# block 1

### src/rtl/fifo_arb_pkg.sv
// fifo_arb_pkg: shared state type and round-robin search for the FIFO write arbiter
package fifo_arb_pkg;
  typedef enum logic {IDLE, GRANT} arb_state_t;
  localparam int MAX_REQ = 32;
  function automatic int rr_next(input logic [MAX_REQ-1:0] req, input int n, input int last);
    int best_d;
    rr_next = -1;
    best_d = n;
    for (int i = 0; i < MAX_REQ; i++) begin
      int d;
      d = (i + n - last - 1) % n;
      if (i < n && req[i] && d < best_d) begin
        best_d = d;
        rr_next = i;
      end
    end
  endfunction
endpackage

### src/rtl/fifo_wr_arbiter_if.sv
// fifo_wr_arbiter_if: requester handshakes, FIFO write port and grant status
interface fifo_wr_arbiter_if #(
  parameter int NUM_REQ = 4,
  parameter int DATA_WIDTH = 8,
  parameter int IDX_WIDTH = 2
);
  logic [NUM_REQ-1:0] req_valid;
  logic [NUM_REQ*DATA_WIDTH-1:0] req_data;
  logic [NUM_REQ-1:0] req_ready;
  logic fifo_wr_en;
  logic [DATA_WIDTH-1:0] fifo_din;
  logic fifo_full;
  logic grant_valid;
  logic [IDX_WIDTH-1:0] grant_idx;
  modport master (output req_valid, req_data, fifo_full,
                  input req_ready, fifo_wr_en, fifo_din, grant_valid, grant_idx);
  modport slave (input req_valid, req_data, fifo_full,
                 output req_ready, fifo_wr_en, fifo_din, grant_valid, grant_idx);
endinterface

### src/rtl/fifo_wr_arbiter_rr_pick.sv
// rr_pick: combinational round-robin picker, first valid index after last_i
module rr_pick
  import fifo_arb_pkg::*;
#(
  parameter int N = 4,
  parameter int IW = 2
) (
  input  logic [N-1:0]  req_i,
  input  logic [IW-1:0] last_i,
  output logic          found_o,
  output logic [IW-1:0] idx_o
);
  int pick;
  // search starts just after the last served index so it ranks lowest
  always_comb begin
    pick = rr_next(MAX_REQ'(req_i), N, int'(last_i));
    found_o = pick >= 0;
    idx_o = IW'(pick);
  end
endmodule

### src/rtl/fifo_wr_arbiter.sv
// fifo_wr_arbiter: round-robin burst arbiter sharing one FIFO write port
module fifo_wr_arbiter
  import fifo_arb_pkg::*;
#(
  parameter int NUM_REQ = 4,
  parameter int DATA_WIDTH = 8,
  parameter int MAX_BURST = 4,
  parameter int IDX_WIDTH = 2,
  parameter int BURST_WIDTH = 3
) (
  input logic clk,
  input logic rst,
  fifo_wr_arbiter_if.slave bus
);
  arb_state_t state_q, state_d;
  logic [IDX_WIDTH-1:0] grant_q, grant_d, last_q, last_d, pick_idx;
  logic [BURST_WIDTH-1:0] cnt_q, cnt_d;
  logic [DATA_WIDTH-1:0] words [NUM_REQ];
  logic in_grant, xfer, pick_found;

  for (genvar i = 0; i < NUM_REQ; i++) begin : g_w
    assign words[i] = bus.req_data[i*DATA_WIDTH +: DATA_WIDTH];
  end

  rr_pick #(.N(NUM_REQ), .IW(IDX_WIDTH)) u_pick (
    .req_i(bus.req_valid),
    .last_i(last_q),
    .found_o(pick_found),
    .idx_o(pick_idx)
  );

  assign in_grant = state_q == GRANT;
  assign xfer = in_grant && bus.req_valid[grant_q] && !bus.fifo_full;
  assign bus.req_ready = (in_grant && !bus.fifo_full) ? NUM_REQ'(1) << grant_q : '0;
  assign bus.fifo_wr_en = xfer;
  assign bus.fifo_din = in_grant ? words[grant_q] : '0;
  assign bus.grant_valid = in_grant;
  assign bus.grant_idx = in_grant ? grant_q : '0;

  // arbitrate in IDLE; count beats and release on burst end or dropped valid in GRANT
  always_comb begin
    state_d = state_q;
    grant_d = grant_q;
    cnt_d = cnt_q;
    last_d = last_q;
    if (state_q == IDLE) begin
      if (pick_found) begin
        grant_d = pick_idx;
        cnt_d = '0;
        state_d = GRANT;
      end
    end else if (xfer) begin
      cnt_d = cnt_q + 1'b1;
      if (cnt_q == BURST_WIDTH'(MAX_BURST - 1)) begin
        state_d = IDLE;
        last_d = grant_q;
      end
    end else if (!bus.req_valid[grant_q]) begin
      state_d = IDLE;
      last_d = grant_q;
    end
  end

  // state register; reset leaves requester 0 with first priority
  always_ff @(posedge clk or posedge rst) begin
    if (rst) begin
      state_q <= IDLE;
      grant_q <= '0;
      cnt_q <= '0;
      last_q <= IDX_WIDTH'(NUM_REQ - 1);
    end else begin
      state_q <= state_d;
      grant_q <= grant_d;
      cnt_q <= cnt_d;
      last_q <= last_d;
    end
  end
endmodule

### src/flat_wrapper.sv
// flat-port wrapper written by rule: the top's interface ports become plain ports
module fifo_wr_arbiter_flat import fifo_arb_pkg::*;
#(
  parameter int NUM_REQ = 4,
  parameter int DATA_WIDTH = 8,
  parameter int MAX_BURST = 4,
  parameter int IDX_WIDTH = 2,
  parameter int BURST_WIDTH = 3
)
  (clk, rst, bus_req_valid, bus_req_data, bus_fifo_full, bus_req_ready, bus_fifo_wr_en, bus_fifo_din, bus_grant_valid, bus_grant_idx);
  fifo_wr_arbiter_if #(.NUM_REQ(NUM_REQ), .DATA_WIDTH(DATA_WIDTH), .IDX_WIDTH(IDX_WIDTH)) bus_i ();
  input logic clk;
  input logic rst;
  input wire logic [$bits(bus_i.req_valid)-1:0] bus_req_valid;
  input wire logic [$bits(bus_i.req_data)-1:0] bus_req_data;
  input wire logic [$bits(bus_i.fifo_full)-1:0] bus_fifo_full;
  output wire logic [$bits(bus_i.req_ready)-1:0] bus_req_ready;
  output wire logic [$bits(bus_i.fifo_wr_en)-1:0] bus_fifo_wr_en;
  output wire logic [$bits(bus_i.fifo_din)-1:0] bus_fifo_din;
  output wire logic [$bits(bus_i.grant_valid)-1:0] bus_grant_valid;
  output wire logic [$bits(bus_i.grant_idx)-1:0] bus_grant_idx;
  assign bus_i.req_valid = bus_req_valid;
  assign bus_i.req_data = bus_req_data;
  assign bus_i.fifo_full = bus_fifo_full;
  assign bus_req_ready = bus_i.req_ready;
  assign bus_fifo_wr_en = bus_i.fifo_wr_en;
  assign bus_fifo_din = bus_i.fifo_din;
  assign bus_grant_valid = bus_i.grant_valid;
  assign bus_grant_idx = bus_i.grant_idx;
  fifo_wr_arbiter #(.NUM_REQ(NUM_REQ), .DATA_WIDTH(DATA_WIDTH), .MAX_BURST(MAX_BURST), .IDX_WIDTH(IDX_WIDTH), .BURST_WIDTH(BURST_WIDTH)) u_core (.clk(clk), .rst(rst), .bus(bus_i));
endmodule
### config.mk
export PLATFORM = sky130hd
export DESIGN_NAME = fifo_wr_arbiter_flat
export DESIGN_NICKNAME = d
export VERILOG_FILES = /design/src/rtl/fifo_arb_pkg.sv /design/src/rtl/fifo_wr_arbiter_if.sv /design/src/rtl/fifo_wr_arbiter_rr_pick.sv /design/src/rtl/fifo_wr_arbiter.sv /design/src/flat_wrapper.sv
export SDC_FILE = /design/constraint.sdc
export NUM_CORES = 1
export LEC_CHECK = 0
export CAP_MARGIN = 0
export CORE_MARGIN = 2
export CORE_UTILIZATION = 44
export DETAILED_ROUTE_END_ITERATION = 16
export GPL_TIMING_DRIVEN = 1
export PLACE_DENSITY = 0.86
export SLEW_MARGIN = 30
export SYNTH_ARGS = -nofsm -noshare
export SYNTH_HDL_FRONTEND = slang
export SYNTH_SLANG_ARGS = --single-unit
export TNS_END_PERCENT = 5
### constraint.sdc
create_clock -name clk -period 7.68 [get_ports clk]
set_input_delay 1.536 -clock clk [delete_from_list [all_inputs] [get_ports clk]]
set_output_delay 1.536 -clock clk [all_outputs]
set_load 0.03 [all_outputs]
# block 2

**config.mk**
```make
export PLATFORM = sky130hd
export DESIGN_NAME = bcd_countdown_timer
export DESIGN_NICKNAME = d
export VERILOG_FILES = /design/src/rtl/bcd_countdown_timer_pkg.sv /design/src/rtl/bcd_countdown_timer_tick_gen.sv /design/src/rtl/bcd_countdown_timer.sv
export SDC_FILE = /design/constraint.sdc
export NUM_CORES = 1
export LEC_CHECK = 0
export CAP_MARGIN = 15
export CORE_MARGIN = 3
export CORE_UTILIZATION = 53
export DETAILED_ROUTE_END_ITERATION = 6
export PLACE_DENSITY = 0.74
export SKIP_CTS_REPAIR_TIMING = 1
export SLEW_MARGIN = 20
export SYNTH_ARGS = -nofsm -noshare
export SYNTH_HDL_FRONTEND = slang
export SYNTH_SLANG_ARGS = --single-unit
```
**constraint.sdc**
```tcl
create_clock -name Clk -period 2.1 [get_ports Clk]
set_clock_uncertainty 0.05 [all_clocks]
set_input_delay 0.21 -clock Clk [delete_from_list [all_inputs] [get_ports Clk]]
set_output_delay 0.21 -clock Clk [all_outputs]
set_load 0.05 [all_outputs]
```
**src/rtl/bcd_countdown_timer_pkg.sv**
```systemverilog
// Shared types and helpers for the two-digit BCD countdown timer: state encoding,
// tick divider derivation, preset-to-BCD conversion and active-low 7-segment patterns.
package bcd_countdown_timer_pkg;

    typedef enum logic [1:0] {
        StIdle,
        StRun,
        StPause,
        StDone
    } state_e;

    localparam logic [7:0] ANODE_OFF  = 8'hFF;
    localparam logic [7:0] ANODE_ONES = {ANODE_OFF[7:2], 2'b10};
    localparam logic [7:0] ANODE_TENS = {ANODE_OFF[7:2], 2'b01};
    localparam logic [5:0] PRESET_MAX = 6'd59;

    function automatic int unsigned tick_div(input int unsigned clk_hz,
                                             input int unsigned tick_hz);
        return clk_hz / tick_hz;
    endfunction

    // Clamp to 59, then split into {tens, ones}.
    function automatic logic [7:0] preset_to_bcd(input logic [5:0] preset);
        logic [5:0] p;
        p = (preset > PRESET_MAX) ? PRESET_MAX : preset;
        return {4'(p / 6'd10), 4'(p % 6'd10)};
    endfunction

    // Active-low {dp,g,f,e,d,c,b,a}; non-decimal codes blank the digit.
    function automatic logic [7:0] seg7(input logic [3:0] digit);
        logic [7:0] seg;
        case (digit)
            4'd0:    seg = 8'hC0;
            4'd1:    seg = 8'hF9;
            4'd2:    seg = 8'hA4;
            4'd3:    seg = 8'hB0;
            4'd4:    seg = 8'h99;
            4'd5:    seg = 8'h92;
            4'd6:    seg = 8'h82;
            4'd7:    seg = 8'hF8;
            4'd8:    seg = 8'h80;
            4'd9:    seg = 8'h90;
            default: seg = 8'hFF;
        endcase
        return seg;
    endfunction

endpackage

```
**src/rtl/bcd_countdown_timer_tick_gen.sv**
```systemverilog
// Tick divider: counts 0..TICK_DIV-1 while enabled and pulses Tick on the terminal count.
// Clear restarts the count; the count holds while En is low.
module bcd_countdown_timer_tick_gen
    import bcd_countdown_timer_pkg::*;
#(
    parameter int unsigned CLK_HZ  = 100_000_000,
    parameter int unsigned TICK_HZ = 1
) (
    input  logic Clk,
    input  logic Reset,
    input  logic Clear,
    input  logic En,
    output logic Tick
);

    localparam int unsigned TICK_DIV = tick_div(CLK_HZ, TICK_HZ);
    localparam int unsigned CNT_W    = (TICK_DIV > 1) ? $clog2(TICK_DIV) : 1;
    localparam logic [CNT_W-1:0] CNT_LAST = CNT_W'(TICK_DIV - 1);

    logic [CNT_W-1:0] cnt_q;

    assign Tick = En && (cnt_q == CNT_LAST);

    always_ff @(posedge Clk or posedge Reset) begin
        if (Reset) begin
            cnt_q <= '0;
        end else if (Clear) begin
            cnt_q <= '0;
        end else if (En) begin
            cnt_q <= Tick ? '0 : cnt_q + 1'b1;
        end
    end

endmodule

```
**src/rtl/bcd_countdown_timer.sv**
```systemverilog
// Two-digit BCD countdown timer (00..59) with Start/Pause control, Done level and a
// multiplexed active-low two-digit seven-segment display.
module bcd_countdown_timer
    import bcd_countdown_timer_pkg::*;
#(
    parameter int unsigned CLK_HZ       = 100_000_000,
    parameter int unsigned TICK_HZ      = 1,
    parameter int unsigned REFRESH_BITS = 18
) (
    input  logic       Clk,
    input  logic       Reset,
    input  logic       Start,
    input  logic       Pause,
    input  logic [5:0] Preset,
    output logic       Running,
    output logic       Done,
    output logic [7:0] Anode,
    output logic [7:0] Display
);

    state_e                  state_q, state_d;
    logic [3:0]              tens_q, tens_d;
    logic [3:0]              ones_q, ones_d;
    logic [REFRESH_BITS-1:0] refresh_q, refresh_d;
    logic [3:0]              digit_q;
    logic [7:0]              anode_q;
    logic                    running_q;
    logic                    done_q;
    logic [7:0]              load_bcd;
    logic                    tick;

    assign load_bcd = preset_to_bcd(Preset);

    bcd_countdown_timer_tick_gen #(
        .CLK_HZ  (CLK_HZ),
        .TICK_HZ (TICK_HZ)
    ) u_tick_gen (
        .Clk   (Clk),
        .Reset (Reset),
        .Clear (Start),
        .En    (state_q == StRun),
        .Tick  (tick)
    );

    // Start overrides everything; Pause overrides a coincident tick.
    always_comb begin
        state_d = state_q;
        tens_d  = tens_q;
        ones_d  = ones_q;
        if (Start) begin
            tens_d  = load_bcd[7:4];
            ones_d  = load_bcd[3:0];
            state_d = (load_bcd == 8'h00) ? StDone : StRun;
        end else begin
            case (state_q)
                StRun: begin
                    if (Pause) begin
                        state_d = StPause;
                    end else if (tick) begin
                        if (ones_q != 4'd0) begin
                            ones_d = ones_q - 4'd1;
                        end else begin
                            tens_d = tens_q - 4'd1;
                            ones_d = 4'd9;
                        end
                        if (tens_q == 4'd0 && ones_q == 4'd1) begin
                            state_d = StDone;
                        end
                    end
                end
                StPause: begin
                    if (Pause) begin
                        state_d = StRun;
                    end
                end
                default: ;
            endcase
        end
    end

    assign refresh_d = refresh_q + 1'b1;

    // Display registers follow the next refresh/digit values so Anode and digit stay aligned.
    always_ff @(posedge Clk or posedge Reset) begin
        if (Reset) begin
            state_q   <= StIdle;
            tens_q    <= 4'd0;
            ones_q    <= 4'd0;
            refresh_q <= '0;
            digit_q   <= 4'd0;
            anode_q   <= ANODE_ONES;
            running_q <= 1'b0;
            done_q    <= 1'b0;
        end else begin
            state_q   <= state_d;
            tens_q    <= tens_d;
            ones_q    <= ones_d;
            refresh_q <= refresh_d;
            digit_q   <= refresh_d[REFRESH_BITS-1] ? tens_d : ones_d;
            anode_q   <= refresh_d[REFRESH_BITS-1] ? ANODE_TENS : ANODE_ONES;
            running_q <= (state_d == StRun);
            done_q    <= (state_d == StDone);
        end
    end

    assign Running = running_q;
    assign Done    = done_q;
    assign Anode   = anode_q;
    assign Display = seg7(digit_q);

endmodule

```
# block 3

## config.mk

```make
export PLATFORM = sky130hd
export DESIGN_NAME = sysref_phase_mon
export DESIGN_NICKNAME = d
export VERILOG_FILES = /design/src/rtl/sysref_phase_mon.sv
export SDC_FILE = /design/constraint.sdc
export NUM_CORES = 1
export LEC_CHECK = 0
export ABC_AREA = 1
export CORE_MARGIN = 8
export CORE_UTILIZATION = 58
export CTS_CLUSTER_DIAMETER = 120
export DETAILED_ROUTE_END_ITERATION = 8
export PLACE_DENSITY = 0.83
export SYNTH_ARGS = -nofsm -noshare
export SYNTH_HDL_FRONTEND = slang
export SYNTH_SLANG_ARGS = --single-unit
```

## constraint.sdc

```tcl
create_clock -name aclk_i -period 4.1 [get_ports aclk_i]
set_input_delay 0.82 -clock aclk_i [delete_from_list [all_inputs] [get_ports aclk_i]]
set_output_delay 0.82 -clock aclk_i [all_outputs]
set_load 0.03 [all_outputs]
```

## src/rtl/sysref_phase_mon.sv

```systemverilog
// SYSREF phase monitor: reports the phase of each SYSREF rising edge against a
// free-running modulo-SYSREF_PERIOD counter and tracks SYSREF periodicity.
module sysref_phase_mon #(
  parameter int unsigned SYSREF_PERIOD = 48,
  parameter int unsigned LOCK_COUNT    = 4
) (
  input  logic        aclk_i,
  input  logic        aclk_rstn_i,
  input  logic        sysref_i,
  input  logic        align_i,
  input  logic        clear_i,
  output logic [15:0] sysref_phase_o,
  output logic        sysref_edge_o
);
  localparam logic [7:0] PERIOD   = 8'(SYSREF_PERIOD);
  localparam logic [7:0] CNT_LAST = 8'(SYSREF_PERIOD - 1);
  localparam logic [3:0] LOCK     = 4'(LOCK_COUNT);

  logic       s_q;
  logic       edge_q;
  logic       armed;
  logic       seen;
  logic       stable;
  logic       err_sticky;
  logic [7:0] phase_cnt;
  logic [7:0] interval;
  logic [7:0] phase;
  logic [3:0] good_cnt;
  logic [3:0] good_next;
  logic [4:0] err_cnt;
  logic       period_ok;
  logic       period_err;
  logic       timeout;
  logic       err_event;

  assign period_ok  = (interval == PERIOD);
  assign period_err = edge_q & seen & ~period_ok;
  // Interval saturates at 255, so a missing SYSREF times out exactly once per gap.
  assign timeout    = ~edge_q & seen & (interval == 8'd254);
  assign err_event  = period_err | timeout;
  assign good_next  = (good_cnt == 4'd15) ? 4'd15 : good_cnt + 4'd1;

  always_ff @(posedge aclk_i) begin
    if (!aclk_rstn_i) begin
      s_q        <= 1'b0;
      edge_q     <= 1'b0;
      armed      <= 1'b0;
      seen       <= 1'b0;
      stable     <= 1'b0;
      err_sticky <= 1'b0;
      phase_cnt  <= 8'd0;
      interval   <= 8'd0;
      phase      <= 8'd0;
      good_cnt   <= 4'd0;
      err_cnt    <= 5'd0;
    end else begin
      s_q    <= sysref_i;
      edge_q <= sysref_i & ~s_q;

      // An armed edge restarts the counter so that edge itself reads as phase 0.
      if (edge_q && armed)
        phase_cnt <= 8'd1;
      else if (phase_cnt == CNT_LAST)
        phase_cnt <= 8'd0;
      else
        phase_cnt <= phase_cnt + 8'd1;

      if (edge_q)
        interval <= 8'd1;
      else if (interval != 8'd255)
        interval <= interval + 8'd1;

      if (edge_q) begin
        seen  <= 1'b1;
        phase <= armed ? 8'd0 : phase_cnt;
      end

      if (edge_q && seen && period_ok) begin
        good_cnt <= good_next;
        if (good_next >= LOCK)
          stable <= 1'b1;
      end

      // An error event in the same cycle as clear_i wins and restarts the count at 1.
      if (err_event) begin
        err_sticky <= 1'b1;
        err_cnt    <= clear_i ? 5'd1 : ((err_cnt == 5'd31) ? 5'd31 : err_cnt + 5'd1);
        good_cnt   <= 4'd0;
        stable     <= 1'b0;
      end else if (clear_i) begin
        err_sticky <= 1'b0;
        err_cnt    <= 5'd0;
      end

      if (align_i)
        armed <= 1'b1;
      else if (edge_q)
        armed <= 1'b0;
    end
  end

  assign sysref_phase_o = {seen, stable, err_sticky, err_cnt, phase};
  assign sysref_edge_o  = edge_q;

endmodule

```

**Block 1: clock wires, drivers and flops**

(8 px per µm)
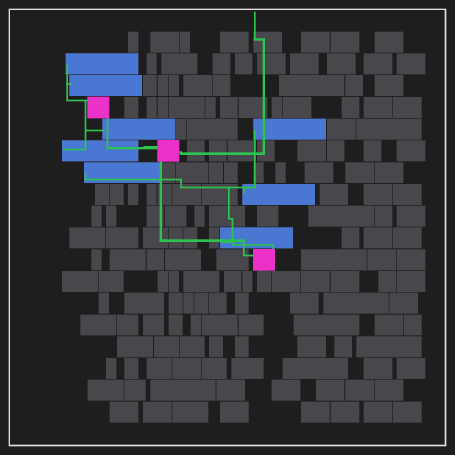
legend:
  green:
    item: clock wires
    length: 140 µm
  blue:
    item: flip-flops
    count: 8
  magenta:
    item: cells driving clock nets
    count: 3
routed clock nets: 4

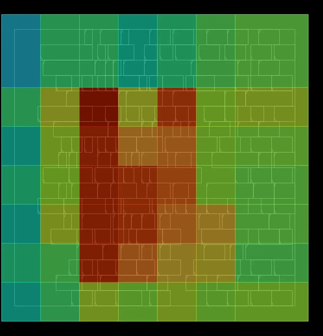
**Above:** block 1 (track usage over the die).
met3 Use GR: 6.831%
GRT Util Overall: 23.40%
fin util: 69.44%
busiest layer in global routing: met2

==> flow_summary.json, block 1 <==
{
  "clockPowerShare_pct": 5.2,
  "max_cap_viol_count": 0,
  "fmax_mhz": 184.4,
  "cts_sinks": 8,
  "drt_iter0_drc": 32,
  "post-synth-top-count-cell": "ha_1",
  "path_class": "in -> reg",
  "grt_max_degree": 18,
  "crit_end": "u_core.grant_q[0]$_DFFE_PP0P_",
  "ios": 55,
  "drv_slew": 0,
  "r2r_start": "u_core.last_q[0]$_DFFE_PP1P_",
  "drt-pass1-iter-count": 4,
  "comb_area_um2": 844.6,
  "drive_gt1_share_pct": 13.95,
  "syn2layout_area_growth_pct": 51.52,
  "gp_congestion": 0.8481,
  "cp-start-kind": "input pin",
  "root_buffer": "clkbuf_4",
  "worst_slack_ps": 2256,
  "synth-edff-count": 0,
  "die_x_um": 54.34,
  "chipHeight_um": 54.34,
  "critical_path.max_fanout": 8,
  "viasPerCell": 5.837,
  "xor_area_share_pct": 0.7856,
  "numCtsBuffers": 3,
  "met1_length_mm": 1.227,
  "hp-class": "reg -> reg",
  "synthTopCellsByCount": "ha_1, and2_1, inv_1, a21oi_1, mux4_2",
  "power_leakage_nw": 0.6979,
  "wl_met2_mm": 1.616,
  "remaining_drc_errors": 0,
  "dr.max_layer_used": "met4",
  "status": "complete, no violations",
  "fillerInstances": 182,
  "p_comb_mw": 0.498,
  "coreArea_um2": 2432,
  "grt.overflow.total": 0,
  "fin_crit_ps": 5424,
  "synth_top_flop_cell": "dfrtp_1",
  "cts_resized": 0
}
block 1: worst reg2reg max path, delay by kind of cell, from the launching register on:
kind / cells / cell delay, ps
muxes: 1 / 220
AOI/OAI and AO/OA: 5 / 880
buffers and inverters: 1 / 190
and+or+nand+nor: 7 / 2010
DFF: 1 / 610
adders and majority gates: 4 / 1000
block 1: sequential cells by signal, summed over array words and instances, names as in the netlist:
signal,cells
u_core.cnt_q,3
u_core.grant_q,2
u_core.last_q,2
u_core.bus.grant_valid,1
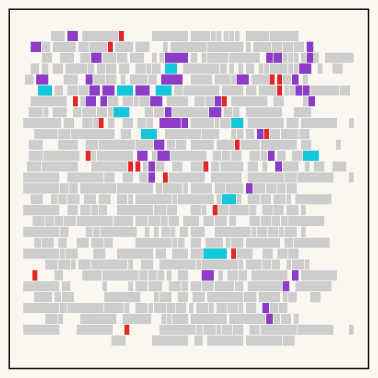
**Above:** block 2 (logic cells by family).
(4 px per µm)
legend:
  red:
    family: inverters
    cells: 19
  purple:
    family: inverting AOI/OAI gates
    cells: 42
  cyan:
    family: AND-OR and OR-AND gates
    cells: 10

==> flow_summary.json, block 2 <==
{
  "status": "finished, violations left",
  "violations": "negative setup slack",
  "top_logic_kind": "simple AND/OR/NAND/NOR gates",
  "use_met3_pct": 5.253,
  "syn_avg_cell_area_um2": 9.395,
  "reg2reg_slack_ps": -110,
  "core.rowCount": 29,
  "adder_share_pct": 4.066,
  "reg2reg_to": "digit_q[0]$_DFF_PP0_",
  "wl_mm": 9.075,
  "postSynthCellCount": 393,
  "end_kind": "flop",
  "ios": 28,
  "chipHeight_um": 89.47,
  "p_total_mw": 3.165,
  "nWellTaps": 77,
  "die_x_um": 89.47,
  "regArea_um2": 1553,
  "synthTopCellsByCount": "dfrtp_1, nor2_1, nand2_1, xnor2_1, xor2_1",
  "fillerInstances": 422,
  "drv_slew": 0,
  "mux_area_share_pct": 1.796,
  "clk_pin_slew_ps": 70,
  "powerSeq_mw": 1.30,
  "comb_area_um2": 2196,
  "yosys_area_um2": 3692,
  "slowest_delay_ps": 430,
  "fin_crit_ps": 2213,
  "ys_seq_share_pct": 42.05,
  "worst_slack_ps": -113.0,
  "coreArea_um2": 6531,
  "synth-edff-count": 0,
  "setup-violations-final": 6,
  "simple_gate_share_pct": 26.03,
  "ys_sh_aoi_pct": 10.47,
  "drt_iter0_drc": 130,
  "cellPowerDensity_nw_per_um2": 643.5
}
block 2: sequential cells by signal (all words and copies together), names as in the netlist:
register / flops
tens_q: 4
Done: 1
ones_q: 4
Anode: 2
state_q: 2
digit_q: 4
u_tick_gen.cnt_q: 27
Running: 1
refresh_q: 17
block 2: per-layer routing:
layer	wire [µm]	vias to the layer above
li1	-	1548
met5	0	-
met3	427	24
met4	281	0
met2	4327	102
met1	4039	1549
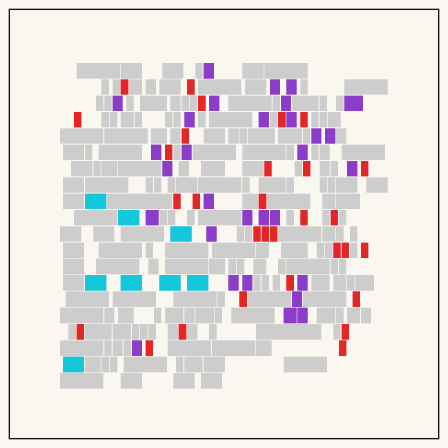
**Above:** block 3 (logic cells by family).
(6 px per µm)
legend:
  cyan:
    family: AND-OR and OR-AND gates
    cells: 8
  purple:
    family: inverting AOI/OAI gates
    cells: 30
  red:
    family: inverters
    cells: 30

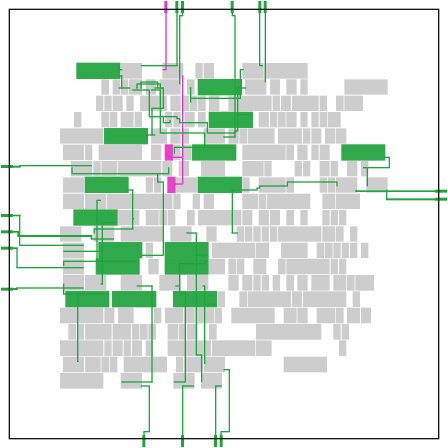
**Above:** block 3 (wires at chosen ports, followed through buffers).
(6 px per µm)
legend:
  magenta:
    port: `clear_i`
    bits: 1
    direction: input
    edge: top
    end_cells: 2
    buffers: 1
    wire: 33.5 µm
  green:
    port: `sysref_phase_o`
    bits: 16
    direction: output
    edge: 5 left, 5 top, 4 bottom, 2 right
    end_cells: 16
    buffers: 16
    wire: 575 µm

==> flow_summary.json, block 3 <==
{
  "worst_slew_margin_rel_pct": 50.35,
  "top_cell_area_share_pct": 43.97,
  "power_leader": "sequential cells",
  "pre_cts_slack_ps": 1342,
  "critPathLaunch": "aclk_rstn_i",
  "min_delay_path_depth": 1,
  "reg2reg_to": "interval[1]$_SDFFE_PP0P_",
  "drt_iter0_drc": 93,
  "setup-violations-final": 0,
  "syn_avg_cell_area_um2": 7.719,
  "max_cap_viol_count": 0,
  "r2r_start": "interval[1]$_SDFFE_PP0P_",
  "drive_gt1_share_pct": 6.693,
  "synth_top_flop_cell": "dfxtp_1",
  "powerSeq_mw": 0.396,
  "clockPowerShare_pct": 41.2,
  "cts_resized": 0,
  "fp-utilization_pct": 59.62,
  "warning_count": 28,
  "core.rowCount": 20,
  "status": "complete, no violations",
  "clk_pin_slew_ps": 110,
  "power_leakage_nw": 0.8396,
  "worst_slack_ps": 1632,
  "ys_sh_aoi_pct": 13.32,
  "simple_gate_share_pct": 26.92,
  "cellPowerDensity_nw_per_um2": 358.7,
  "numCtsBuffers": 5,
  "ys_seq_elements": 39,
  "fin_crit_ps": 2468,
  "end_kind": "flop",
  "port_buffers": 21,
  "ios": 22,
  "yosys.cell_types.count": 30,
  "wl_mm": 3.494,
  "ir_worst_vdd_mv": 0.3053,
  "cts_sinks": 39,
  "fin_util_pct": 70.42,
  "hold_viol_final": 0,
  "seqPwrFrac_pct": 52.7,
  "via_count": 1521,
  "rr_worst_depth": 7,
  "remaining_drc_errors": 0,
  "grt_max_degree": 15,
  "drv_slew": 0
}
==> block 3: registers in the layout, summed over array words and instances, names as in the netlist <==
signal / count
phase: 8
phase_cnt: 8
stable: 1
sysref_edge_o: 1
err_sticky: 1
interval: 8
err_cnt: 5
good_cnt: 4
s_q: 1
armed: 1
seen: 1
==> block 3: routing by layer <==
| metal | up-vias | share of wire, % | GRT usage [%] |
|---|---|---|---|
| met5 | - | 0 | 0 |
| met4 | 0 | 0.97 | 6.005 |
| met3 | 4 | 4.4 | 5.300 |
| met2 | 36 | 48 | 23.88 |
| met1 | 679 | 46 | 17.63 |
| li1 | 802 | - | - |

# block 4

**Block 4: wires at chosen ports, followed through buffers**

(3 px per µm)
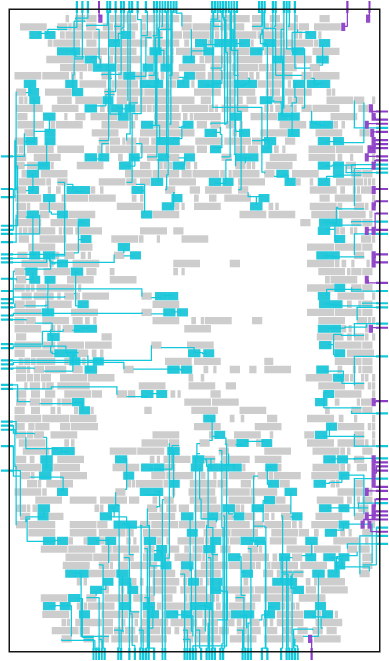

===== src/rtl/pipe_stage_buf.sv =====
// Two-entry skid buffer carrying an opaque payload and halt flag between pipeline stages.
// Optional performance counters are compiled in with `define PIPE_STAGE_BUF_PERF_CNT_EN.
module pipe_stage_buf #(
    parameter int unsigned DATA_W = 128,
    parameter int unsigned CNT_W  = 32
) (
    input  logic              CLK,
    input  logic              RST,
    input  logic              in_valid,
    output logic              in_ready,
    input  logic [DATA_W-1:0] in_data,
    input  logic              in_halt,
    input  logic              flush,
    output logic              out_valid,
    input  logic              out_ready,
    output logic [DATA_W-1:0] out_data,
    output logic              out_halt,
    output logic              halt_seen,
    output logic [1:0]        occupancy,
    output logic [CNT_W-1:0]  stall_cnt,
    output logic [CNT_W-1:0]  flush_cnt
);

    typedef enum logic [1:0] {StEmpty, StOne, StFull} stateT;

    stateT             stateQ, stateD;
    logic [DATA_W-1:0] mainDataQ, mainDataD, skidDataQ, skidDataD;
    logic              mainHaltQ, mainHaltD, skidHaltQ, skidHaltD;
    logic              haltPendingQ, haltPendingD;
    logic              haltSeenQ, haltSeenD;
    logic              inReadyQ, inReadyD;
    logic              acc, deq;

    assign out_valid = (stateQ != StEmpty);
    assign acc       = in_valid & inReadyQ;
    assign deq       = out_valid & out_ready;

    always_comb begin
        stateD       = stateQ;
        mainDataD    = mainDataQ;
        mainHaltD    = mainHaltQ;
        skidDataD    = skidDataQ;
        skidHaltD    = skidHaltQ;
        haltPendingD = haltPendingQ;
        // A dequeue coincident with flush is still a delivery.
        haltSeenD    = haltSeenQ | (deq & mainHaltQ);

        if (flush) begin
            stateD       = StEmpty;
            haltPendingD = 1'b0;
        end else begin
            if (acc && in_halt) begin
                haltPendingD = 1'b1;
            end
            case (stateQ)
                StEmpty: begin
                    if (acc) begin
                        stateD    = StOne;
                        mainDataD = in_data;
                        mainHaltD = in_halt;
                    end
                end
                StOne: begin
                    if (acc && !deq) begin
                        stateD    = StFull;
                        skidDataD = in_data;
                        skidHaltD = in_halt;
                    end else if (acc && deq) begin
                        mainDataD = in_data;
                        mainHaltD = in_halt;
                    end else if (deq) begin
                        stateD = StEmpty;
                    end
                end
                StFull: begin
                    if (deq) begin
                        stateD    = StOne;
                        mainDataD = skidDataQ;
                        mainHaltD = skidHaltQ;
                    end
                end
                default: stateD = StEmpty;
            endcase
        end

        // Registered ready computed from next state keeps out_ready off the input path.
        inReadyD = (stateD != StFull) & ~haltSeenD & ~haltPendingD;
    end

    always_ff @(posedge CLK or posedge RST) begin
        if (RST) begin
            stateQ       <= StEmpty;
            mainDataQ    <= '0;
            mainHaltQ    <= 1'b0;
            skidDataQ    <= '0;
            skidHaltQ    <= 1'b0;
            haltPendingQ <= 1'b0;
            haltSeenQ    <= 1'b0;
            inReadyQ     <= 1'b0;
        end else begin
            stateQ       <= stateD;
            mainDataQ    <= mainDataD;
            mainHaltQ    <= mainHaltD;
            skidDataQ    <= skidDataD;
            skidHaltQ    <= skidHaltD;
            haltPendingQ <= haltPendingD;
            haltSeenQ    <= haltSeenD;
            inReadyQ     <= inReadyD;
        end
    end

    assign in_ready  = inReadyQ;
    assign out_data  = mainDataQ;
    assign out_halt  = mainHaltQ;
    assign halt_seen = haltSeenQ;

    always_comb begin
        case (stateQ)
            StOne:   occupancy = 2'd1;
            StFull:  occupancy = 2'd2;
            default: occupancy = 2'd0;
        endcase
    end

`ifdef PIPE_STAGE_BUF_PERF_CNT_EN
    localparam logic [CNT_W-1:0] CntOne = {{(CNT_W-1){1'b0}}, 1'b1};

    logic [CNT_W-1:0] stallCntQ, flushCntQ;

    // Both counters saturate at all-ones.
    always_ff @(posedge CLK or posedge RST) begin
        if (RST) begin
            stallCntQ <= '0;
            flushCntQ <= '0;
        end else begin
            if (in_valid && !inReadyQ && !(&stallCntQ)) begin
                stallCntQ <= stallCntQ + CntOne;
            end
            if (flush && (stateQ != StEmpty) && !(&flushCntQ)) begin
                flushCntQ <= flushCntQ + CntOne;
            end
        end
    end

    assign stall_cnt = stallCntQ;
    assign flush_cnt = flushCntQ;
`else
    assign stall_cnt = '0;
    assign flush_cnt = '0;
`endif

endmodule


===== config.mk =====
export PLATFORM = sky130hd
export DESIGN_NAME = pipe_stage_buf
export DESIGN_NICKNAME = d
export VERILOG_FILES = /design/src/rtl/pipe_stage_buf.sv
export SDC_FILE = /design/constraint.sdc
export NUM_CORES = 1
export LEC_CHECK = 0
export CORE_ASPECT_RATIO = 1.75
export CORE_UTILIZATION = 45
export DETAILED_ROUTE_END_ITERATION = 8
export PLACE_DENSITY = 0.83
export SETUP_SLACK_MARGIN = 0.2
export SYNTH_ARGS = -nofsm -noshare
export SYNTH_HDL_FRONTEND = slang
export SYNTH_SLANG_ARGS = --single-unit

===== constraint.sdc =====
create_clock -name CLK -period 24.7 [get_ports CLK]
set_clock_uncertainty 0.1 [all_clocks]
set_input_delay 4.94 -clock CLK [delete_from_list [all_inputs] [get_ports CLK]]
set_output_delay 4.94 -clock CLK [all_outputs]
set_load 0.005 [all_outputs]

# block 5

===== src/rtl/dff_pipe_if.sv =====
// ============================================================================
// Module  : dff_pipe_if
// Brief   : Control/data bundle between a pipeline driver and dff_pipe.
// Revision: 1.0 - initial release
// ============================================================================
`default_nettype none

interface dff_pipe_if #(
    parameter int WIDTH = 8,
    parameter int TAP_W = 1
);
    logic             en;
    logic             clr;
    logic             d_valid;
    logic [WIDTH-1:0] d;
    logic [TAP_W-1:0] tap_sel;
    logic [WIDTH-1:0] q;
    logic             q_valid;
    logic [WIDTH-1:0] tap;
    logic             changed;

    modport master (
        output en, clr, d_valid, d, tap_sel,
        input  q, q_valid, tap, changed
    );

    modport slave (
        input  en, clr, d_valid, d, tap_sel,
        output q, q_valid, tap, changed
    );
endinterface

`default_nettype wire


===== src/rtl/dff_pipe.sv =====
// ============================================================================
// Module  : dff_pipe
// Brief   : DEPTH-stage enabled/clearable register pipeline with valid, tap, change flag.
// Revision: 1.0 - initial release
// ============================================================================
`default_nettype none

module dff_pipe #(
    parameter int               WIDTH     = 8,
    parameter int               DEPTH     = 1,
    parameter logic [WIDTH-1:0] RESET_VAL = '0
) (
    input  wire         clk,
    input  wire         rst,
    dff_pipe_if.slave   bus
);
    localparam int TAP_W = (DEPTH > 1) ? $clog2(DEPTH) : 1;

    logic [WIDTH-1:0] r_stage [DEPTH];
    logic [DEPTH-1:0] r_valid;
    logic             r_changed;
    logic [WIDTH-1:0] w_next_last;
    logic [WIDTH-1:0] w_tap;

    // Value the last stage will take on an enabled shift.
    generate
        if (DEPTH == 1) begin : g_single
            assign w_next_last = bus.d;
        end else begin : g_chain
            assign w_next_last = r_stage[DEPTH-2];
        end
    endgenerate

    always_ff @(posedge clk or negedge rst) begin
        if (!rst) begin
            for (int i = 0; i < DEPTH; i++) begin
                r_stage[i] <= RESET_VAL;
            end
            r_valid   <= '0;
            r_changed <= 1'b0;
        end else if (bus.clr) begin
            for (int i = 0; i < DEPTH; i++) begin
                r_stage[i] <= RESET_VAL;
            end
            r_valid   <= '0;
            r_changed <= 1'b0;
        end else if (bus.en) begin
            r_stage[0] <= bus.d;
            r_valid[0] <= bus.d_valid;
            for (int i = 1; i < DEPTH; i++) begin
                r_stage[i] <= r_stage[i-1];
                r_valid[i] <= r_valid[i-1];
            end
            r_changed <= (w_next_last != r_stage[DEPTH-1]);
        end else begin
            r_changed <= 1'b0;
        end
    end

    // Out-of-range selects fall through to the last stage.
    always_comb begin
        w_tap = r_stage[DEPTH-1];
        for (int i = 0; i < DEPTH; i++) begin
            if (int'(bus.tap_sel) == i) begin
                w_tap = r_stage[i];
            end
        end
    end

    assign bus.q       = r_stage[DEPTH-1];
    assign bus.q_valid = r_valid[DEPTH-1];
    assign bus.tap     = w_tap;
    assign bus.changed = r_changed;

    logic w_unused_tap_w;
    assign w_unused_tap_w = (TAP_W == $bits(bus.tap_sel));

endmodule

`default_nettype wire


===== src/flat_wrapper.sv =====
// flat-port wrapper written by rule: the top's interface ports become plain ports
module dff_pipe_flat 
#(
    parameter int               WIDTH     = 8,
    parameter int               DEPTH     = 1,
    parameter logic [WIDTH-1:0] RESET_VAL = '0
)
  (clk, rst, bus_en, bus_clr, bus_d_valid, bus_d, bus_tap_sel, bus_q, bus_q_valid, bus_tap, bus_changed);
  dff_pipe_if #(.WIDTH(WIDTH), .TAP_W(2)) bus_i ();
  input  wire clk;
  input  wire rst;
  input wire logic [$bits(bus_i.en)-1:0] bus_en;
  input wire logic [$bits(bus_i.clr)-1:0] bus_clr;
  input wire logic [$bits(bus_i.d_valid)-1:0] bus_d_valid;
  input wire logic [$bits(bus_i.d)-1:0] bus_d;
  input wire logic [$bits(bus_i.tap_sel)-1:0] bus_tap_sel;
  output wire logic [$bits(bus_i.q)-1:0] bus_q;
  output wire logic [$bits(bus_i.q_valid)-1:0] bus_q_valid;
  output wire logic [$bits(bus_i.tap)-1:0] bus_tap;
  output wire logic [$bits(bus_i.changed)-1:0] bus_changed;
  assign bus_i.en = bus_en;
  assign bus_i.clr = bus_clr;
  assign bus_i.d_valid = bus_d_valid;
  assign bus_i.d = bus_d;
  assign bus_i.tap_sel = bus_tap_sel;
  assign bus_q = bus_i.q;
  assign bus_q_valid = bus_i.q_valid;
  assign bus_tap = bus_i.tap;
  assign bus_changed = bus_i.changed;
  dff_pipe #(.WIDTH(WIDTH), .DEPTH(DEPTH), .RESET_VAL(RESET_VAL)) u_core (.clk(clk), .rst(rst), .bus(bus_i));
endmodule

===== config.mk =====
export PLATFORM = sky130hd
export DESIGN_NAME = dff_pipe_flat
export DESIGN_NICKNAME = d
export VERILOG_FILES = /design/src/rtl/dff_pipe_if.sv /design/src/rtl/dff_pipe.sv /design/src/flat_wrapper.sv
export SDC_FILE = /design/constraint.sdc
export NUM_CORES = 1
export LEC_CHECK = 0
export ABC_CLOCK_PERIOD_IN_PS = 1150
export CORE_MARGIN = 2
export CORE_UTILIZATION = 35
export DETAILED_ROUTE_END_ITERATION = 8
export GPL_TIMING_DRIVEN = 0
export PLACE_DENSITY = 0.8
export RECOVER_POWER = 100
export REMOVE_ABC_BUFFERS = 1
export SYNTH_ARGS = -nofsm -noshare
export SYNTH_HDL_FRONTEND = slang
export SYNTH_SLANG_ARGS = --single-unit

===== constraint.sdc =====
create_clock -name clk -period 1.15 [get_ports clk]
set_input_delay 0.115 -clock clk [delete_from_list [all_inputs] [get_ports clk]]
set_output_delay 0.115 -clock clk [all_outputs]
set_load 0.005 [all_outputs]

# block 6

===== src/rtl/ppu_tile_converter_if.sv =====
// Control, framebuffer-read and staging-write signals of the PPU tile converter.
// The converter side uses the master modport; the flow controller / memories use slave.
interface ppu_tile_converter_if #(
  parameter int FB_ADDR_BITS  = 16,
  parameter int OUT_ADDR_BITS = 14
);
  logic                     start_tick;
  logic                     done_tick;
  logic                     busy;
  logic [FB_ADDR_BITS-1:0]  fb_read_addr;
  logic [7:0]               fb_read_data;
  logic                     out_write_valid;
  logic                     out_write_ready;
  logic [OUT_ADDR_BITS-1:0] out_write_addr;
  logic [15:0]              out_write_data;
  logic [15:0]              tiles_done;

  modport master (
    input  start_tick, fb_read_data, out_write_ready,
    output done_tick, busy, fb_read_addr, out_write_valid,
           out_write_addr, out_write_data, tiles_done
  );

  modport slave (
    output start_tick, fb_read_data, out_write_ready,
    input  done_tick, busy, fb_read_addr, out_write_valid,
           out_write_addr, out_write_data, tiles_done
  );
endinterface


===== src/rtl/ppu_tile_converter.sv =====
// Converts the finished framebuffer into SNES 4bpp planar tiles, one 8-pixel tile row
// at a time: 8 reads, one drain cycle for the RAM latency, then two 16-bit plane words.
module ppu_tile_converter #(
  parameter int TILES_X       = 25,
  parameter int TILES_Y       = 20,
  parameter int FB_ADDR_BITS  = 16,
  parameter int OUT_ADDR_BITS = 14
) (
  input logic                  clock,
  input logic                  reset,
  ppu_tile_converter_if.master bus
);

  typedef enum logic [2:0] {IDLE, READ, DRAIN, WR_LO, WR_HI, FINISH} state_t;

  localparam int ROW_PIXELS = 8 * TILES_X;

  state_t                   state_q;
  logic [15:0]              tx_q, ty_q, tilesDone_q;
  logic [2:0]               row_q, col_q;
  logic [3:0][7:0]          plane_q;
  logic                     doneTick_q, busy_q, valid_q;
  logic [FB_ADDR_BITS-1:0]  fbAddr_q;
  logic [OUT_ADDR_BITS-1:0] outAddr_q;
  logic [15:0]              outData_q;

  logic [2:0]      capCol, row_d;
  logic [3:0][7:0] plane_d;
  logic [15:0]     tx_d, ty_d;
  logic            lastRow, lastTileCol, lastPass;
  logic [31:0]     tileBase, rowBase_d;

  // The RAM answers one cycle late, so the byte arriving now belongs to the previous column.
  always_comb begin
    capCol  = (state_q == DRAIN) ? 3'd7 : col_q - 3'd1;
    plane_d = plane_q;
    for (int k = 0; k < 4; k++) plane_d[k][3'd7 - capCol] = bus.fb_read_data[k];
  end

  always_comb begin
    lastRow     = (row_q == 3'd7);
    lastTileCol = (tx_q == 16'(TILES_X - 1));
    lastPass    = lastRow && lastTileCol && (ty_q == 16'(TILES_Y - 1));
    row_d       = row_q + 3'd1;
    tx_d        = tx_q;
    ty_d        = ty_q;
    if (lastRow) begin
      tx_d = lastTileCol ? 16'd0 : tx_q + 16'd1;
      ty_d = lastTileCol ? ty_q + 16'd1 : ty_q;
    end
    tileBase  = ({16'd0, ty_q} * 32'(TILES_X) + {16'd0, tx_q}) << 4;
    rowBase_d = ({16'd0, ty_d} * 32'd8 + {29'd0, row_d}) * 32'(ROW_PIXELS)
              + {16'd0, tx_d} * 32'd8;
  end

  always_ff @(posedge clock or posedge reset) begin
    if (reset) begin
      state_q     <= IDLE;
      tx_q        <= '0;
      ty_q        <= '0;
      row_q       <= '0;
      col_q       <= '0;
      tilesDone_q <= '0;
      plane_q     <= '0;
      doneTick_q  <= 1'b0;
      busy_q      <= 1'b0;
      valid_q     <= 1'b0;
      fbAddr_q    <= '0;
      outAddr_q   <= '0;
      outData_q   <= '0;
    end else begin
      doneTick_q <= 1'b0;
      case (state_q)
        IDLE: begin
          if (bus.start_tick) begin
            tx_q        <= '0;
            ty_q        <= '0;
            row_q       <= '0;
            col_q       <= '0;
            tilesDone_q <= '0;
            fbAddr_q    <= '0;
            busy_q      <= 1'b1;
            state_q     <= READ;
          end
        end
        READ: begin
          if (col_q != 3'd0) plane_q <= plane_d;
          if (col_q == 3'd7) begin
            state_q <= DRAIN;
          end else begin
            col_q    <= col_q + 3'd1;
            fbAddr_q <= fbAddr_q + FB_ADDR_BITS'(1);
          end
        end
        DRAIN: begin
          plane_q   <= plane_d;
          valid_q   <= 1'b1;
          outAddr_q <= OUT_ADDR_BITS'(tileBase + {29'd0, row_q});
          outData_q <= {plane_d[1], plane_d[0]};
          state_q   <= WR_LO;
        end
        WR_LO: begin
          if (bus.out_write_ready) begin
            outAddr_q <= OUT_ADDR_BITS'(tileBase + 32'd8 + {29'd0, row_q});
            outData_q <= {plane_q[3], plane_q[2]};
            state_q   <= WR_HI;
          end
        end
        WR_HI: begin
          if (bus.out_write_ready) begin
            valid_q <= 1'b0;
            row_q   <= row_d;
            tx_q    <= tx_d;
            ty_q    <= ty_d;
            col_q   <= '0;
            if (lastRow) tilesDone_q <= tilesDone_q + 16'd1;
            if (lastPass) begin
              busy_q     <= 1'b0;
              doneTick_q <= 1'b1;
              state_q    <= FINISH;
            end else begin
              fbAddr_q <= FB_ADDR_BITS'(rowBase_d);
              state_q  <= READ;
            end
          end
        end
        FINISH: state_q <= IDLE;
        default: begin
          valid_q <= 1'b0;
          busy_q  <= 1'b0;
          state_q <= IDLE;
        end
      endcase
    end
  end

  assign bus.done_tick       = doneTick_q;
  assign bus.busy            = busy_q;
  assign bus.fb_read_addr    = fbAddr_q;
  assign bus.out_write_valid = valid_q;
  assign bus.out_write_addr  = outAddr_q;
  assign bus.out_write_data  = outData_q;
  assign bus.tiles_done      = tilesDone_q;

endmodule


===== src/flat_wrapper.sv =====
// flat-port wrapper written by rule: the top's interface ports become plain ports
module ppu_tile_converter_flat 
#(
  parameter int TILES_X       = 25,
  parameter int TILES_Y       = 20,
  parameter int FB_ADDR_BITS  = 16,
  parameter int OUT_ADDR_BITS = 14
)
  (clock, reset, bus_start_tick, bus_fb_read_data, bus_out_write_ready, bus_done_tick, bus_busy, bus_fb_read_addr, bus_out_write_valid, bus_out_write_addr, bus_out_write_data, bus_tiles_done);
  ppu_tile_converter_if #(.FB_ADDR_BITS(FB_ADDR_BITS), .OUT_ADDR_BITS(OUT_ADDR_BITS)) bus_i ();
  input logic clock;
  input logic reset;
  input wire logic [$bits(bus_i.start_tick)-1:0] bus_start_tick;
  input wire logic [$bits(bus_i.fb_read_data)-1:0] bus_fb_read_data;
  input wire logic [$bits(bus_i.out_write_ready)-1:0] bus_out_write_ready;
  output wire logic [$bits(bus_i.done_tick)-1:0] bus_done_tick;
  output wire logic [$bits(bus_i.busy)-1:0] bus_busy;
  output wire logic [$bits(bus_i.fb_read_addr)-1:0] bus_fb_read_addr;
  output wire logic [$bits(bus_i.out_write_valid)-1:0] bus_out_write_valid;
  output wire logic [$bits(bus_i.out_write_addr)-1:0] bus_out_write_addr;
  output wire logic [$bits(bus_i.out_write_data)-1:0] bus_out_write_data;
  output wire logic [$bits(bus_i.tiles_done)-1:0] bus_tiles_done;
  assign bus_i.start_tick = bus_start_tick;
  assign bus_i.fb_read_data = bus_fb_read_data;
  assign bus_i.out_write_ready = bus_out_write_ready;
  assign bus_done_tick = bus_i.done_tick;
  assign bus_busy = bus_i.busy;
  assign bus_fb_read_addr = bus_i.fb_read_addr;
  assign bus_out_write_valid = bus_i.out_write_valid;
  assign bus_out_write_addr = bus_i.out_write_addr;
  assign bus_out_write_data = bus_i.out_write_data;
  assign bus_tiles_done = bus_i.tiles_done;
  ppu_tile_converter #(.TILES_X(TILES_X), .TILES_Y(TILES_Y), .FB_ADDR_BITS(FB_ADDR_BITS), .OUT_ADDR_BITS(OUT_ADDR_BITS)) u_core (.clock(clock), .reset(reset), .bus(bus_i));
endmodule

===== config.mk =====
export PLATFORM = sky130hd
export DESIGN_NAME = ppu_tile_converter_flat
export DESIGN_NICKNAME = d
export VERILOG_FILES = /design/src/rtl/ppu_tile_converter_if.sv /design/src/rtl/ppu_tile_converter.sv /design/src/flat_wrapper.sv
export SDC_FILE = /design/constraint.sdc
export NUM_CORES = 1
export LEC_CHECK = 0
export ABC_AREA = 1
export CORE_MARGIN = 2
export CORE_UTILIZATION = 42
export CTS_CLUSTER_DIAMETER = 150
export DETAILED_ROUTE_END_ITERATION = 10
export RECOVER_POWER = 50
export SYNTH_ARGS = -nofsm -noshare
export SYNTH_HDL_FRONTEND = slang
export SYNTH_SLANG_ARGS = --single-unit
export TNS_END_PERCENT = 10

===== constraint.sdc =====
create_clock -name clock -period 15.4 [get_ports clock]
set_input_delay 3.08 -clock clock [delete_from_list [all_inputs] [get_ports clock]]
set_output_delay 3.08 -clock clock [all_outputs]
set_load 0.05 [all_outputs]

# block 7

<file path="config.mk">
export PLATFORM = sky130hd
export DESIGN_NAME = mem_readback_serializer
export DESIGN_NICKNAME = d
export VERILOG_FILES = /design/src/rtl/mem_readback_serializer_pkg.sv /design/src/rtl/mem_readback_serializer_byte_shifter.sv /design/src/rtl/mem_readback_serializer.sv
export SDC_FILE = /design/constraint.sdc
export NUM_CORES = 1
export LEC_CHECK = 0
export CAP_MARGIN = 20
export CORE_MARGIN = 2
export CORE_UTILIZATION = 35
export DETAILED_ROUTE_END_ITERATION = 16
export SYNTH_ARGS = -nofsm -noshare
export SYNTH_HDL_FRONTEND = slang
export SYNTH_SLANG_ARGS = --single-unit
</file>
<file path="constraint.sdc">
create_clock -name clk -period 2.31 [get_ports clk]
set_clock_uncertainty 0.1 [all_clocks]
set_input_delay 0.3465 -clock clk [delete_from_list [all_inputs] [get_ports clk]]
set_output_delay 0.3465 -clock clk [all_outputs]
set_load 0.005 [all_outputs]
</file>
<file path="src/rtl/mem_readback_serializer_pkg.sv">
// Shared constants and state type for the memory readback serializer.
package mem_readback_serializer_pkg;

    localparam int ADDRW          = 13;
    localparam int ADDRIW         = 11;
    localparam int BITS           = 32;
    localparam int BYTES_PER_WORD = 4;

    localparam logic [2:0] I_MEM        = 3'b100;
    localparam logic [2:0] D_MEM        = 3'b010;
    localparam logic [2:0] IMAGE_BUFFER = 3'b001;

    typedef enum logic [2:0] {
        RB_IDLE,
        RB_READ,
        RB_CAPTURE,
        RB_SEND,
        RB_DONE
    } rb_state_t;

endpackage

</file>
<file path="src/rtl/mem_readback_serializer_byte_shifter.sv">
// Word load/shift register that hands out one byte at a time, LSB first.
module mem_readback_serializer_byte_shifter
    import mem_readback_serializer_pkg::*;
(
    input  logic            clk,
    input  logic            rst,
    input  logic            load,
    input  logic [BITS-1:0] load_data,
    input  logic            shift,
    output logic [7:0]      byte_out,
    output logic            last_byte
);

    logic [BITS-1:0] shift_reg;
    logic [1:0]      byte_idx;

    always_ff @(posedge clk) begin
        if (rst) begin
            shift_reg <= '0;
            byte_idx  <= '0;
        end else if (load) begin
            shift_reg <= load_data;
            byte_idx  <= '0;
        end else if (shift) begin
            shift_reg <= shift_reg >> 8;
            byte_idx  <= byte_idx + 2'd1;
        end
    end

    assign byte_out  = shift_reg[7:0];
    assign last_byte = (byte_idx == 2'(BYTES_PER_WORD - 1));

endmodule

</file>
<file path="src/rtl/mem_readback_serializer.sv">
// Reads words from instruction or data memory and streams them LSB-first to the UART TX.
module mem_readback_serializer
    import mem_readback_serializer_pkg::*;
(
    input  logic             clk,
    input  logic             rst,
    input  logic             start,
    input  logic [2:0]       dest,
    input  logic [ADDRW-1:0] base_addr,
    input  logic [ADDRW:0]   word_cnt,
    output logic             busy,
    output logic             done,
    output logic             err,
    output logic             imem_rd_en,
    output logic             dmem_rd_en,
    output logic [ADDRW-1:0] mem_addr,
    input  logic [BITS-1:0]  imem_rdata,
    input  logic [BITS-1:0]  dmem_rdata,
    output logic [7:0]       tx_data,
    output logic             tx_valid,
    input  logic             tx_ready
);

    // I_MEM addresses live in the low ADDRIW bits and wrap there.
    localparam logic [ADDRW-1:0] IMEM_MASK = ADDRW'((1 << ADDRIW) - 1);

    rb_state_t        state;
    logic             is_imem;
    logic [ADDRW:0]   remain;
    logic [ADDRW-1:0] next_addr;
    logic             shift;
    logic             load;
    logic             last_byte;

    assign next_addr = is_imem ? ((mem_addr + 1'b1) & IMEM_MASK) : (mem_addr + 1'b1);
    assign load      = (state == RB_CAPTURE);
    assign shift     = (state == RB_SEND) && tx_ready;

    mem_readback_serializer_byte_shifter u_byte_shifter (
        .clk       (clk),
        .rst       (rst),
        .load      (load),
        .load_data (is_imem ? imem_rdata : dmem_rdata),
        .shift     (shift),
        .byte_out  (tx_data),
        .last_byte (last_byte)
    );

    always_ff @(posedge clk) begin
        if (rst) begin
            state      <= RB_IDLE;
            busy       <= 1'b0;
            done       <= 1'b0;
            err        <= 1'b0;
            imem_rd_en <= 1'b0;
            dmem_rd_en <= 1'b0;
            tx_valid   <= 1'b0;
            mem_addr   <= '0;
            remain     <= '0;
            is_imem    <= 1'b0;
        end else begin
            done       <= 1'b0;
            err        <= 1'b0;
            imem_rd_en <= 1'b0;
            dmem_rd_en <= 1'b0;
            case (state)
                RB_IDLE: begin
                    if (start) begin
                        if (dest != I_MEM && dest != D_MEM) begin
                            err <= 1'b1;
                        end else if (word_cnt == '0) begin
                            done <= 1'b1;
                        end else begin
                            is_imem    <= (dest == I_MEM);
                            mem_addr   <= (dest == I_MEM) ? (base_addr & IMEM_MASK) : base_addr;
                            remain     <= word_cnt;
                            busy       <= 1'b1;
                            imem_rd_en <= (dest == I_MEM);
                            dmem_rd_en <= (dest == D_MEM);
                            state      <= RB_READ;
                        end
                    end
                end
                RB_READ: state <= RB_CAPTURE;
                RB_CAPTURE: begin
                    tx_valid <= 1'b1;
                    state    <= RB_SEND;
                end
                RB_SEND: begin
                    if (tx_ready && last_byte) begin
                        tx_valid <= 1'b0;
                        remain   <= remain - 1'b1;
                        mem_addr <= next_addr;
                        if (remain == (ADDRW+1)'(1)) begin
                            done  <= 1'b1;
                            busy  <= 1'b0;
                            state <= RB_DONE;
                        end else begin
                            imem_rd_en <= is_imem;
                            dmem_rd_en <= !is_imem;
                            state      <= RB_READ;
                        end
                    end
                end
                RB_DONE: state <= RB_IDLE;
                default: state <= RB_IDLE;
            endcase
        end
    end

endmodule

</file>
**Block 6: logic cells by family**

(2 px per µm)
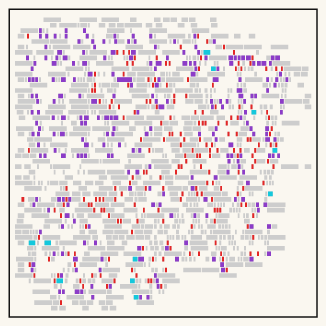
legend:
  red:
    family: inverters
    cells: 202
  purple:
    family: inverting AOI/OAI gates
    cells: 241
    where: spread over the die
  cyan:
    family: AND-OR and OR-AND gates
    cells: 11
    where: spread over the die

==> flow_summary.json, block 6 <==
{
  "status": "finished, violations left",
  "violations": "max-capacitance violations, max-slew violations",
  "synth-edff-count": 0,
  "drv_slew": 114,
  "met2_usage_pct": 31.85,
  "syn_avg_cell_area_um2": 7.778,
  "clockBufferCount": 17,
  "met1_length_mm": 11.47,
  "synthArstFlopShare_pct": 100.0,
  "yosys.cell_types.count": 46,
  "worst_slew_margin_rel_pct": -122.4,
  "net-switching-power_mw": 0.8083,
  "postSynthCellCount": 1201,
  "rr_worst_depth": 30,
  "synth_area_um2": 9341,
  "wl_per_cell_um": 14.88,
  "max_cap_viol_count": 2,
  "top_area_cell": "dfrtp_1",
  "grt_pass1_vias": 7800,
  "fmax_mhz": 151.7,
  "worstPathCellList": "dlygate4sd3_1 -> nand2_1 -> nand2_1 -> o21ai_2 -> nor2_2 -> nand4_1 -> nor2_1 -> nand2_1 -> nor2_1 -> nand2_1 -> nor3b_1 -> nor3_1",
  "fin_crit_ps": 6593,
  "root_buffer": "clkbuf_16",
  "drt_iter0_drc": 412
}
==> block 6: metrics by stage <==
stage / hold slack (ps) / setup slack [ps] / power [mW] / area (µm²)
final: 485.5 / 8807 / 1.738 / 10960
after global routing: 502.5 / 8526 / 1.864 / 10960
after CTS: 492.8 / 9184 / 1.767 / 10980
after detailed placement: 473.0 / 9157 / 1.334 / 10360
after global placement: 466.4 / 9139 / 1.330 / 10360
after floorplan: 453.3 / 8624 / 1.106 / 9341
==> block 6: kinds of logic after synthesis <==
group	synth area share, %
compound gates	15.54
flops	36.97
buf+inv	9.081
xor+xnor	3.469
simple gates	20.77
fa+ha+maj	14.17
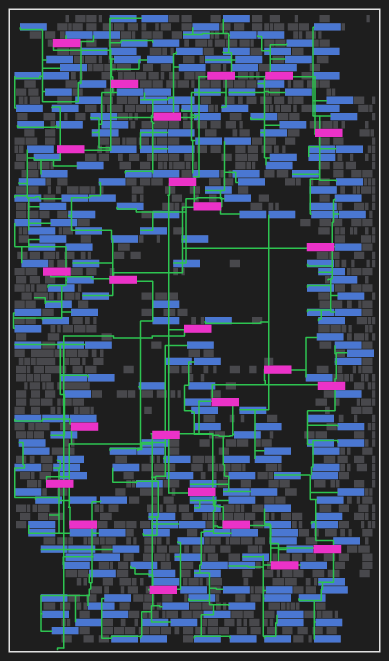
**Above:** block 4 (clock wires, drivers and flops).
(3 px per µm)
legend:
  magenta:
    item: cells driving clock nets
    count: 25
  blue:
    item: flip-flops
    count: 263
  green:
    item: clock wires
    length: 3320 µm
routed clock nets: 26
flops lie: spread over the die

## Picture notes: 'wires at chosen ports, followed through buffers' of block 4
legend:
  cyan:
    port: `in_data`
    bits: 128
    direction: input
    edge: 40 top, 40 bottom, 29 left, 19 right
    end_cells: 256
    buffers: 128
    wire: 5110 µm
  purple:
    port: `flush_cnt`
    bits: 32
    direction: output
    edge: 28 right, 3 top, 1 bottom
    end_cells: 32
    buffers: 0
    wire: 85.9 µm

==> flow_summary.json, block 4 <==
{
  "chipHeight_um": 213.7,
  "synth_top_flop_cell": "dfrtp_1",
  "dr.max_layer_used": "met4",
  "buffer_area_share_pct": 18.44,
  "status": "complete, no violations",
  "port_buffers": 267,
  "nWellTaps": 316,
  "min_to": "out_data[57]$_DFFE_PP0P_",
  "grt_pass1_vias": 7559,
  "fin_area_um2": 14800,
  "met2_usage_pct": 34.52,
  "synthArstFlopShare_pct": 100.0,
  "crit_end": "skidDataQ[105]$_DFFE_PP0P_",
  "ant_nets": 0,
  "fin_crit_ps": 7423,
  "reg2reg_to": "skidDataQ[105]$_DFFE_PP0P_",
  "wl_met2_mm": 13.52,
  "drv_slew": 0,
  "hold_viol_final": 0,
  "adder_share_pct": 0,
  "top_area_cell": "dfrtp_1",
  "critPathLaunch": "out_ready",
  "regArea_um2": 6581,
  "fin_setup_tns_ps": 0,
  "worst_slack_ps": 17280,
  "ys_seq_share_pct": 57.11,
  "slowest_delay_ps": 900,
  "core.rowCount": 77,
  "syn_avg_cell_area_um2": 12.48,
  "viasPerCell": 4.981,
  "arrival_ps": 7720,
  "fin_nets": 1298,
  "via_count": 7477,
  "grt_pass1_wl_mm": 39.74,
  "dpl_cell_area_um2": 14000,
  "clk_pin_slew_ps": 60
}
==> block 4: worst max-delay path, delay by kind of cell <==
family	cells	cell delay, ps
and+or+nand+nor	2	820
buffers and inverters	2	1490
muxes	1	420
==> block 4: where the power goes <==
part | switching (mW) | leakage, nW | internal (mW)
sequential | 0.101 | 3.36 | 0.630
combinational | 0.176 | 3.88 | 0.307
clock | 0.160 | 0.399 | 0.214
total | 0.438 | 7.65 | 1.15
==> block 4: sequential cells by signal, summed over array words and instances (netlist names) <==
signal and count:
haltPendingQ 1, stateQ 2, out_data 128, skidDataQ 128, out_halt 1, in_ready 1, halt_seen 1, skidHaltQ 1
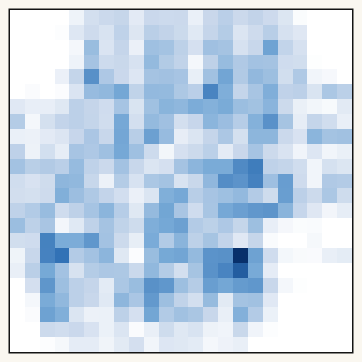
**Above:** block 7 (routed metal per tile).
(3 px per µm) 23 x 23 tiles, from white (low) to dark blue (high), scaled to the fullest tile. Values are wire area over tile area, all layers added.
mean over tiles: 0.15
nearly empty tiles: 16%
fullest tile: 0.61

==> flow_summary.json, block 7 <==
{
  "yosys_area_um2": 4237,
  "grt.overflow.total": 0,
  "drive_gt1_share_pct": 12.04,
  "grtUsageTotal_pct": 19.03,
  "lay_top_cells": "clkdlybuf4s50_1, dfxtp_1, nand2_1",
  "cp-start-kind": "input pin",
  "yosys_cells": 534,
  "status": "complete, no violations",
  "postCtsHoldBufs": 0,
  "ir_worst_vdd_mv": 0.3939,
  "seq_share_pct": 23.96,
  "drt-pass1-iter-count": 5,
  "cp.required_ps": 2430,
  "powerSeq_mw": 1.50,
  "synth-edff-count": 0,
  "p_total_mw": 3.928,
  "diodes": 0,
  "syn_nets": 636,
  "nWellTaps": 147,
  "worstPathCellList": "clkdlybuf4s50_1 -> nor4_2 -> nand4_2 -> o211ai_4 -> buf_12 -> nor3_1 -> a31o_1",
  "cts_tree": "built",
  "port_buffers": 124,
  "antenna_found_initial": 0,
  "fin_util_pct": 49.85,
  "seqPwrFrac_pct": 38.2,
  "fin_crit_ps": 1950,
  "hold_ws_ps": 249.0,
  "inv_count": 5
}
-- block 7: worst paths after layout --
| kind | start | endpoint | slack, ps | cells after the start |
|---|---|---|---|---|
| worst max-delay path | word_cnt[1] | mem_addr[2]$_SDFFE_PP0P_ | 360 | 7 |
| worst min-delay path | rst | u_byte_shifter.shift_reg[27]$_SDFFE_PP0P_ | 250 | 2 |
| worst max register to register | state[1]$_SDFFE_PP0P_ | mem_addr[1]$_SDFFE_PP0P_ | 370 | 6 |
| worst min register to register | busy$_SDFFE_PP0P_ | busy$_SDFFE_PP0P_ | 360 | 2 |
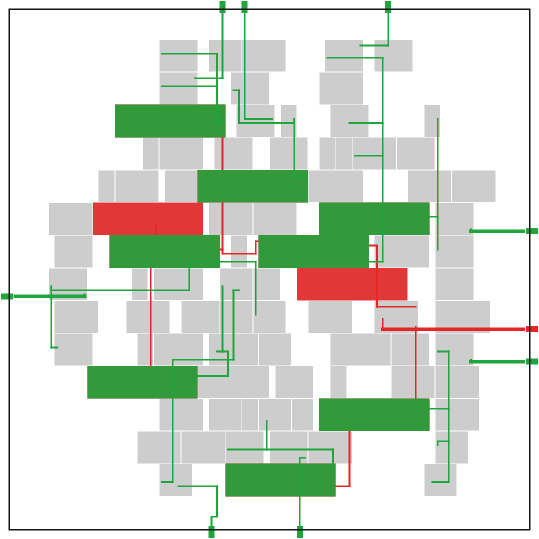
**Above:** block 5 (wires at chosen ports, followed through buffers).
(12 px per µm)
legend:
  red:
    port: `rst`
    bits: 1
    direction: input
    edge: right
    end_cells: 10
    buffers: 1
    wire: 81.1 µm
  green:
    port: `bus_tap`
    bits: 8
    direction: output
    edge: 3 top, 2 bottom, 2 right, 1 left
    end_cells: 8
    buffers: 9
    wire: 214 µm

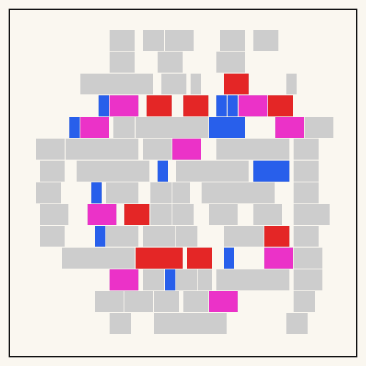
**Above:** block 5 (logic cells by family).
(8 px per µm)
legend:
  red:
    family: XOR/XNOR gates
    cells: 8
  magenta:
    family: multiplexers
    cells: 9
  blue:
    family: NOR gates
    cells: 11

==> flow_summary.json, block 5 <==
{
  "comb_area_um2": 237.7,
  "drt_iter0_drc": 8,
  "hold_viol_final": 0,
  "diodes": 0,
  "final_cells": 101,
  "crit_slowest_cell": "dfrtp_1",
  "worst_slack_ps": -140.4,
  "clk_pin_slew_ps": 70,
  "clk_latency_ps": 270,
  "status": "finished, violations left",
  "dp.cells": 86,
  "grtUsageTotal_pct": 15.14,
  "violations": "negative setup slack",
  "critical_path.max_fanout": 2,
  "hold_ws_ps": 223.9,
  "rr_worst_depth": 5,
  "cellPowerDensity_nw_per_um2": 1020,
  "viasPerCell": 4.822,
  "cp.required_ps": 1300,
  "grt_max_degree": 11,
  "seq_share_pct": 27.51,
  "setup-violations-final": 1,
  "arrival_ps": 1440,
  "grt_most_used_layer": "met2",
  "slowest_delay_ps": 390,
  "cts_tree": "built",
  "worstMarginPinSlew_ps": 599.9,
  "htree_levels": 1,
  "ys_seq_elements": 10,
  "ys_sh_aoi_pct": 0.9281,
  "crit_buf_inv": 2
}
-- block 5: Yosys cell counts (all sizes together) --
library cell,count,area [µm²]
nor4,2,12.51
dfrtp,10,250.2
mux2i,9,90.09
clkbuf,1,3.750
nand2b,1,6.260
a21oi,1,5.000
xor2,8,70.07
buf,9,67.56
nor2,9,33.78
-- block 5: power by group through the flow --
stage                     Sequential, mW  Clock [mW]  Combinational [mW]
after floorplan                    0.401           0              0.0490
after global placement             0.396           0               0.194
after detailed placement           0.397           0               0.194
after CTS                          0.383       0.323               0.203
after global routing               0.387       0.350               0.240
final                              0.384       0.321               0.222

## Gallery

Track usage over the die.
panel A
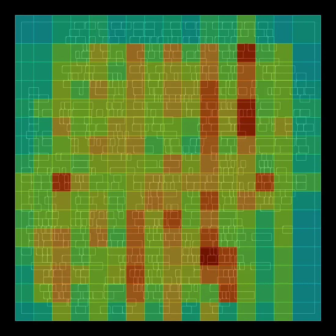
panel B
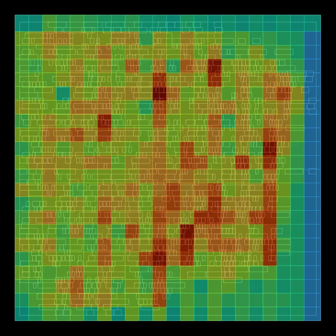
panel C
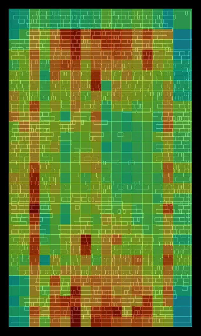
panel D
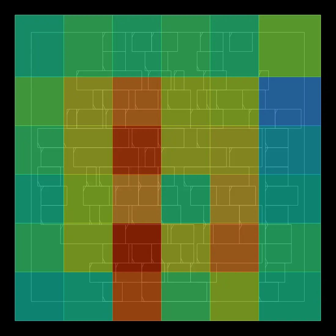
block 5: panel D
block 7: panel A
block 4: panel C
block 6: panel B
- lowest track usage: panel D


# block 8

**Block 8: clock wires, drivers and flops**

(3 px per µm)
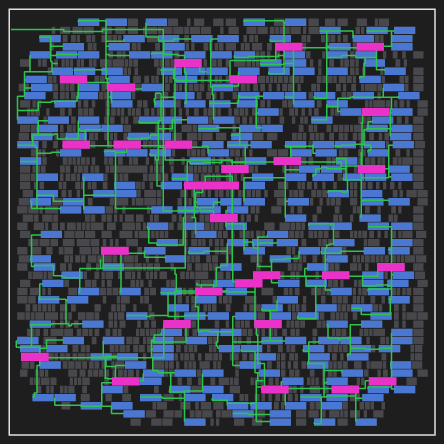
**Block 8: track usage over the die**

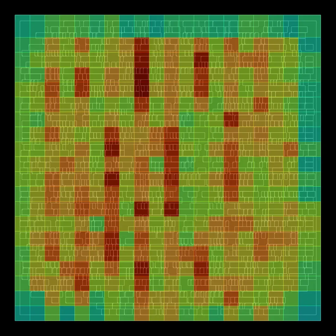
### src/rtl/uart_cmd_parser_pkg.sv
// Shared constants for the UART command parser: ASCII codes, state encoding, widths.
package uart_cmd_parser_pkg;

   localparam int unsigned BYTE_W = 8;
   localparam int unsigned KEY_W  = 128;
   localparam int unsigned NIB_W  = 5;

   localparam logic [BYTE_W-1:0] ASCII_S  = 8'h53;
   localparam logic [BYTE_W-1:0] ASCII_P  = 8'h50;
   localparam logic [BYTE_W-1:0] ASCII_E  = 8'h45;
   localparam logic [BYTE_W-1:0] ASCII_D  = 8'h44;
   localparam logic [BYTE_W-1:0] ASCII_C  = 8'h43;
   localparam logic [BYTE_W-1:0] ASCII_K  = 8'h4B;
   localparam logic [BYTE_W-1:0] ASCII_O  = 8'h4F;
   localparam logic [BYTE_W-1:0] ASCII_X  = 8'h58;
   localparam logic [BYTE_W-1:0] ASCII_CR = 8'h0D;
   localparam logic [BYTE_W-1:0] ASCII_LF = 8'h0A;
   localparam logic [BYTE_W-1:0] ASCII_SP = 8'h20;

   typedef enum logic {
      ST_IDLE = 1'b0,
      ST_KEY  = 1'b1
   } state_e;

endpackage

### src/rtl/ascii_hex_decode.sv
// Combinational ASCII hex digit decoder: 0-9, A-F, a-f -> nibble plus validity flag.
module ascii_hex_decode
   import uart_cmd_parser_pkg::*;
(
   input  logic [BYTE_W-1:0] data_i,
   output logic              is_hex_o,
   output logic [3:0]        nibble_o
);

   always_comb begin
      is_hex_o = 1'b0;
      nibble_o = 4'h0;
      if (data_i >= 8'h30 && data_i <= 8'h39) begin
         is_hex_o = 1'b1;
         nibble_o = 4'(data_i - 8'h30);
      end else if (data_i >= 8'h41 && data_i <= 8'h46) begin
         is_hex_o = 1'b1;
         nibble_o = 4'(data_i - 8'h37);
      end else if (data_i >= 8'h61 && data_i <= 8'h66) begin
         is_hex_o = 1'b1;
         nibble_o = 4'(data_i - 8'h57);
      end
   end

endmodule

### src/rtl/uart_cmd_parser.sv
// Host UART command parser: single-letter commands drive work/enc/clr_cnt, 'K' loads a
// 32-digit hex key; every command is answered with one ack byte on a one-entry register.
module uart_cmd_parser
   import uart_cmd_parser_pkg::*;
#(
   parameter int unsigned      CLK_FREQ    = 50_000_000,
   parameter int unsigned      TIMEOUT_MS  = 100,
   parameter logic             ENC_DEFAULT = 1'b1,
   parameter logic [KEY_W-1:0] KEY_DEFAULT = '0
) (
   input  logic              clk,
   input  logic              rst,
   input  logic [BYTE_W-1:0] rx_data,
   input  logic              rx_valid,
   output logic              work,
   output logic              enc,
   output logic              clr_cnt,
   output logic [KEY_W-1:0]  key,
   output logic              key_load,
   output logic              err,
   output logic [BYTE_W-1:0] ack_data,
   output logic              ack_valid,
   input  logic              ack_require
);

   localparam int unsigned TMO_CYCLES = CLK_FREQ / 1000 * TIMEOUT_MS;
   localparam int unsigned TMO_W      = $clog2(TMO_CYCLES + 1);

   state_e             state_q, state_d;
   logic [NIB_W-1:0]   nib_q, nib_d;
   logic [KEY_W-1:0]   shift_q, shift_d;
   logic [KEY_W-1:0]   key_q, key_d;
   logic [TMO_W-1:0]   tmo_q, tmo_d;
   logic               work_q, work_d;
   logic               enc_q, enc_d;
   logic               clr_q, clr_d;
   logic               kl_q, kl_d;
   logic               err_q, err_d;
   logic [BYTE_W-1:0]  ack_data_q, ack_data_d;
   logic               ack_valid_q, ack_valid_d;

   logic               is_hex;
   logic [3:0]         nibble;
   logic               ack_set;
   logic [BYTE_W-1:0]  ack_byte;
   logic [KEY_W-1:0]   shifted;

   ascii_hex_decode u_hex (
      .data_i   (rx_data),
      .is_hex_o (is_hex),
      .nibble_o (nibble)
   );

   assign shifted = {shift_q[KEY_W-5:0], nibble};

   // Next-state and output decode; an incoming byte always takes priority over timeout.
   always_comb begin
      state_d     = state_q;
      nib_d       = nib_q;
      shift_d     = shift_q;
      key_d       = key_q;
      tmo_d       = tmo_q;
      work_d      = work_q;
      enc_d       = enc_q;
      clr_d       = 1'b0;
      kl_d        = 1'b0;
      err_d       = 1'b0;
      ack_set     = 1'b0;
      ack_byte    = ASCII_O;
      ack_data_d  = ack_data_q;
      ack_valid_d = ack_valid_q & ~ack_require;

      case (state_q)
         ST_IDLE: begin
            if (rx_valid) begin
               case (rx_data)
                  ASCII_S: begin work_d = 1'b1; ack_set = 1'b1; end
                  ASCII_P: begin work_d = 1'b0; ack_set = 1'b1; end
                  ASCII_E: begin enc_d  = 1'b1; ack_set = 1'b1; end
                  ASCII_D: begin enc_d  = 1'b0; ack_set = 1'b1; end
                  ASCII_C: begin clr_d  = 1'b1; ack_set = 1'b1; end
                  ASCII_K: begin
                     state_d = ST_KEY;
                     nib_d   = '0;
                     shift_d = '0;
                     tmo_d   = TMO_W'(TMO_CYCLES);
                  end
                  ASCII_CR, ASCII_LF, ASCII_SP: ;
                  default: begin
                     err_d    = 1'b1;
                     ack_set  = 1'b1;
                     ack_byte = ASCII_X;
                  end
               endcase
            end
         end
         ST_KEY: begin
            if (rx_valid) begin
               if (is_hex) begin
                  shift_d = shifted;
                  tmo_d   = TMO_W'(TMO_CYCLES);
                  if (nib_q == NIB_W'(31)) begin
                     key_d   = shifted;
                     kl_d    = 1'b1;
                     ack_set = 1'b1;
                     nib_d   = '0;
                     state_d = ST_IDLE;
                  end else begin
                     nib_d = nib_q + NIB_W'(1);
                  end
               end else begin
                  err_d    = 1'b1;
                  ack_set  = 1'b1;
                  ack_byte = ASCII_X;
                  state_d  = ST_IDLE;
               end
            end else if (tmo_q <= TMO_W'(1)) begin
               tmo_d    = '0;
               err_d    = 1'b1;
               ack_set  = 1'b1;
               ack_byte = ASCII_X;
               state_d  = ST_IDLE;
            end else begin
               tmo_d = tmo_q - TMO_W'(1);
            end
         end
         default: state_d = ST_IDLE;
      endcase

      // Newest ack overwrites a pending one; a simultaneous transfer keeps it valid.
      if (ack_set) begin
         ack_valid_d = 1'b1;
         ack_data_d  = ack_byte;
      end
   end

   always_ff @(posedge clk) begin
      if (rst) begin
         state_q     <= ST_IDLE;
         nib_q       <= '0;
         shift_q     <= '0;
         key_q       <= KEY_DEFAULT;
         tmo_q       <= '0;
         work_q      <= 1'b0;
         enc_q       <= ENC_DEFAULT;
         clr_q       <= 1'b0;
         kl_q        <= 1'b0;
         err_q       <= 1'b0;
         ack_data_q  <= 8'h00;
         ack_valid_q <= 1'b0;
      end else begin
         state_q     <= state_d;
         nib_q       <= nib_d;
         shift_q     <= shift_d;
         key_q       <= key_d;
         tmo_q       <= tmo_d;
         work_q      <= work_d;
         enc_q       <= enc_d;
         clr_q       <= clr_d;
         kl_q        <= kl_d;
         err_q       <= err_d;
         ack_data_q  <= ack_data_d;
         ack_valid_q <= ack_valid_d;
      end
   end

   assign work      = work_q;
   assign enc       = enc_q;
   assign clr_cnt   = clr_q;
   assign key       = key_q;
   assign key_load  = kl_q;
   assign err       = err_q;
   assign ack_data  = ack_data_q;
   assign ack_valid = ack_valid_q;

endmodule

### config.mk
export PLATFORM = sky130hd
export DESIGN_NAME = uart_cmd_parser
export DESIGN_NICKNAME = d
export VERILOG_FILES = /design/src/rtl/uart_cmd_parser_pkg.sv /design/src/rtl/ascii_hex_decode.sv /design/src/rtl/uart_cmd_parser.sv
export SDC_FILE = /design/constraint.sdc
export NUM_CORES = 1
export LEC_CHECK = 0
export CAP_MARGIN = 15
export CORE_MARGIN = 2
export CORE_UTILIZATION = 59
export DETAILED_ROUTE_END_ITERATION = 7
export GPL_TIMING_DRIVEN = 0
export HOLD_SLACK_MARGIN = 0.08
export PLACE_DENSITY = 0.81
export SYNTH_ARGS = -nofsm -noshare
export SYNTH_HDL_FRONTEND = slang
export SYNTH_SLANG_ARGS = --single-unit
### constraint.sdc
create_clock -name clk -period 3.3 [get_ports clk]
set_input_delay 0.495 -clock clk [delete_from_list [all_inputs] [get_ports clk]]
set_output_delay 0.495 -clock clk [all_outputs]
set_load 0.05 [all_outputs]
==> flow_summary.json <==
{
  "reg2reg_slack_ps": 680,
  "cellPowerDensity_nw_per_um2": 483.8,
  "postSynthCellCount": 1402,
  "pre_cts_slack_ps": -262.6,
  "syn_avg_cell_area_um2": 7.950,
  "worstMarginPinSlew_ps": 733.4,
  "p_sw_share_pct": 21.38,
  "cts_tree": "built",
  "syn2layout_area_growth_pct": 23.60,
  "fin_crit_sh_pct": 87.96,
  "status": "complete, no violations",
  "cp.required_ps": 3740,
  "xor_area_share_pct": 0,
  "clockPowerShare_pct": 44.5,
  "ys_seq_elements": 290,
  "clockBufferDepth": 3
}
Notes on 'clock wires, drivers and flops' of block 8 above:
legend:
  green:
    item: clock wires
    length: 3030 µm
  blue:
    item: flip-flops
    count: 290
  magenta:
    item: cells driving clock nets
    count: 29
flops lie: spread over the die
routed clock nets: 30

Notes on 'track usage over the die' of block 8 above:
fin util: 73.89%
GR Layer Usage met1: 38.61%

critical path: stages:
cell,delay (ps)
clkdlybuf4s50_1,490
inv_1,140
ha_1,340
nor3b_1,290
nor3b_2,130
o21ba_1,210
nor2_1,200
clkbuf_2,370
clkbuf_1,380
nand2_1,130
a21oi_1,180
power by group through the flow:
stage | Clock [mW] | Combinational, mW | Sequential, mW
after global placement | 0 | 0.183 | 3.59
after global routing | 3.17 | 0.201 | 3.51
final | 2.97 | 0.187 | 3.51
after CTS | 3.01 | 0.186 | 3.51
after floorplan | 0 | 0.102 | 3.60
after detailed placement | 0 | 0.185 | 3.59


==> screenshots <==
Routed metal per tile.
(a)
(8 px per µm) 9 x 9 tiles, from white (low) to dark blue (high), scaled to the fullest tile. Values are wire area over tile area, all layers added.
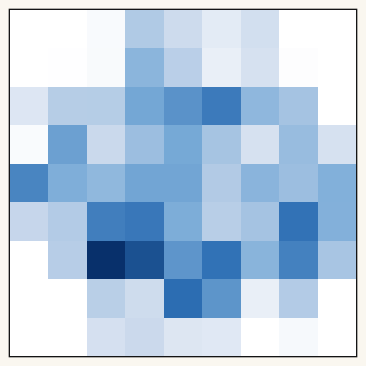
(b)
(6 px per µm) 14 x 14 tiles, from white (low) to dark blue (high), scaled to the fullest tile. Values are wire area over tile area, all layers added.
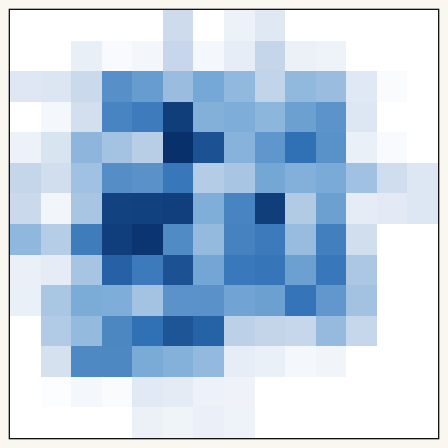
(c)
(4 px per µm) 18 x 18 tiles, from white (low) to dark blue (high), scaled to the fullest tile. Values are wire area over tile area, all layers added.
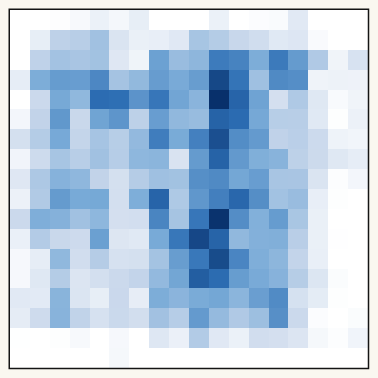
(d)
(6 px per µm) 11 x 11 tiles, from white (low) to dark blue (high), scaled to the fullest tile. Values are wire area over tile area, all layers added.
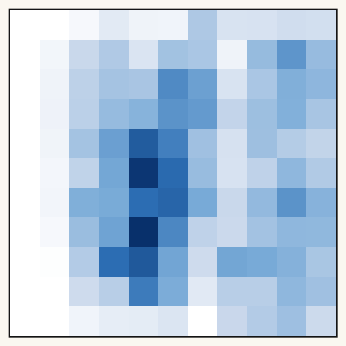
(e)
(3 px per µm) 28 x 28 tiles, from white (low) to dark blue (high), scaled to the fullest tile. Values are wire area over tile area, all layers added.
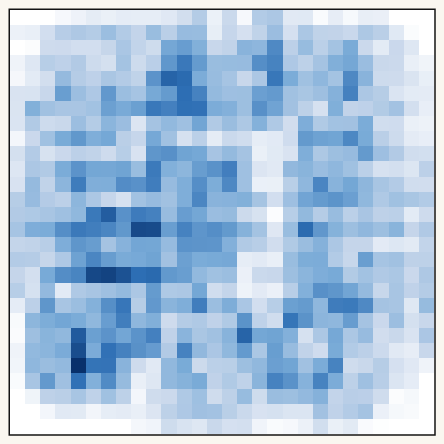
(f)
(2 px per µm) 12 x 21 tiles, from white (low) to dark blue (high), scaled to the fullest tile. Values are wire area over tile area, all layers added.
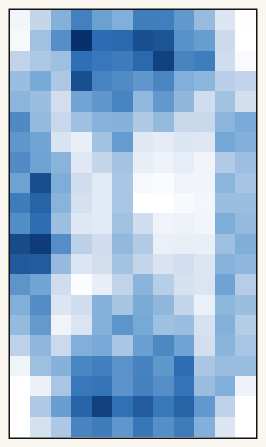
block 2 -> (c)
block 1 -> (d)
block 8 -> (e)
block 3 -> (b)
block 4 -> (f)
block 5 -> (a)

Key to (d):
nearly empty tiles: 13%
fullest tile: 0.61
emptiest ninth of the die: top left


## Gallery

Logic cells by family.
picture 1
(3 px per µm)
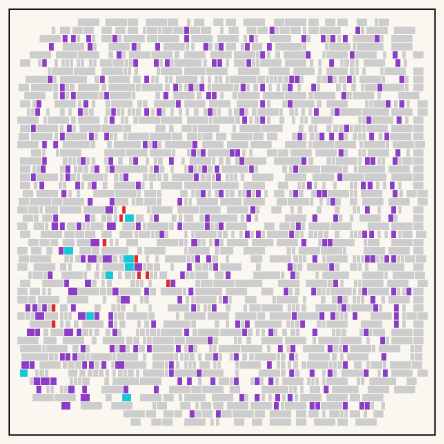
picture 2
(6 px per µm)
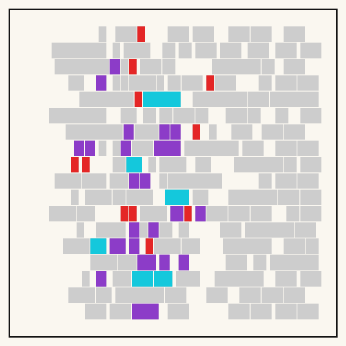
picture 3
(2 px per µm)
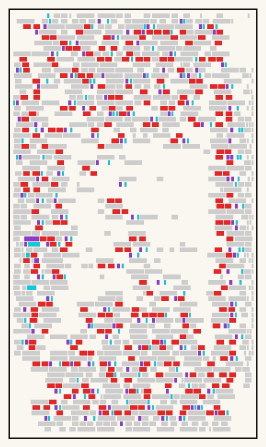
picture 4
(3 px per µm)
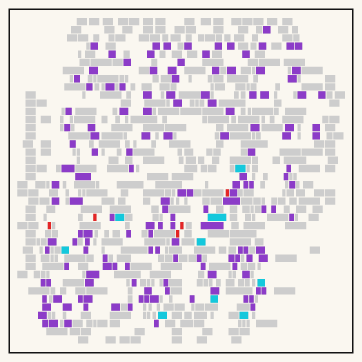
For block 8, see picture 1.
For block 7, see picture 4.
For block 4, see picture 3.
For block 1, see picture 2.
The one with the smallest die is picture 2.

Key to picture 3:
legend:
  purple:
    family: inverting AOI/OAI gates
    cells: 132
    where: spread over the die
  cyan:
    family: NAND gates
    cells: 132
    where: spread over the die
  red:
    family: multiplexers
    cells: 260
    where: spread over the die

No activity file was given, so power comes from the tool's default toggle rates.
